=== gfe_mulred ===
--- config.mk ---
export PLATFORM = sky130hd
export DESIGN_NAME = gfe_mulred
export DESIGN_NICKNAME = d
export VERILOG_FILES = /design/src/rtl/gfe_mulred.sv
export SDC_FILE = /design/constraint.sdc
export NUM_CORES = 1
export LEC_CHECK = 0
export CAP_MARGIN = 5
export CORE_AREA = 3 3 46 44
export DETAILED_ROUTE_END_ITERATION = 12
export DIE_AREA = 0 0 49 47
export GPL_TIMING_DRIVEN = 0
export PLACE_DENSITY = 0.74
export SYNTH_ARGS = -nofsm -noshare
export SYNTH_HDL_FRONTEND = slang
export SYNTH_SLANG_ARGS = --single-unit
export TNS_END_PERCENT = 30
--- constraint.sdc ---
create_clock -name clk -period 3.3 [get_ports clk]
set_input_delay 0.33 -clock clk [delete_from_list [all_inputs] [get_ports clk]]
set_output_delay 0.33 -clock clk [all_outputs]
set_load 0.01 [all_outputs]
--- src/rtl/gfe_mulred.sv ---
// Sequential modular multiplier over GF(P): MSB-first interleaved shift-and-add
// with a reduction after every doubling and every addition, so acc stays canonical.
module gfe_mulred #(
    parameter int P = 3,
    parameter int W = 2
) (
    input  logic         clk,
    input  logic         rst,
    input  logic         in_valid,
    output logic         in_ready,
    input  logic [W-1:0] in_a,
    input  logic [W-1:0] in_b,
    output logic         out_valid,
    input  logic         out_ready,
    output logic [W-1:0] out_r,
    output logic         busy
);

    localparam int IW = (W > 1) ? $clog2(W) : 1;
    localparam logic [W:0]    P_X   = (W + 1)'(P);
    localparam logic [IW-1:0] I_TOP = IW'(W - 1);

    // Handshakes: a transfer happens on a rising edge where valid and ready
    // are both high; valid never waits on ready, and a presented result holds
    // out_valid/out_r stable until out_ready is seen.
    typedef enum logic [1:0] {
        IDLE = 2'd0,
        RUN  = 2'd1,
        DONE = 2'd2
    } state_t;

    state_t        state;
    logic [W-1:0]  a_r;
    logic [W-1:0]  b_r;
    logic [W-1:0]  acc;
    logic [IW-1:0] idx;

    logic [W:0]    a_ext;
    logic [W-1:0]  a_canon;
    logic [W:0]    t_dbl;
    logic [W-1:0]  t_red;
    logic [W:0]    u_sum;
    logic [W-1:0]  acc_next;
    logic          accept;
    logic          deliver;

    assign in_ready = (state == IDLE) & ~rst;
    assign accept   = in_valid & in_ready;
    assign deliver  = out_valid & out_ready;

    // Operand a may be as large as 2^W-1 < 2P, so one subtraction canonicalises it.
    always_comb begin
        a_ext   = {1'b0, in_a};
        a_canon = in_a;
        if (a_ext >= P_X) begin
            a_canon = W'(a_ext - P_X);
        end
    end

    // One step: acc <- (2*acc mod P + b[i]*a) mod P, kept in W+1 bits throughout.
    always_comb begin
        t_dbl = {acc, 1'b0};
        t_red = W'(t_dbl);
        if (t_dbl >= P_X) begin
            t_red = W'(t_dbl - P_X);
        end
        u_sum = {1'b0, t_red};
        if (b_r[idx]) begin
            u_sum = {1'b0, t_red} + {1'b0, a_r};
        end
        acc_next = W'(u_sum);
        if (u_sum >= P_X) begin
            acc_next = W'(u_sum - P_X);
        end
    end

    always_ff @(posedge clk) begin
        if (rst) begin
            state     <= IDLE;
            a_r       <= '0;
            b_r       <= '0;
            acc       <= '0;
            idx       <= '0;
            out_valid <= 1'b0;
            out_r     <= '0;
            busy      <= 1'b0;
        end else begin
            case (state)
                IDLE: begin
                    if (accept) begin
                        a_r   <= a_canon;
                        b_r   <= in_b;
                        acc   <= '0;
                        idx   <= I_TOP;
                        busy  <= 1'b1;
                        state <= RUN;
                    end
                end
                RUN: begin
                    acc <= acc_next;
                    if (idx == '0) begin
                        out_valid <= 1'b1;
                        out_r     <= acc_next;
                        state     <= DONE;
                    end else begin
                        idx <= idx - 1'b1;
                    end
                end
                DONE: begin
                    if (deliver) begin
                        out_valid <= 1'b0;
                        busy      <= 1'b0;
                        state     <= IDLE;
                    end
                end
                default: begin
                    state     <= IDLE;
                    out_valid <= 1'b0;
                    busy      <= 1'b0;
                end
            endcase
        end
    end

endmodule

=== inst_fetch_unit ===
## src/rtl/inst_fetch_unit_pkg.sv

```systemverilog
// Shared definitions for the instruction fetch unit.
//   fetch_state_t    : FSM encoding (S_FETCH, S_VALID, S_DRAIN)
//   PC_STEP/PC_SKIP  : sequential and skip PC increments (bytes)
//   RESET_PC_DEFAULT : default PC loaded on reset
package inst_fetch_unit_pkg;

  typedef enum logic [1:0] {
    S_FETCH = 2'd0,  // demand fetch of pc in progress, no valid instruction
    S_VALID = 2'd1,  // instruction at pc presented to the control unit
    S_DRAIN = 2'd2   // waiting out a stale prefetch after a redirect
  } fetch_state_t;

  localparam int PC_STEP = 2;
  localparam int PC_SKIP = 4;

  localparam logic [15:0] RESET_PC_DEFAULT = 16'h0000;

endpackage

```

## src/rtl/inst_fetch_unit_pc_next_calc.sv

```systemverilog
// Combinational next-PC selection for the fetch unit.
// Ports:
//   pc            : current PC
//   pc_2_en       : skip the following word (pc + PC_SKIP)
//   branch_en     : load branch_target (takes priority over pc_2_en)
//   branch_target : jump address
//   next_pc       : selected next PC, modulo 2^ADDR_W
module pc_next_calc
  import inst_fetch_unit_pkg::*;
#(
  parameter int ADDR_W = 16
) (
  input  logic [ADDR_W-1:0] pc,
  input  logic              pc_2_en,
  input  logic              branch_en,
  input  logic [ADDR_W-1:0] branch_target,
  output logic [ADDR_W-1:0] next_pc
);

  // Next-PC mux; the adders wrap naturally at ADDR_W bits.
  always_comb begin
    next_pc = pc + ADDR_W'(PC_STEP);
    if (branch_en) begin
      next_pc = branch_target;
    end else if (pc_2_en) begin
      next_pc = pc + ADDR_W'(PC_SKIP);
    end else begin
      next_pc = pc + ADDR_W'(PC_STEP);
    end
  end

endmodule

```

## src/rtl/inst_fetch_unit.sv

```systemverilog
// Instruction fetch front end: owns the PC, fetches 16-bit instructions over
// a req/ack memory handshake and keeps a one-entry sequential prefetch buffer
// so straight-line code advances without a bubble.
// Ports:
//   clk, rst                  : clock, async active-low reset
//   pc_inc, pc_2_en,          : control unit advance request and qualifiers
//   branch_en, branch_target
//   halt                      : suppress new memory requests
//   imem_req, imem_addr       : registered memory request (held until ack)
//   imem_ack, imem_rdata      : memory response, data sampled in ack cycle
//   instruction, inst_valid,  : presented instruction and its address
//   pc
module inst_fetch_unit
  import inst_fetch_unit_pkg::*;
#(
  parameter int                ADDR_W   = 16,
  parameter int                DATA_W   = 16,
  parameter logic [ADDR_W-1:0] RESET_PC = ADDR_W'(RESET_PC_DEFAULT)
) (
  input  logic              clk,
  input  logic              rst,
  input  logic              pc_inc,
  input  logic              pc_2_en,
  input  logic              branch_en,
  input  logic [ADDR_W-1:0] branch_target,
  input  logic              halt,
  input  logic              imem_ack,
  input  logic [DATA_W-1:0] imem_rdata,
  output logic              imem_req,
  output logic [ADDR_W-1:0] imem_addr,
  output logic [DATA_W-1:0] instruction,
  output logic              inst_valid,
  output logic [ADDR_W-1:0] pc
);

  fetch_state_t      state_r;
  logic [ADDR_W-1:0] pc_r;
  logic              imem_req_r;
  logic [ADDR_W-1:0] imem_addr_r;
  logic [DATA_W-1:0] instruction_r;
  logic              inst_valid_r;
  logic              buf_valid_r;
  logic [DATA_W-1:0] buf_data_r;

  logic              ack_s;
  logic              redirect_s;
  logic [ADDR_W-1:0] seq_pc_s;
  logic [ADDR_W-1:0] next_pc_s;

  // An ack only counts while our own request is open, so a late ack from a
  // request abandoned by reset is ignored.
  assign ack_s      = imem_ack & imem_req_r;
  assign redirect_s = pc_2_en | branch_en;
  assign seq_pc_s   = pc_r + ADDR_W'(PC_STEP);

  pc_next_calc #(
    .ADDR_W(ADDR_W)
  ) u_pc_next_calc (
    .pc           (pc_r),
    .pc_2_en      (pc_2_en),
    .branch_en    (branch_en),
    .branch_target(branch_target),
    .next_pc      (next_pc_s)
  );

  // Fetch FSM with PC, request, prefetch buffer and output registers.
  always_ff @(posedge clk or negedge rst) begin
    if (!rst) begin
      state_r       <= S_FETCH;
      pc_r          <= RESET_PC;
      imem_req_r    <= 1'b0;
      imem_addr_r   <= RESET_PC;
      instruction_r <= {DATA_W{1'b0}};
      inst_valid_r  <= 1'b0;
      buf_valid_r   <= 1'b0;
      buf_data_r    <= {DATA_W{1'b0}};
    end else begin
      case (state_r)
        S_FETCH: begin
          if (imem_req_r) begin
            if (ack_s) begin
              instruction_r <= imem_rdata;
              inst_valid_r  <= 1'b1;
              imem_req_r    <= 1'b0;
              state_r       <= S_VALID;
            end
          end else if (!halt) begin
            imem_req_r  <= 1'b1;
            imem_addr_r <= pc_r;
          end
        end

        S_VALID: begin
          if (pc_inc) begin
            pc_r        <= next_pc_s;
            buf_valid_r <= 1'b0;
            if (!redirect_s && buf_valid_r) begin
              // Buffered word is exactly pc+2: advance with no bubble.
              instruction_r <= buf_data_r;
            end else if (!redirect_s && ack_s) begin
              // Prefetch lands in the consuming cycle: bypass it.
              instruction_r <= imem_rdata;
              imem_req_r    <= 1'b0;
            end else if (imem_req_r && !ack_s) begin
              // Sequential: the in-flight prefetch becomes the demand fetch.
              // Redirect: its data is stale and must be drained.
              inst_valid_r <= 1'b0;
              state_r      <= redirect_s ? S_DRAIN : S_FETCH;
            end else begin
              inst_valid_r <= 1'b0;
              state_r      <= S_FETCH;
              if (ack_s) begin
                // Redirect coinciding with an ack: drop the data, close req.
                imem_req_r <= 1'b0;
              end else if (!halt) begin
                imem_req_r  <= 1'b1;
                imem_addr_r <= next_pc_s;
              end
            end
          end else begin
            if (ack_s) begin
              buf_data_r  <= imem_rdata;
              buf_valid_r <= 1'b1;
              imem_req_r  <= 1'b0;
            end else if (!imem_req_r && !buf_valid_r && !halt) begin
              imem_req_r  <= 1'b1;
              imem_addr_r <= seq_pc_s;
            end
          end
        end

        S_DRAIN: begin
          inst_valid_r <= 1'b0;
          if (ack_s) begin
            imem_req_r <= 1'b0;
            state_r    <= S_FETCH;
          end
        end

        default: begin
          state_r      <= S_FETCH;
          imem_req_r   <= 1'b0;
          inst_valid_r <= 1'b0;
          buf_valid_r  <= 1'b0;
        end
      endcase
    end
  end

  assign imem_req    = imem_req_r;
  assign imem_addr   = imem_addr_r;
  assign instruction = instruction_r;
  assign inst_valid  = inst_valid_r;
  assign pc          = pc_r;

endmodule
```

## config.mk

```make
export PLATFORM = sky130hd
export DESIGN_NAME = inst_fetch_unit
export DESIGN_NICKNAME = d
export VERILOG_FILES = /design/src/rtl/inst_fetch_unit_pkg.sv /design/src/rtl/inst_fetch_unit_pc_next_calc.sv /design/src/rtl/inst_fetch_unit.sv
export SDC_FILE = /design/constraint.sdc
export NUM_CORES = 1
export LEC_CHECK = 0
export CELL_PAD_IN_SITES_DETAIL_PLACEMENT = 2
export CELL_PAD_IN_SITES_GLOBAL_PLACEMENT = 2
export CORE_AREA = 2 2 154 96
export CTS_BUF_LIST = sky130_fd_sc_hd__clkbuf_4
export CTS_CLUSTER_SIZE = 12
export DETAILED_ROUTE_END_ITERATION = 10
export DIE_AREA = 0 0 156 98
export GPL_ROUTABILITY_DRIVEN = 0
export PLACE_DENSITY_LB_ADDON = 0.1
export SLEW_MARGIN = 20
export SYNTH_ARGS = -nofsm -noshare
export SYNTH_HDL_FRONTEND = slang
export SYNTH_HIERARCHICAL = 1
export SYNTH_SLANG_ARGS = --single-unit
```

## constraint.sdc

```tcl
create_clock -name clk -period 1.8 [get_ports clk]
set_clock_uncertainty 0.05 [all_clocks]
set_input_delay 0.18 -clock clk [delete_from_list [all_inputs] [get_ports clk]]
set_output_delay 0.18 -clock clk [all_outputs]
set_load 0.03 [all_outputs]
```

=== fetch_unit ===
## src/rtl/fetch_pkg.sv

```systemverilog
// rtl/fetch_pkg.sv - shared types and reset constants for the instruction fetch stage
package fetch_pkg;
  localparam int XLEN = 32;
  localparam logic [XLEN-1:0] RESET_PC  = 32'h0000_0000;
  localparam logic [XLEN-1:0] NOP_INSTR = 32'h0000_0013;

  typedef enum logic [1:0] {IDLE, FETCH, HOLD, DROP} fetch_state_e;
endpackage

```

## src/rtl/fetch_unit_if_id_reg.sv

```systemverilog
// rtl/fetch_unit_if_id_reg.sv - IF/ID pipeline register with load, bubble and hold
module if_id_reg
  import fetch_pkg::*;
(
  input  logic            clk,
  input  logic            reset,
  input  logic            load,
  input  logic            bubble,
  input  logic [XLEN-1:0] pc,
  input  logic [XLEN-1:0] instr,
  output logic [XLEN-1:0] if_id_pc,
  output logic [XLEN-1:0] if_id_pc4,
  output logic [XLEN-1:0] if_id_instr,
  output logic            if_id_valid
);
  // A bubble only drops the valid bit; PC and instruction keep their old values.
  always_ff @(posedge clk) begin
    if (reset) begin
      if_id_pc    <= '0;
      if_id_pc4   <= '0;
      if_id_instr <= NOP_INSTR;
      if_id_valid <= 1'b0;
    end else if (bubble) begin
      if_id_valid <= 1'b0;
    end else if (load) begin
      if_id_pc    <= pc;
      if_id_pc4   <= pc + 32'd4;
      if_id_instr <= instr;
      if_id_valid <= 1'b1;
    end
  end
endmodule

```

## src/rtl/fetch_unit.sv

```systemverilog
// rtl/fetch_unit.sv - program counter, imem request FSM and IF/ID loading
module fetch_unit
  import fetch_pkg::*;
(
  input  logic            CLK,
  input  logic            RESET,
  input  logic [XLEN-1:0] TargetedAddress,
  input  logic            PCAddressController,
  input  logic            Stall,
  output logic            imem_req,
  output logic [XLEN-1:0] imem_addr,
  input  logic [XLEN-1:0] imem_rdata,
  input  logic            imem_ready,
  output logic [XLEN-1:0] IF_ID_PC,
  output logic [XLEN-1:0] IF_ID_PC4,
  output logic [XLEN-1:0] IF_ID_Instr,
  output logic            IF_ID_Valid
);
  fetch_state_e    state, state_d;
  logic [XLEN-1:0] pc_q, pc_d;
  logic [XLEN-1:0] redir_q, redir_d;
  logic [XLEN-1:0] hold_q, hold_d;
  logic            load, bubble;
  logic [XLEN-1:0] load_instr;

  always_ff @(posedge CLK) begin
    if (RESET) begin
      state   <= IDLE;
      pc_q    <= RESET_PC;
      redir_q <= '0;
      hold_q  <= '0;
    end else begin
      state   <= state_d;
      pc_q    <= pc_d;
      redir_q <= redir_d;
      hold_q  <= hold_d;
    end
  end

  // imem_addr tracks pc_q directly, so it stays stable until the request completes.
  assign imem_addr = pc_q;

  always_comb begin
    state_d    = state;
    pc_d       = pc_q;
    redir_d    = redir_q;
    hold_d     = hold_q;
    load       = 1'b0;
    bubble     = 1'b0;
    load_instr = imem_rdata;
    imem_req   = 1'b0;
    unique case (state)
      IDLE: state_d = FETCH;
      FETCH: begin
        imem_req = 1'b1;
        if (PCAddressController && imem_ready) begin
          pc_d   = TargetedAddress;
          bubble = 1'b1;
        end else if (PCAddressController) begin
          redir_d = TargetedAddress;
          bubble  = 1'b1;
          state_d = DROP;
        end else if (imem_ready && Stall) begin
          hold_d  = imem_rdata;
          state_d = HOLD;
        end else if (imem_ready) begin
          load = 1'b1;
          pc_d = pc_q + 32'd4;
        end else if (!Stall) begin
          bubble = 1'b1;
        end
      end
      HOLD: begin
        load_instr = hold_q;
        if (PCAddressController) begin
          pc_d    = TargetedAddress;
          bubble  = 1'b1;
          state_d = FETCH;
        end else if (!Stall) begin
          load    = 1'b1;
          pc_d    = pc_q + 32'd4;
          state_d = FETCH;
        end
      end
      DROP: begin
        imem_req = 1'b1;
        bubble   = 1'b1;
        if (PCAddressController) redir_d = TargetedAddress;
        // The stale word is thrown away; a same-cycle redirect is the newest target.
        if (imem_ready) begin
          pc_d    = PCAddressController ? TargetedAddress : redir_q;
          state_d = FETCH;
        end
      end
      default: state_d = IDLE;
    endcase
  end

  if_id_reg u_if_id_reg (
    .clk        (CLK),
    .reset      (RESET),
    .load       (load),
    .bubble     (bubble),
    .pc         (pc_q),
    .instr      (load_instr),
    .if_id_pc   (IF_ID_PC),
    .if_id_pc4  (IF_ID_PC4),
    .if_id_instr(IF_ID_Instr),
    .if_id_valid(IF_ID_Valid)
  );
endmodule

```

## config.mk

```make
export PLATFORM = sky130hd
export DESIGN_NAME = fetch_unit
export DESIGN_NICKNAME = d
export VERILOG_FILES = /design/src/rtl/fetch_pkg.sv /design/src/rtl/fetch_unit_if_id_reg.sv /design/src/rtl/fetch_unit.sv
export SDC_FILE = /design/constraint.sdc
export NUM_CORES = 1
export LEC_CHECK = 0
export CORE_AREA = 2 2 172 174
export CTS_CLUSTER_DIAMETER = 200
export DETAILED_ROUTE_END_ITERATION = 6
export DIE_AREA = 0 0 174 176
export PLACE_DENSITY_LB_ADDON = 0.05
export SLEW_MARGIN = 20
export SYNTH_ARGS = -nofsm -noshare
export SYNTH_HDL_FRONTEND = slang
export SYNTH_SLANG_ARGS = --single-unit
```

## constraint.sdc

```tcl
create_clock -name CLK -period 2.6 [get_ports CLK]
set_input_delay 0.26 -clock CLK [delete_from_list [all_inputs] [get_ports CLK]]
set_output_delay 0.26 -clock CLK [all_outputs]
set_load 0.01 [all_outputs]
```

gfe_mulred/sizing.png
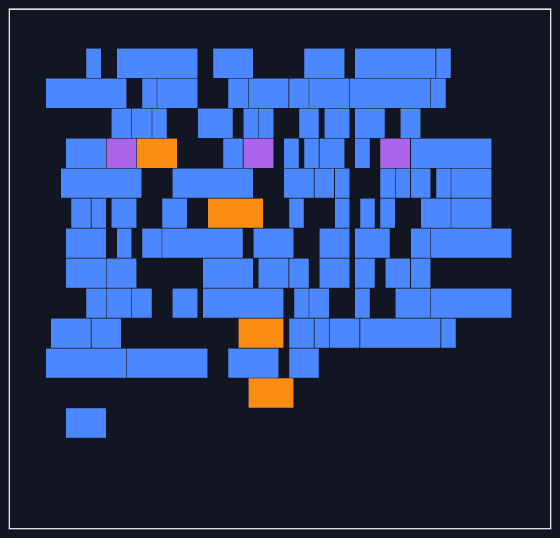
Key: x1 and smaller = blue [cells 92, share 93%]; x2 = orange [cells 4, share 4.0%]; x3 and x4 = purple [cells 3, share 3.0%]

==> impl_metrics.tcl, gfe_mulred <==
# flow metrics
set metrics [dict create \
    clkCellAreaFrac 0.0303 \
    synthArstFlopShare 0 \
    yosysUniqueCellTypes 26 \
    leakagePower_nw 0.317 \
    min_path_type "register to register" \
    post_cts_buffers 0 \
    yosys.area_share.simple 0.267 \
    port-buffer-count 12 \
    syn_avg_cell_area_sq_um 8.31 \
    n_antenna_cell 0 \
    p_int_mw 0.252 \
    sw_frac_of_total 0.275 \
    ios 13 \
    r2r-end "out_r[0]" \
    place_congestion 0.853 \
    final_cells 123 \
    fin_crit_sh 0.761 \
    met3_usage 0.0381 \
    status "finished clean" \
    power_density_nw_per_um2 402 \
    worst-setup-path-type "register to register" \
    syn_area_sq_um 689 \
    grt_antenna_before_repair 0 \
    top_logic_kind "simple AND/OR/NAND/NOR gates" \
    die_w_um 49 \
    r2r-start "acc[1]" \
    dieArea_sq_um 2300 \
    final_nets 111 \
    clkLatencyLatePin_ps 270 \
    wire_per_inst_um 10.5 \
    yosys_warnings 0 \
    grt_busiest_layer "met1" \
    wl_met2_um 555 \
    dp_slack_ps 803 \
    maxCapViolCount 0 \
    fp_util 0.423 \
    layout_top_cells "13 x dfxtp_1, 12 x clkdlybuf4s50_1, 10 x nor2_1" \
    whs_path_depth 2 \
    seq-cell-share 0.301 \
    nNonClkBuffers 15 \
    routed_wl_um 1290 \
    worst-path-stages 8 \
    crit_family "adder cells" \
    bufAreaShareNonClock 0.152 \
    crit_path_end "out_r[0]" \
    root_buffer "clkbuf_4" \
    top_area_frac 0.377 \
    synth_nets 94 \
    cts-htree-levels 1 \
    p_total_mw 0.348 \
    nClkBuffers 4 \
    fillers 158 \
    cp_num_buf_inv 0 \
    power_leader "sequential cells" \
    ys.flops 13 \
    crit_path_cell_trace "ha_1 -> fa_1 -> mux2_2 -> ha_1 -> or4b_1 -> o21ai_0 -> o211ai_1 -> a21oi_1" \
]
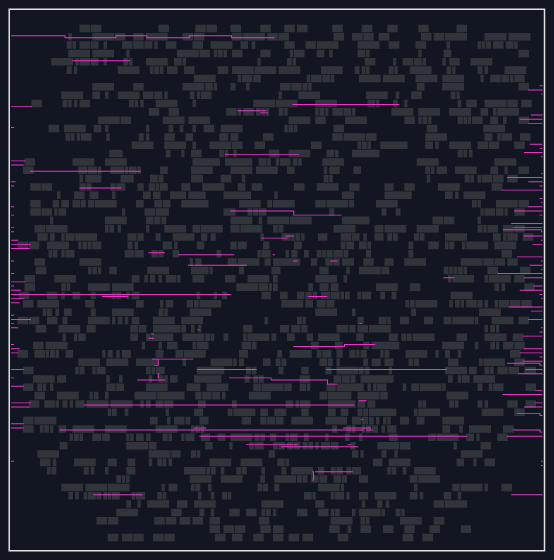
fetch_unit/m3.png
The wires run mostly horizontal. The layer holds 4.6% of the routed length. The longest straight run is 98.9 um.

fetch_unit/sizing.png
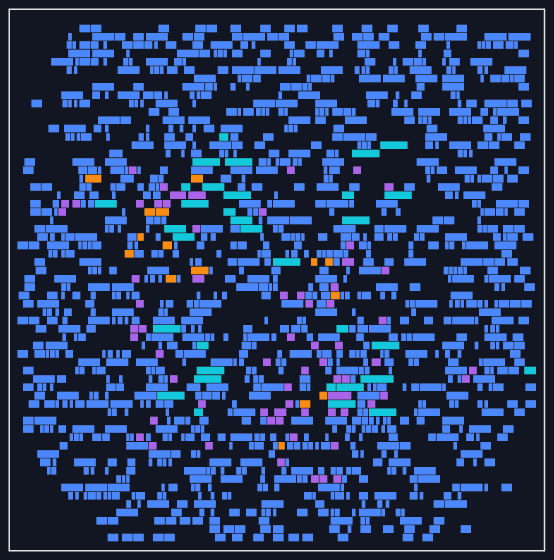
Key: x1 and smaller = blue [cells 1131, share 91%]; x2 = orange [cells 15, share 1.2%]; x6 and larger = cyan [cells 33, share 2.7%]; x3 and x4 = purple [cells 66, share 5.3%]

==> impl_metrics.tcl, fetch_unit <==
# flow metrics
set metrics [dict create \
    maxCapViolCount 0 \
    place_inst 1598 \
    layout_top_cells "225 x nand2_1, 197 x clkdlybuf4s50_1, 193 x dfxtp_1" \
    final_nets 1307 \
    endpoint_kind "register" \
    synth-edff-count 0 \
    clockPowerShare 0.385 \
    yosys_warnings 0 \
    switchingPower_mw 1.98 \
    crit_path_start_kind "register" \
    routed_wl_um 28800 \
    grt_pass1_vias 7472 \
    hold_viol 0 \
    port-buffer-count 198 \
    worst_clock_skew_ps 14.7 \
    regArea_sq_um 3860 \
    grt_util_met1 0.281 \
    ys_top_cells_by_area "dfxtp_1 45%, nand2_1 9.9%, a21oi_1 7.9%" \
    core_sq_um 28500 \
    worst-path-stages 9 \
    critPathLaunch "state[1]" \
    grt_max_degree 73 \
    synth_area_leader_cell "dfxtp_1" \
    top_logic_kind "AND-OR/OR-AND gates" \
    mux_share 0.0386 \
    r2r-start "state[1]" \
    worst_ep_required_time_ps 2940 \
    aoi_share 0.225 \
    ys.flop_type "dfxtp_1" \
    yosysUniqueCellTypes 68 \
    final_cells 1629 \
    lay_top_count "nand2_1" \
    grt_busiest_layer "met1" \
    area.growth.synth_to_final_pct 36.7 \
    whs_path_depth 2 \
    crit_path_cell_trace "inv_1 -> ha_1 -> a21oi_1 -> nor4b_1 -> buf_4 -> o21a_4 -> buf_12 -> nor2_1 -> a211oi_1" \
    ios 199 \
    die_h_um 176 \
    dominant-cell-class "logic gates" \
    n_antenna_cell 0 \
    sw_frac_of_total 0.287 \
    grt-ovfl-total 0 \
    root_buffer "clkbuf_16" \
    status "finished clean" \
    hold_end "u_if_id_reg.if_id_pc[20]" \
    cp_num_buf_inv 3 \
    dp_slack_ps 116 \
    critPathSlowestCell "ha_1" \
    rsz0062_at_grt "no" \
    syn_inst 1049 \
    ctsHoldBuffers 0 \
    final_core_util 0.410 \
]
inst_fetch_unit/congestion_map.png
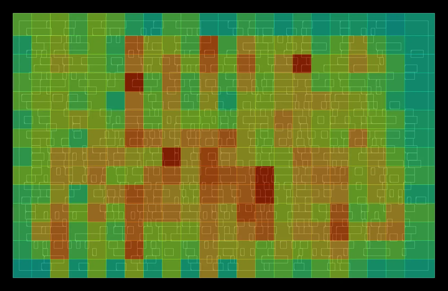
GR Util met3: 0.0337
drt wl/cell: 19.8 um

inst_fetch_unit/gates.png
Bar = 50 um.
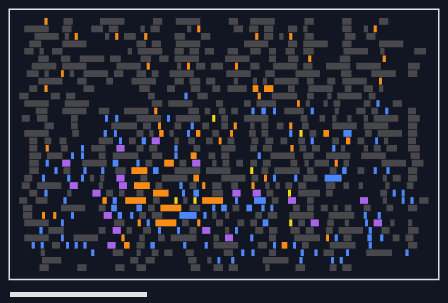
Key: xor and xnor cells = purple [cells 19]; nand cells = blue [cells 106]; inv cells = yellow [cells 7]; nor cells = orange [cells 55, where widely spread]
Comb/total area: 0.367
dominant logic cell type in the layout: nand2_1

==> impl_metrics.tcl, inst_fetch_unit <==
# flow metrics
set metrics [dict create \
    sw_frac_of_total 0.476 \
    ctsHoldBuffers 1 \
    numClockSinks 69 \
    place_area_sq_um 5460 \
    p_int_mw 5.17 \
    die_w_um 156 \
    violations "negative setup slack" \
    rrSetupSlack_ps -290 \
    finalSetupViolations 16 \
    die_h_um 98 \
    worst_ep_required_time_ps 2140 \
    tool_warnings 29 \
    first_pass_iters 4 \
    synth_seq_share 0.453 \
    grt_antenna_before_repair 0 \
    status "finished, violations left" \
    worst_slack_ps -293 \
    p_clk_mw 0.965 \
    r2r-start "pc[2]" \
    seq-cell-share 0.292 \
    hold_slack_ps 184 \
]

==> layout pictures side by side <==
Routed clock nets over the placement.
panel A
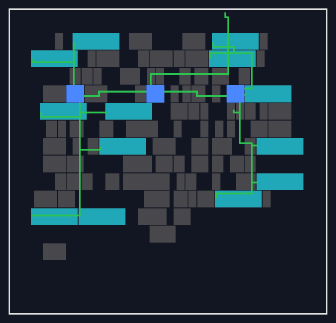
panel B
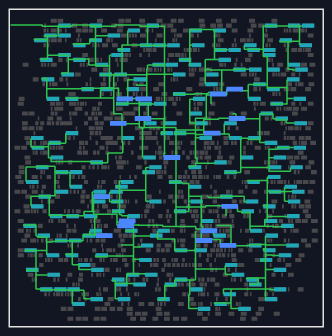
panel C
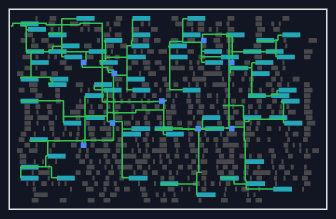
panel B: fetch_unit
panel A: gfe_mulred
panel C: inst_fetch_unit
The one with the most sequential cells is panel B.
The one with the fewest sequential cells is panel A.


=== fetch_unit_flat ===
fetch_unit_flat/gates.png
Bar = 50 um.
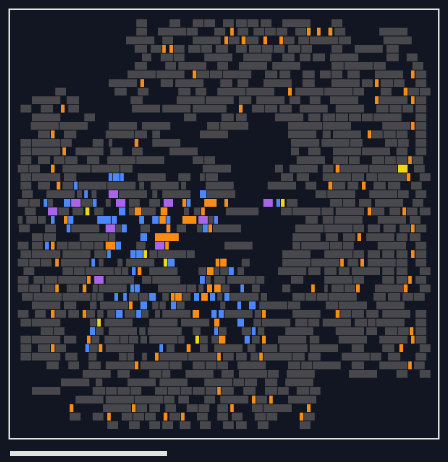

===== config.mk =====
export PLATFORM = sky130hd
export DESIGN_NAME = fetch_unit_flat
export DESIGN_NICKNAME = d
export VERILOG_FILES = /design/src/rtl/fetch_unit_pkg.sv /design/src/rtl/fetch_unit_if.sv /design/src/rtl/fetch_unit_queue.sv /design/src/rtl/fetch_unit.sv /design/src/flat_wrapper.sv
export SDC_FILE = /design/constraint.sdc
export NUM_CORES = 1
export LEC_CHECK = 0
export CAP_MARGIN = 20
export CORE_MARGIN = 2
export CORE_UTILIZATION = 45
export DETAILED_ROUTE_END_ITERATION = 8
export PLACE_DENSITY = 0.8
export SKIP_LAST_GASP = 1
export SYNTH_ARGS = -nofsm -noshare
export SYNTH_HDL_FRONTEND = slang
export SYNTH_SLANG_ARGS = --single-unit

===== constraint.sdc =====
create_clock -name clk -period 9.6 [get_ports clk]
set_clock_uncertainty 0.05 [all_clocks]
set_input_delay 2.88 -clock clk [delete_from_list [all_inputs] [get_ports clk]]
set_output_delay 2.88 -clock clk [all_outputs]
set_load 0.01 [all_outputs]

===== src/rtl/fetch_unit_pkg.sv =====
// Shared widths, constants and the fetch queue entry type for the instruction-fetch front end.
package fetch_unit_pkg;

  localparam int XLEN    = 32;
  localparam int INSTR_W = 32;
  localparam logic [XLEN-1:0] PC_STEP          = 32'd4;
  localparam logic [XLEN-1:0] DEFAULT_RESET_PC = 32'h0000_0000;

  typedef struct packed {
    logic [XLEN-1:0]    pc;
    logic [INSTR_W-1:0] instr;
  } fetch_entry_t;

  function automatic logic is_misaligned(input logic [XLEN-1:0] addr);
    return addr[1:0] != 2'b00;
  endfunction

endpackage


===== src/rtl/fetch_unit_if.sv =====
// Fetch-to-decode channel carrying {pc, instr} pairs.
// Handshake: a transfer completes on a rising edge where out_valid and out_ready are both 1;
// out_valid/out_instr/out_pc stay stable until that edge, and out_valid never depends on out_ready.
interface fetch_unit_if;
  import fetch_unit_pkg::*;

  logic               out_valid;
  logic [INSTR_W-1:0] out_instr;
  logic [XLEN-1:0]    out_pc;
  logic               out_ready;

  modport master (output out_valid, output out_instr, output out_pc, input out_ready);
  modport slave  (input out_valid, input out_instr, input out_pc, output out_ready);

endinterface


===== src/rtl/fetch_unit_queue.sv =====
// Synchronous FIFO of fetched {pc, instr} entries; flush empties it and overrides a same-cycle push.
module fetch_queue
  import fetch_unit_pkg::*;
#(
  parameter int QDEPTH = 2
) (
  input  logic                        clk,
  input  logic                        rst,
  input  logic                        push_i,
  input  logic                        pop_i,
  input  logic                        flush_i,
  input  fetch_entry_t                data_i,
  output fetch_entry_t                data_o,
  output logic [$clog2(QDEPTH):0]     count_o,
  output logic                        full_o,
  output logic                        empty_o
);

  localparam int PW = $clog2(QDEPTH);
  localparam int CW = PW + 1;
  localparam logic [CW-1:0] FULL_CNT = CW'(QDEPTH);

  fetch_entry_t  mem_q [QDEPTH];
  logic [PW-1:0] wr_ptr_q, rd_ptr_q;
  logic [CW-1:0] count_q;
  logic          do_push, do_pop;

  assign full_o  = (count_q == FULL_CNT);
  assign empty_o = (count_q == '0);
  assign count_o = count_q;

  // A push into a full queue is only legal when the head leaves on the same edge.
  assign do_push = push_i && !flush_i && (!full_o || pop_i);
  assign do_pop  = pop_i && !empty_o;

  // Empty queue presents zeros so no stale entry is ever visible downstream.
  assign data_o = empty_o ? '0 : mem_q[rd_ptr_q];

  always_ff @(posedge clk or posedge rst) begin
    if (rst) begin
      wr_ptr_q <= '0;
      rd_ptr_q <= '0;
      count_q  <= '0;
      for (int i = 0; i < QDEPTH; i++) mem_q[i] <= '0;
    end else if (flush_i) begin
      wr_ptr_q <= '0;
      rd_ptr_q <= '0;
      count_q  <= '0;
    end else begin
      if (do_push) begin
        mem_q[wr_ptr_q] <= data_i;
        wr_ptr_q        <= wr_ptr_q + 1'b1;
      end
      if (do_pop) rd_ptr_q <= rd_ptr_q + 1'b1;
      if (do_push && !do_pop)      count_q <= count_q + 1'b1;
      else if (do_pop && !do_push) count_q <= count_q - 1'b1;
    end
  end

endmodule


===== src/rtl/fetch_unit.sv =====
// Instruction-fetch front end: PC register, fetch/redirect/error control and the fetch queue.
module fetch_unit
  import fetch_unit_pkg::*;
#(
  parameter logic [XLEN-1:0] RESET_PC = DEFAULT_RESET_PC,
  parameter int              QDEPTH   = 2
) (
  input  logic               clk,
  input  logic               reset,
  output logic [XLEN-1:0]    imem_a,
  input  logic [INSTR_W-1:0] imem_rd,
  input  logic               redirect_valid,
  input  logic [XLEN-1:0]    redirect_pc,
  fetch_unit_if.master       dec,
  output logic               fetch_err
);

  logic [XLEN-1:0]         pc_q, pc_d;
  logic                    fetch_err_q, fetch_err_d;
  logic                    pop, push, q_full, q_empty;
  logic [$clog2(QDEPTH):0] q_count;
  fetch_entry_t            q_wdata, q_head;

  assign imem_a    = pc_q;
  assign fetch_err = fetch_err_q;

  assign pop     = dec.out_valid && dec.out_ready;
  assign push    = !redirect_valid && !fetch_err_q && (!q_full || pop);
  assign q_wdata = '{pc: pc_q, instr: imem_rd};

  always_comb begin
    pc_d        = pc_q;
    fetch_err_d = fetch_err_q;
    if (redirect_valid) begin
      pc_d        = redirect_pc;
      fetch_err_d = fetch_err_q || is_misaligned(redirect_pc);
    end else if (push) begin
      pc_d = pc_q + PC_STEP;  // wraps modulo 2^32 silently
    end
  end

  always_ff @(posedge clk or posedge reset) begin
    if (reset) begin
      pc_q        <= RESET_PC;
      fetch_err_q <= 1'b0;
    end else begin
      pc_q        <= pc_d;
      fetch_err_q <= fetch_err_d;
    end
  end

  fetch_queue #(.QDEPTH(QDEPTH)) u_queue (
    .clk     (clk),
    .rst     (reset),
    .push_i  (push),
    .pop_i   (pop),
    .flush_i (redirect_valid),
    .data_i  (q_wdata),
    .data_o  (q_head),
    .count_o (q_count),
    .full_o  (q_full),
    .empty_o (q_empty)
  );

  assign dec.out_valid = !q_empty;
  assign dec.out_pc    = q_head.pc;
  assign dec.out_instr = q_head.instr;

endmodule


===== src/flat_wrapper.sv =====
// flat-port wrapper written by rule: the top's interface ports become plain ports
module fetch_unit_flat import fetch_unit_pkg::*;
#(
  parameter logic [XLEN-1:0] RESET_PC = DEFAULT_RESET_PC,
  parameter int              QDEPTH   = 2
)
  (clk, reset, imem_a, imem_rd, redirect_valid, redirect_pc, fetch_err, dec_out_valid, dec_out_instr, dec_out_pc, dec_out_ready);
  fetch_unit_if dec_i ();
  input  logic clk;
  input  logic reset;
  output logic [XLEN-1:0] imem_a;
  input  logic [INSTR_W-1:0] imem_rd;
  input  logic redirect_valid;
  input  logic [XLEN-1:0] redirect_pc;
  output logic fetch_err;
  output wire logic [$bits(dec_i.out_valid)-1:0] dec_out_valid;
  output wire logic [$bits(dec_i.out_instr)-1:0] dec_out_instr;
  output wire logic [$bits(dec_i.out_pc)-1:0] dec_out_pc;
  input wire logic [$bits(dec_i.out_ready)-1:0] dec_out_ready;
  assign dec_out_valid = dec_i.out_valid;
  assign dec_out_instr = dec_i.out_instr;
  assign dec_out_pc = dec_i.out_pc;
  assign dec_i.out_ready = dec_out_ready;
  fetch_unit #(.RESET_PC(RESET_PC), .QDEPTH(QDEPTH)) u_core (.clk(clk), .reset(reset), .imem_a(imem_a), .imem_rd(imem_rd), .redirect_valid(redirect_valid), .redirect_pc(redirect_pc), .dec(dec_i), .fetch_err(fetch_err));
endmodule

=== bsg_serial_in_packet_lock_arbiter ===
## config.mk

```make
export PLATFORM = sky130hd
export DESIGN_NAME = bsg_serial_in_packet_lock_arbiter
export DESIGN_NICKNAME = d
export VERILOG_FILES = /design/src/rtl/bsg_serial_in_packet_lock_arbiter_pkg.sv /design/src/rtl/bsg_rr_rotate_priority_select.sv /design/src/rtl/bsg_serial_in_packet_lock_arbiter.sv
export SDC_FILE = /design/constraint.sdc
export NUM_CORES = 1
export LEC_CHECK = 0
export CELL_PAD_IN_SITES_DETAIL_PLACEMENT = 0
export CELL_PAD_IN_SITES_GLOBAL_PLACEMENT = 1
export CORE_AREA = 2 2 52 79
export DETAILED_ROUTE_END_ITERATION = 6
export DIE_AREA = 0 0 54 81
export PLACE_DENSITY = 0.89
export SKIP_LAST_GASP = 1
export SLEW_MARGIN = 10
export SYNTH_ARGS = -nofsm -noshare
export SYNTH_HDL_FRONTEND = slang
export SYNTH_SLANG_ARGS = --single-unit
```

## constraint.sdc

```tcl
create_clock -name clk_i -period 2.66 [get_ports clk_i]
set_input_delay 0.532 -clock clk_i [delete_from_list [all_inputs] [get_ports clk_i]]
set_output_delay 0.532 -clock clk_i [all_outputs]
set_load 0.02 [all_outputs]
```

## src/rtl/bsg_serial_in_packet_lock_arbiter_pkg.sv

```systemverilog
// Shared types and helpers for the packet-lock arbiter in front of a serial-in assembler.
package bsg_serial_in_packet_lock_arbiter_pkg;

  typedef enum logic [0:0] {
    StIdle,
    StLocked
  } state_e;

  // Width of an index into x entries, never narrower than one bit.
  function automatic int unsigned safe_clog2(int unsigned x);
    return (x <= 1) ? 1 : $clog2(x);
  endfunction

endpackage

```

## src/rtl/bsg_rr_rotate_priority_select.sv

```systemverilog
// Combinational rotating-priority select: searches req_i from last_i+1 upward with wrap.
module bsg_rr_rotate_priority_select #(
  parameter int unsigned num_in_p     = 2,
  parameter int unsigned lg_num_in_lp = 1
) (
  input  logic [num_in_p-1:0]     req_i,
  input  logic [lg_num_in_lp-1:0] last_i,
  output logic [num_in_p-1:0]     grant_o,
  output logic [lg_num_in_lp-1:0] idx_o,
  output logic                    v_o
);

  always_comb begin
    int unsigned cand;
    logic [lg_num_in_lp-1:0] cand_idx;
    cand     = 0;
    cand_idx = '0;
    grant_o  = '0;
    idx_o    = '0;
    v_o      = 1'b0;
    // The previous winner is visited last, giving it the lowest priority.
    for (int unsigned i = 1; i <= num_in_p; i++) begin
      cand     = (32'(last_i) + i) % num_in_p;
      cand_idx = lg_num_in_lp'(cand);
      if (!v_o && req_i[cand_idx]) begin
        v_o               = 1'b1;
        idx_o             = cand_idx;
        grant_o[cand_idx] = 1'b1;
      end
    end
  end

endmodule

```

## src/rtl/bsg_serial_in_packet_lock_arbiter.sv

```systemverilog
// Round-robin arbiter that locks onto one requester for a full els_p-word bundle so words
// from different requesters never interleave inside an assembled bundle.
module bsg_serial_in_packet_lock_arbiter
  import bsg_serial_in_packet_lock_arbiter_pkg::*;
#(
  parameter int unsigned  width_p      = 8,
  parameter int unsigned  els_p        = 4,
  parameter int unsigned  num_in_p     = 3,
  localparam int unsigned lg_num_in_lp = safe_clog2(num_in_p),
  localparam int unsigned lg_els_lp    = safe_clog2(els_p)
) (
  input  logic                        clk_i,
  input  logic                        reset_n_i,
  input  logic [num_in_p-1:0]         v_i,
  input  logic [num_in_p*width_p-1:0] data_i,
  output logic [num_in_p-1:0]         ready_and_o,
  output logic                        v_o,
  output logic [width_p-1:0]          data_o,
  output logic [lg_num_in_lp-1:0]     chan_o,
  output logic                        last_o,
  input  logic                        ready_and_i
);

  state_e                  state_q, state_d;
  logic [lg_num_in_lp-1:0] grant_q, grant_d;
  logic [lg_num_in_lp-1:0] last_q, last_d;
  logic [lg_els_lp-1:0]    cnt_q, cnt_d;

  logic [num_in_p-1:0]     rr_grant, grant_oh;
  logic [lg_num_in_lp-1:0] rr_idx, sel;
  logic                    rr_v, locked, cnt_last, accept;

  bsg_rr_rotate_priority_select #(
    .num_in_p    (num_in_p),
    .lg_num_in_lp(lg_num_in_lp)
  ) rr_select (
    .req_i  (v_i),
    .last_i (last_q),
    .grant_o(rr_grant),
    .idx_o  (rr_idx),
    .v_o    (rr_v)
  );

  assign locked   = (state_q == StLocked);
  assign sel      = locked ? grant_q : rr_idx;
  assign cnt_last = (cnt_q == lg_els_lp'(els_p - 1));

  always_comb begin
    grant_oh          = '0;
    grant_oh[grant_q] = 1'b1;
  end

  // Zero-bubble: in IDLE the rotating winner is forwarded combinationally.
  assign v_o         = reset_n_i & (locked ? v_i[grant_q] : rr_v);
  assign data_o      = data_i[width_p*sel +: width_p];
  assign chan_o      = sel;
  assign last_o      = cnt_last;
  assign ready_and_o = (locked ? grant_oh : rr_grant) & {num_in_p{ready_and_i & reset_n_i}};
  assign accept      = v_o & ready_and_i;

  always_comb begin
    state_d = state_q;
    grant_d = grant_q;
    cnt_d   = cnt_q;
    last_d  = last_q;
    case (state_q)
      StIdle: begin
        if (rr_v) begin
          if (accept && (els_p == 1)) begin
            last_d = rr_idx;
          end else begin
            // An unaccepted first word still takes the lock so data_o/chan_o stay stable.
            state_d = StLocked;
            grant_d = rr_idx;
            cnt_d   = accept ? lg_els_lp'(1) : '0;
          end
        end
      end
      StLocked: begin
        if (accept) begin
          if (cnt_last) begin
            state_d = StIdle;
            cnt_d   = '0;
            last_d  = grant_q;
          end else begin
            cnt_d = cnt_q + lg_els_lp'(1);
          end
        end
      end
      default: state_d = StIdle;
    endcase
  end

  always_ff @(posedge clk_i) begin
    if (!reset_n_i) begin
      state_q <= StIdle;
      grant_q <= '0;
      cnt_q   <= '0;
      last_q  <= lg_num_in_lp'(num_in_p - 1);
    end else begin
      state_q <= state_d;
      grant_q <= grant_d;
      cnt_q   <= cnt_d;
      last_q  <= last_d;
    end
  end

endmodule

```

=== eth_tx_frame_buf ===
==> config.mk <==
export PLATFORM = sky130hd
export DESIGN_NAME = eth_tx_frame_buf
export DESIGN_NICKNAME = d
export VERILOG_FILES = /design/src/rtl/eth_tx_frame_buf.sv
export SDC_FILE = /design/constraint.sdc
export NUM_CORES = 1
export LEC_CHECK = 0
export ABC_CLOCK_PERIOD_IN_PS = 4360
export CAP_MARGIN = 15
export CORE_AREA = 2 2 228 230
export CTS_CLUSTER_SIZE = 8
export DETAILED_ROUTE_END_ITERATION = 8
export DIE_AREA = 0 0 230 232
export PLACE_DENSITY_LB_ADDON = 0.1
export SYNTH_ARGS = -nofsm -noshare
export SYNTH_HDL_FRONTEND = slang
export SYNTH_SLANG_ARGS = --single-unit
==> constraint.sdc <==
create_clock -name clk_mac -period 4.36 [get_ports clk_mac]
set_input_delay 0.654 -clock clk_mac [delete_from_list [all_inputs] [get_ports clk_mac]]
set_output_delay 0.654 -clock clk_mac [all_outputs]
set_load 0.02 [all_outputs]
==> src/rtl/eth_tx_frame_buf.sv <==
// Transmit frame buffer loaded over Wishbone that feeds eth_mac's byte stream.
// It pads frames shorter than MIN_FRAME with zeros and reports completion with sticky status and an irq pulse.
//
// state | meaning
// IDLE  | waiting for start; LEN/PTR/DATA writable
// SEND  | streaming bytes 0..TOTAL-1 to the MAC
// DONE  | one-cycle completion: irq pulse, done set on exit

module eth_tx_frame_buf #(
    parameter int DEPTH_WORDS = 16,
    parameter int MIN_FRAME   = 60
) (
    input  logic        clk_mac,
    input  logic        rst_n,
    input  logic [31:0] wb_adr_i,
    input  logic [31:0] wb_dat_i,
    input  logic [3:0]  wb_sel_i,
    input  logic        wb_we_i,
    input  logic        wb_stb_i,
    input  logic        wb_cyc_i,
    output logic [31:0] wb_dat_o,
    output logic        wb_ack_o,
    output logic        wb_err_o,
    output logic        wb_rty_o,
    output logic [7:0]  tx_axis_mac_tdata,
    output logic        tx_axis_mac_tvalid,
    output logic        tx_axis_mac_tlast,
    input  logic        tx_axis_mac_tready,
    output logic        tx_done_irq
);

    localparam int          AW            = $clog2(DEPTH_WORDS);
    localparam logic [11:0] DEPTH_BYTES_W = 12'(4 * DEPTH_WORDS);
    localparam logic [10:0] MIN_FRAME_W   = 11'(MIN_FRAME);

    typedef enum logic [1:0] {ST_IDLE, ST_SEND, ST_DONE} state_t;

    state_t          state_q, state_d;
    logic            ack_q, ack_d;
    logic [31:0]     dat_o_q, dat_o_d;
    logic [10:0]     len_q, len_d;
    logic [AW-1:0]   ptr_q, ptr_d;
    logic            done_q, done_d;
    logic            err_q, err_d;
    logic [10:0]     idx_q, idx_d;
    logic [10:0]     total_q, total_d;
    logic            tvalid_q, tvalid_d;
    logic            tlast_q, tlast_d;
    logic [7:0]      tdata_q, tdata_d;
    logic            irq_q, irq_d;
    logic [31:0]     mem_q [DEPTH_WORDS];

    logic            access, wr, ctrl_wr, busy, mem_we;
    logic [3:0]      reg_sel;
    logic [10:0]     nxt;
    logic [31:0]     nxt_word;
    logic            unused_ok;

    assign unused_ok = ^{wb_sel_i, wb_adr_i[31:6], wb_adr_i[1:0]};

    assign reg_sel = wb_adr_i[5:2];
    assign access  = wb_cyc_i & wb_stb_i & ~ack_q;
    assign wr      = access & wb_we_i;
    assign ctrl_wr = wr && (reg_sel == 4'd0);
    assign busy    = (state_q != ST_IDLE);

    always_comb begin
        state_d  = state_q;
        ack_d    = access;
        dat_o_d  = '0;
        len_d    = len_q;
        ptr_d    = ptr_q;
        done_d   = done_q;
        err_d    = err_q;
        idx_d    = idx_q;
        total_d  = total_q;
        tvalid_d = tvalid_q;
        tlast_d  = tlast_q;
        tdata_d  = tdata_q;
        irq_d    = 1'b0;
        mem_we   = 1'b0;
        nxt      = idx_q + 11'd1;
        nxt_word = mem_q[nxt[AW+1:2]];

        if (access && !wb_we_i) begin
            case (reg_sel)
                4'd0:    dat_o_d = {29'b0, err_q, done_q, busy};
                4'd1:    dat_o_d = 32'(len_q);
                4'd2:    dat_o_d = 32'(ptr_q);
                4'd3:    dat_o_d = mem_q[ptr_q];
                default: dat_o_d = '0;
            endcase
        end

        if (ctrl_wr && wb_dat_i[1]) done_d = 1'b0;
        if (ctrl_wr && wb_dat_i[2]) err_d  = 1'b0;

        if (wr && !busy) begin
            case (reg_sel)
                4'd1: len_d = wb_dat_i[10:0];
                4'd2: ptr_d = wb_dat_i[AW-1:0];
                4'd3: begin
                    mem_we = 1'b1;
                    ptr_d  = ptr_q + AW'(1);
                end
                default: ;
            endcase
        end

        case (state_q)
            ST_IDLE: begin
                if (ctrl_wr && wb_dat_i[0]) begin
                    if (len_q == '0 || {1'b0, len_q} > DEPTH_BYTES_W) begin
                        err_d = 1'b1;
                    end else begin
                        total_d  = (len_q < MIN_FRAME_W) ? MIN_FRAME_W : len_q;
                        idx_d    = '0;
                        state_d  = ST_SEND;
                        tvalid_d = 1'b1;
                        tdata_d  = mem_q[0][7:0];
                        tlast_d  = (total_d == 11'd1);
                    end
                end
            end
            ST_SEND: begin
                if (tvalid_q && tx_axis_mac_tready) begin
                    if (tlast_q) begin
                        state_d  = ST_DONE;
                        tvalid_d = 1'b0;
                        tlast_d  = 1'b0;
                        tdata_d  = 8'h00;
                        irq_d    = 1'b1;
                    end else begin
                        idx_d   = nxt;
                        // bytes past LEN are the zero pad up to MIN_FRAME
                        tdata_d = (nxt < len_q) ? nxt_word[{nxt[1:0], 3'b000} +: 8] : 8'h00;
                        tlast_d = (nxt == total_q - 11'd1);
                    end
                end
            end
            ST_DONE: begin
                state_d = ST_IDLE;
                done_d  = 1'b1;
            end
            default: state_d = ST_IDLE;
        endcase
    end

    always_ff @(posedge clk_mac or negedge rst_n) begin
        if (!rst_n) begin
            state_q  <= ST_IDLE;
            ack_q    <= 1'b0;
            dat_o_q  <= '0;
            len_q    <= '0;
            ptr_q    <= '0;
            done_q   <= 1'b0;
            err_q    <= 1'b0;
            idx_q    <= '0;
            total_q  <= '0;
            tvalid_q <= 1'b0;
            tlast_q  <= 1'b0;
            tdata_q  <= '0;
            irq_q    <= 1'b0;
        end else begin
            state_q  <= state_d;
            ack_q    <= ack_d;
            dat_o_q  <= dat_o_d;
            len_q    <= len_d;
            ptr_q    <= ptr_d;
            done_q   <= done_d;
            err_q    <= err_d;
            idx_q    <= idx_d;
            total_q  <= total_d;
            tvalid_q <= tvalid_d;
            tlast_q  <= tlast_d;
            tdata_q  <= tdata_d;
            irq_q    <= irq_d;
        end
    end

    always_ff @(posedge clk_mac) begin
        if (mem_we) mem_q[ptr_q] <= wb_dat_i;
    end

    assign wb_dat_o           = dat_o_q;
    assign wb_ack_o           = ack_q;
    assign wb_err_o           = 1'b0;
    assign wb_rty_o           = 1'b0;
    assign tx_axis_mac_tdata  = tdata_q;
    assign tx_axis_mac_tvalid = tvalid_q;
    assign tx_axis_mac_tlast  = tlast_q;
    assign tx_done_irq        = irq_q;

endmodule

=== segment_transition ===
**src/rtl/segment_transition.sv**
```systemverilog
// Segment transition controller: arms a segment switch on an immediate, index-sync,
// system-time or GPIO-edge condition and counts repeats of the active segment.
module segment_transition #(
    parameter int IDX_W    = 13,
    parameter int GPIO_NUM = 4
) (
    input  logic                CLK,
    input  logic                RST,
    input  logic [63:0]         SYS_TIME,
    input  logic                UPDATE_REQ,
    input  logic                REQ_SEGMENT,
    input  logic [2:0]          REQ_MODE,
    input  logic [63:0]         REQ_VALUE,
    input  logic [15:0]         REQ_REP,
    input  logic [GPIO_NUM-1:0] GPIO_IN,
    input  logic [IDX_W-1:0]    IDX,
    input  logic [IDX_W-1:0]    CYCLE,
    input  logic                IDX_VALID,
    output logic                SEGMENT,
    output logic                REQ_ACK,
    output logic                REQ_ERR,
    output logic                SWITCHED,
    output logic                BUSY,
    output logic                STOP
);

    localparam int GSEL_W = (GPIO_NUM > 1) ? $clog2(GPIO_NUM) : 1;

    localparam logic [2:0]  MODE_IMM  = 3'd0;
    localparam logic [2:0]  MODE_SYNC = 3'd1;
    localparam logic [2:0]  MODE_TIME = 3'd2;
    localparam logic [2:0]  MODE_GPIO = 3'd3;
    localparam logic [15:0] REP_INF   = 16'hFFFF;

    typedef enum logic [1:0] {IDLE, WAIT_IDX, WAIT_TIME, WAIT_GPIO} state_t;

    state_t              state;
    logic                seg_lat;
    logic [63:0]         time_lat;
    logic [15:0]         rep_lat;
    logic [GSEL_W-1:0]   gsel_lat;
    logic [15:0]         rep_cnt;
    logic [GPIO_NUM-1:0] gpio_p0;
    logic [GPIO_NUM-1:0] gpio_p1;
    logic [GPIO_NUM-1:0] gpio_p2;
    logic [GPIO_NUM-1:0] gpio_rise;
    logic                req_valid;
    logic                period_end;
    logic                switch_now;

    assign req_valid  = UPDATE_REQ && (REQ_MODE <= MODE_GPIO);
    assign period_end = IDX_VALID && (IDX == CYCLE);
    assign gpio_rise  = gpio_p1 & ~gpio_p2;

    // GPIO: two synchronizer flops, then the edge-detect register
    always_ff @(posedge CLK or posedge RST) begin
        if (RST) begin
            gpio_p0 <= '0;
            gpio_p1 <= '0;
            gpio_p2 <= '0;
        end else begin
            gpio_p0 <= GPIO_IN;
            gpio_p1 <= gpio_p0;
            gpio_p2 <= gpio_p1;
        end
    end

    // Request payload only matters while a wait state is armed, so it carries no reset
    always_ff @(posedge CLK) begin
        if (req_valid) begin
            seg_lat  <= REQ_SEGMENT;
            time_lat <= REQ_VALUE;
            rep_lat  <= REQ_REP;
            gsel_lat <= GSEL_W'(REQ_VALUE % 64'(GPIO_NUM));
        end
    end

    always_comb begin
        switch_now = 1'b0;
        case (state)
            WAIT_IDX:  switch_now = IDX_VALID && (STOP || (IDX == CYCLE));
            WAIT_TIME: switch_now = (SYS_TIME >= time_lat);
            WAIT_GPIO: switch_now = gpio_rise[gsel_lat];
            default:   switch_now = 1'b0;
        endcase
    end

    always_ff @(posedge CLK or posedge RST) begin
        if (RST) begin
            state    <= IDLE;
            SEGMENT  <= 1'b0;
            REQ_ACK  <= 1'b0;
            REQ_ERR  <= 1'b0;
            SWITCHED <= 1'b0;
            BUSY     <= 1'b0;
            STOP     <= 1'b0;
            rep_cnt  <= REP_INF;
        end else begin
            REQ_ACK  <= req_valid;
            REQ_ERR  <= UPDATE_REQ && !req_valid;
            SWITCHED <= 1'b0;

            // Repeat accounting for the active segment; a switch below overrides it
            if (period_end && !STOP && (rep_cnt != REP_INF)) begin
                if (rep_cnt == 16'd0)
                    STOP <= 1'b1;
                else
                    rep_cnt <= rep_cnt - 16'd1;
            end

            if (req_valid) begin
                case (REQ_MODE)
                    MODE_IMM: begin
                        SEGMENT  <= REQ_SEGMENT;
                        SWITCHED <= 1'b1;
                        rep_cnt  <= REQ_REP;
                        STOP     <= 1'b0;
                        BUSY     <= 1'b0;
                        state    <= IDLE;
                    end
                    MODE_SYNC: begin
                        BUSY  <= 1'b1;
                        state <= WAIT_IDX;
                    end
                    MODE_TIME: begin
                        BUSY  <= 1'b1;
                        state <= WAIT_TIME;
                    end
                    MODE_GPIO: begin
                        BUSY  <= 1'b1;
                        state <= WAIT_GPIO;
                    end
                    default: state <= state;
                endcase
            end else if (switch_now) begin
                SEGMENT  <= seg_lat;
                SWITCHED <= 1'b1;
                rep_cnt  <= rep_lat;
                STOP     <= 1'b0;
                BUSY     <= 1'b0;
                state    <= IDLE;
            end
        end
    end

endmodule

```
**config.mk**
```make
export PLATFORM = sky130hd
export DESIGN_NAME = segment_transition
export DESIGN_NICKNAME = d
export VERILOG_FILES = /design/src/rtl/segment_transition.sv
export SDC_FILE = /design/constraint.sdc
export NUM_CORES = 1
export LEC_CHECK = 0
export ABC_AREA = 1
export CAP_MARGIN = 10
export CORE_MARGIN = 8
export CORE_UTILIZATION = 53
export CTS_BUF_LIST = sky130_fd_sc_hd__clkbuf_16
export CTS_CLUSTER_DIAMETER = 40
export CTS_CLUSTER_SIZE = 28
export DETAILED_ROUTE_END_ITERATION = 8
export PLACE_DENSITY_LB_ADDON = 0.1
export SLEW_MARGIN = 20
export SYNTH_ARGS = -nofsm -noshare
export SYNTH_HDL_FRONTEND = slang
export SYNTH_SLANG_ARGS = --single-unit
```
**constraint.sdc**
```tcl
create_clock -name CLK -period 3.8 [get_ports CLK]
set_clock_uncertainty 0.15 [all_clocks]
set_input_delay 0.38 -clock CLK [delete_from_list [all_inputs] [get_ports CLK]]
set_output_delay 0.38 -clock CLK [all_outputs]
set_load 0.05 [all_outputs]
```

==> screenshots <==
Track usage over the die.
Plate I
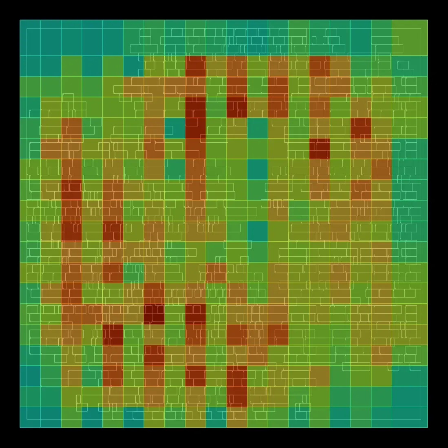
Plate II
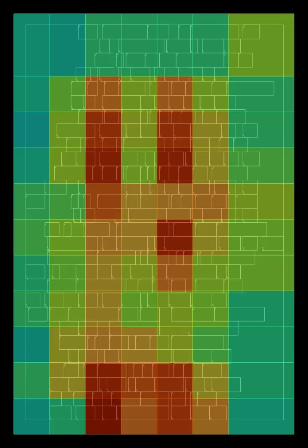
Plate III
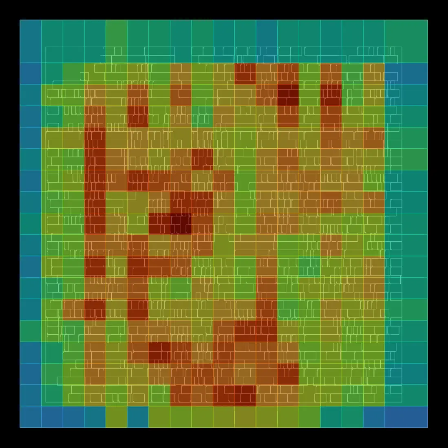
Plate IV
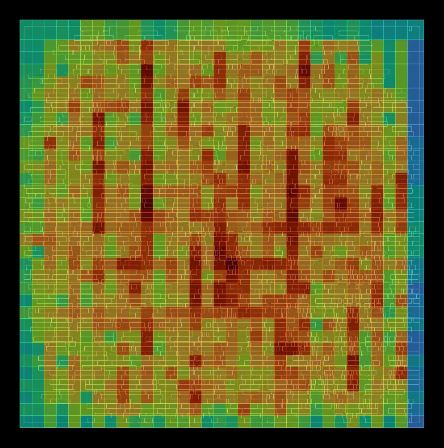
- Plate I = fetch_unit_flat
- Plate II = bsg_serial_in_packet_lock_arbiter
- Plate IV = eth_tx_frame_buf
- Plate III = segment_transition
- highest track usage: Plate IV

fetch_unit_flat/clock_wires.png
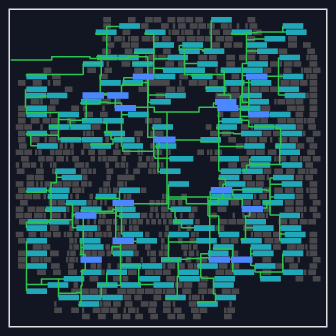
Key: clock-net drivers = blue [count 17]; flip-flops = cyan [count 165]; clock wires = green [length 1900 um]
There are 18 routed clock nets.

fetch_unit_flat/m3.png
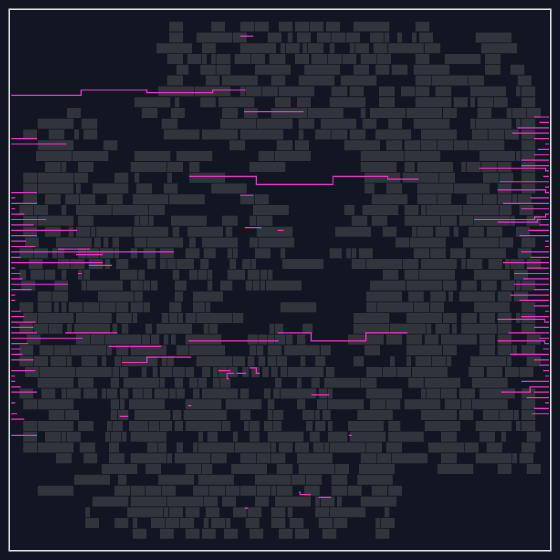
The longest straight run is 40.7 um. The wires run mostly horizontal.
via count: 5701
GR Util met3: 0.0447
Detailed Route WL: 18500 um

Notes on fetch_unit_flat/gates.png above:
Key: nor cells = orange [cells 103, where widely spread]; nand cells = blue [cells 58]; inv cells = yellow [cells 7]; xor and xnor cells = purple [cells 10]
Comb/total area: 0.342
Finished Layout Cells: 1053

==> impl_metrics.tcl, fetch_unit_flat <==
# flow metrics
set metrics [dict create \
    numClockSinks 165 \
    tritoncts "done" \
    fillers 1424 \
    ios 166 \
    slew_headroom 0.383 \
    crit_path_start_kind "register" \
    power_leader "sequential cells" \
    critPathLaunch "u_core.u_queue.rd_ptr_q" \
    cts_buffer_depth 2 \
    endpoint_kind "output port" \
    synth_area_leader_cell "dfrtp_1" \
    fa_ha_area_frac 0.00159 \
    viasPerCell 5.41 \
    regMostFlops "u_core.u_queue.mem_q" \
    dp_slack_ps 3560 \
    critPathMaxStageDelay_ps 760 \
    mux_share 0.271 \
    timing.final.crit_period_ps 5650 \
    grt_pass1_wl_um 29500 \
    cts_buffers 17 \
    largest_reg_flops 128 \
    cp_max_fo 38 \
    worst-path-stages 4 \
    common_cells "165 x dfrtp_1, 131 x mux2_2, 88 x nor2_1" \
    met3RoutedLength_um 891 \
    ys.flop_type "dfrtp_1" \
    whs_path_depth 1 \
    bufAreaShareNonClock 0.166 \
    wl_met2_um 8890 \
    place_congestion 0.772 \
    power_density_nw_per_um2 169 \
    status "finished clean" \
    use_met2 0.334 \
    grt_max_degree 94 \
    rsz0062_at_grt "no" \
    fin_crit_sh 0.588 \
    worst_ep_required_time_ps 6670 \
    rrSetupSlack_ps 6710 \
    ys.flops 165 \
    synth_top_cell_by_count "dfrtp_1" \
    aoi_share 0.0443 \
    place_area_sq_um 9670 \
    maxCapViolCount 0 \
    xor_share 0.0112 \
    dieArea_sq_um 18500 \
    nNonClkBuffers 173 \
    n_all_inverters 7 \
    grt_busiest_layer "met2" \
    arrival_ps 2720 \
    p_int_mw 1.33 \
    p_clk_mw 0.706 \
    logic_gates 451 \
    worst_pin_slew_ps 924 \
    taps 225 \
    first_pass_iters 4 \
    seq_cell_power_mw 0.835 \
    syn_area_sq_um 7850 \
    grt-ovfl-total 0 \
    clk_pin_slew_ps 60 \
    grt_usage 0.204 \
    crit_path_end "dec_out_pc[30]" \
    setup_tns_ps 0 \
    hold_start "u_core.u_queue.mem_q[68]" \
    top_layer "met4" \
    p_seq_frac 0.479 \
    final_core_util 0.599 \
]
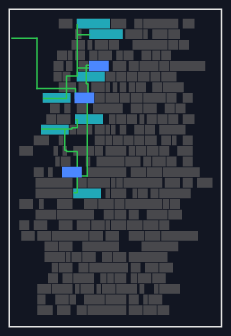
bsg_serial_in_packet_lock_arbiter/clock_wires.png
Key: clock wires = green [length 141 um]; flip-flops = cyan [count 7]; clock-net drivers = blue [count 3]
There are 4 routed clock nets.

bsg_serial_in_packet_lock_arbiter/sizing.png
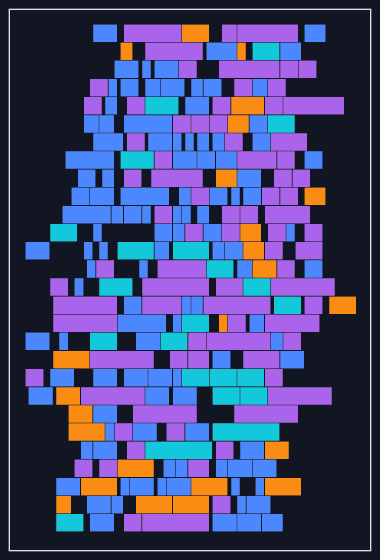
Key: x2 = orange [cells 24, share 10%]; x3 and x4 = purple [cells 79, share 33%]; x6 and larger = cyan [cells 22, share 9.3%]; x1 and smaller = blue [cells 112, share 47%]

==> impl_metrics.tcl, bsg_serial_in_packet_lock_arbiter <==
# flow metrics
set metrics [dict create \
    dominant-cell-class "logic gates" \
    bufAreaShareNonClock 0.379 \
    status "finished, violations left" \
    grt_usage 0.216 \
    syn_inst 138 \
    numClockSinks 7 \
    common_cells "15 x inv_1, 14 x nand3_1, 9 x nand2_1" \
    cts_buffer_depth 2 \
    tritoncts "done" \
    top_layer "met4" \
    yosysUniqueCellTypes 39 \
    core_sq_um 3780 \
    timing.final.crit_period_ps 2890 \
    crit_family "buffers and inverters" \
    critPathSlowestCell "dfxtp_4" \
    worst-setup-path-type "register to output port" \
    p_seq_frac 0.190 \
    dp_slack_ps -891 \
    reg2reg_depth 11 \
    ys.flops 7 \
    tool_warnings 32 \
    sw_frac_of_total 0.345 \
    place_inst 260 \
    whs_path_depth 2 \
    violations "negative setup slack" \
    p_total_mw 0.587 \
    p_int_mw 0.384 \
    met3RoutedLength_um 106 \
    mux_share 0.0698 \
    cts.repair.resized 114 \
    worst_slack_ps -228 \
    root_buffer "clkbuf_8" \
    syn_avg_cell_area_sq_um 7.80 \
    first_pass_iters 4 \
    crit_path_cell_trace "inv_4 -> buf_6 -> ha_4 -> nand3b_1 -> buf_6 -> o21a_4 -> o2111ai_4 -> buf_6 -> buf_16 -> o2111ai_2 -> o221ai_1 -> buf_4" \
    synth_seq_share 0.130 \
    grt-ovfl-total 0 \
    hold_start "grant_q[1]" \
    fin_crit_sh 1.09 \
    p_comb_frac 0.551 \
    hold_viol 0 \
    finalSetupViolations 12 \
    grt_pass1_wl_um 7190 \
    place_area_sq_um 1830 \
    ys_cells 138 \
]
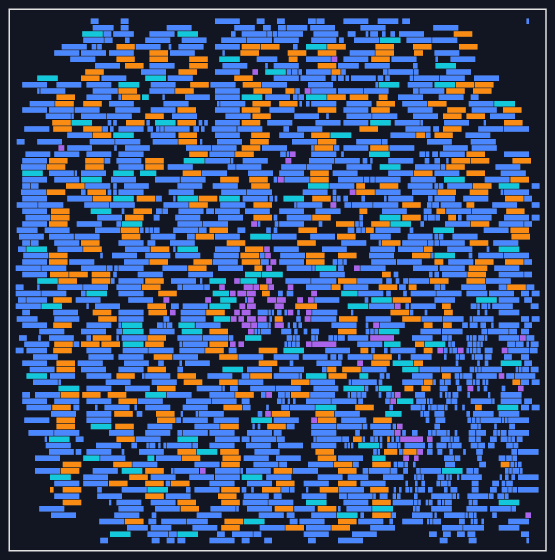
eth_tx_frame_buf/sizing.png
Key: x1 and smaller = blue [cells 1250, share 71%]; x3 and x4 = purple [cells 79, share 4.5%]; x6 and larger = cyan [cells 107, share 6.1%]; x2 = orange [cells 314, share 18%]
cell area after layout: 32300 sq um
synth-to-layout area growth: 16.7%

eth_tx_frame_buf/m3.png
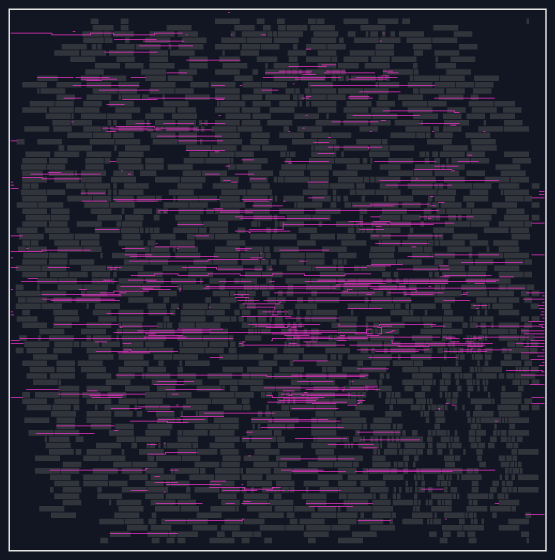
The longest straight run is 121 um. The layer carries 6350 um of wire. The wires run mostly horizontal. 213 nets have wire on it.
via count: 16100
GR Util met3: 0.0641

==> impl_metrics.tcl, eth_tx_frame_buf <==
# flow metrics
set metrics [dict create \
    status "finished clean" \
    wl_met1_um 30200 \
    common_cells "512 x edfxtp_1, 270 x mux4_2, 85 x dfrtp_1" \
    critPathMaxStageDelay_ps 550 \
    crit_path_cell_trace "nand3_1 -> xor2_2 -> inv_4 -> buf_12 -> mux4_2 -> a22oi_1 -> nand2_1 -> a22oi_1 -> a2bb2oi_1" \
    cts_buffers 84 \
    seq-cell-share 0.543 \
    top_logic_kind "multiplexers" \
    grt_pass1_wl_um 110000 \
    worst_clock_skew_ps 23.9 \
    fp-row-count 83 \
    first_pass_iters 5 \
    cts-htree-levels 3 \
    timing.final.crit_period_ps 3420 \
    ctsHoldBuffers 0 \
    final_max_slew_viol_count 0 \
    die_h_um 232 \
    aoi_share 0.0382 \
    syn_inst 1536 \
    tritoncts "done" \
    cts_buffer_depth 3 \
    crit_path_start_kind "register" \
    r2r-end "tx_axis_mac_tdata[0]" \
    reg2reg_depth 9 \
    switchingPower_mw 3.15 \
    synth_top_cell_by_count "edfxtp_1" \
    taps 680 \
    synthArstFlopShare 0.142 \
]
segment_transition/sizing.png
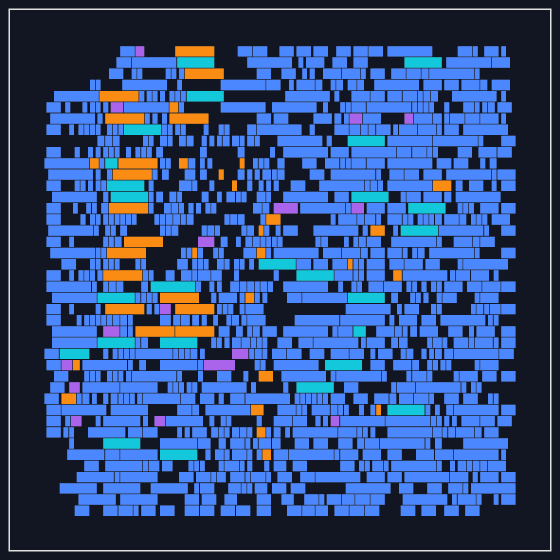
Key: x3 and x4 = purple [cells 16, share 1.5%]; x2 = orange [cells 38, share 3.7%]; x1 and smaller = blue [cells 954, share 92%]; x6 and larger = cyan [cells 25, share 2.4%]

==> impl_metrics.tcl, segment_transition <==
# flow metrics
set metrics [dict create \
    status "finished clean" \
    timing.final.crit_period_ps 2500 \
    crit_path_start_kind "register" \
    crit_family "simple AND/OR/NAND/NOR gates" \
    drc 0 \
    nNonClkBuffers 192 \
    n_antenna_cell 1 \
    aoi_share 0.0440 \
    hold_slack_ps 197 \
    setup_tns_ps 0 \
    yosysChipArea_sq_um 7020 \
    sh_comb_area 0.324 \
    final_max_slew_viol_count 0 \
    fin_crit_sh 0.658 \
    cts.repair.resized 0 \
    tritoncts "done" \
    synth_nets 1070 \
    grt_usage 0.218 \
    clk_pin_slew_ps 60 \
    use_met2 0.372 \
]


==> layout pictures side by side <==
Met3 routing.
(a)
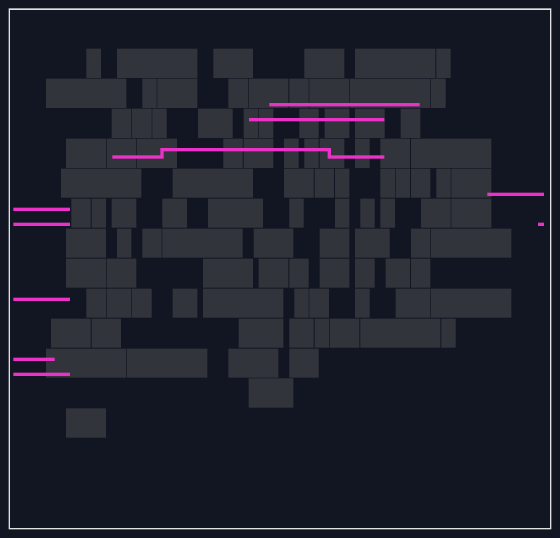
(b)
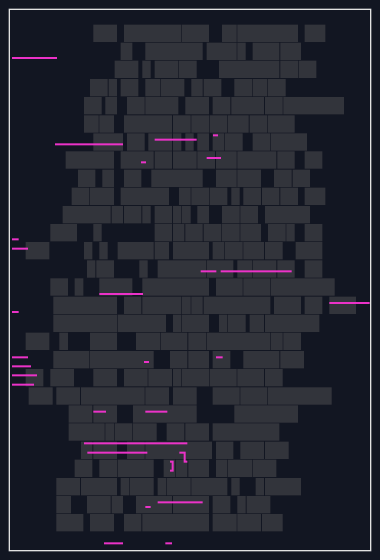
(c)
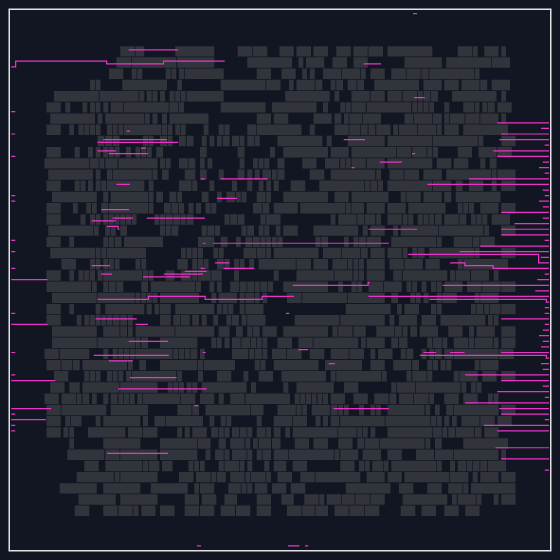
(d)
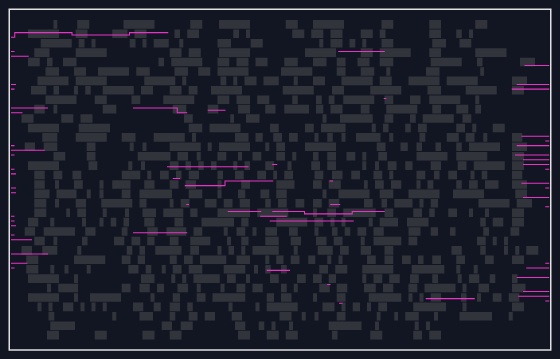
bsg_serial_in_packet_lock_arbiter -> (b)
segment_transition -> (c)
inst_fetch_unit -> (d)
gfe_mulred -> (a)


==> notes/layouts.md <==
Pictures saved along the way, in no particular order.

Gate families picked out.
image #1
Bar = 10 um.
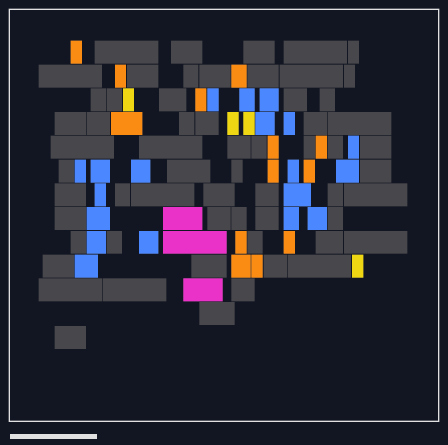
image #2
Bar = 50 um.
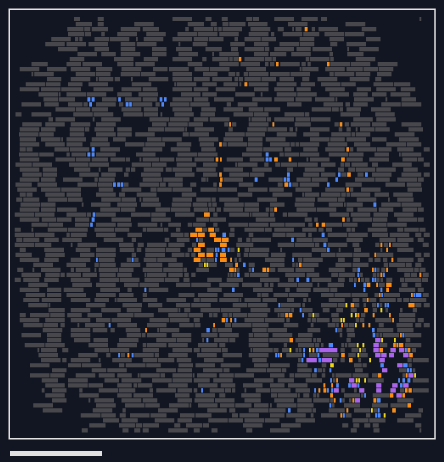
image #3
Bar = 50 um.
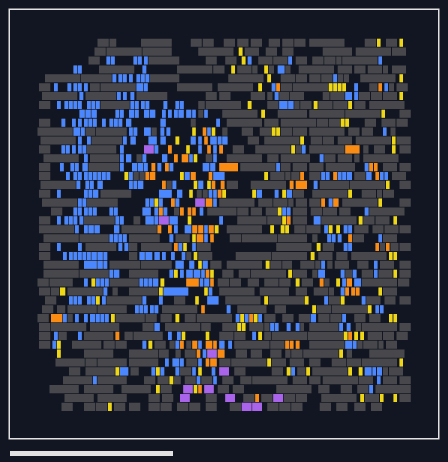
image #4
Bar = 50 um.
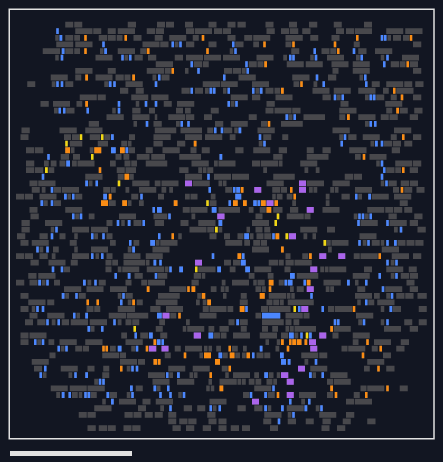
image #5
Bar = 20 um.
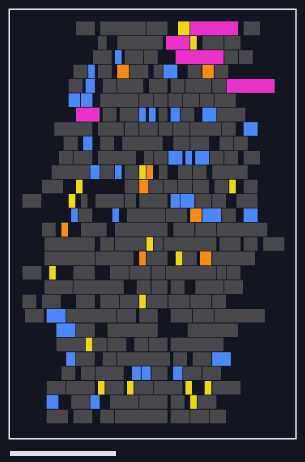
| picture | from |
|---|---|
| image #1 | gfe_mulred |
| image #4 | fetch_unit |
| image #3 | segment_transition |
| image #2 | eth_tx_frame_buf |
| image #5 | bsg_serial_in_packet_lock_arbiter |

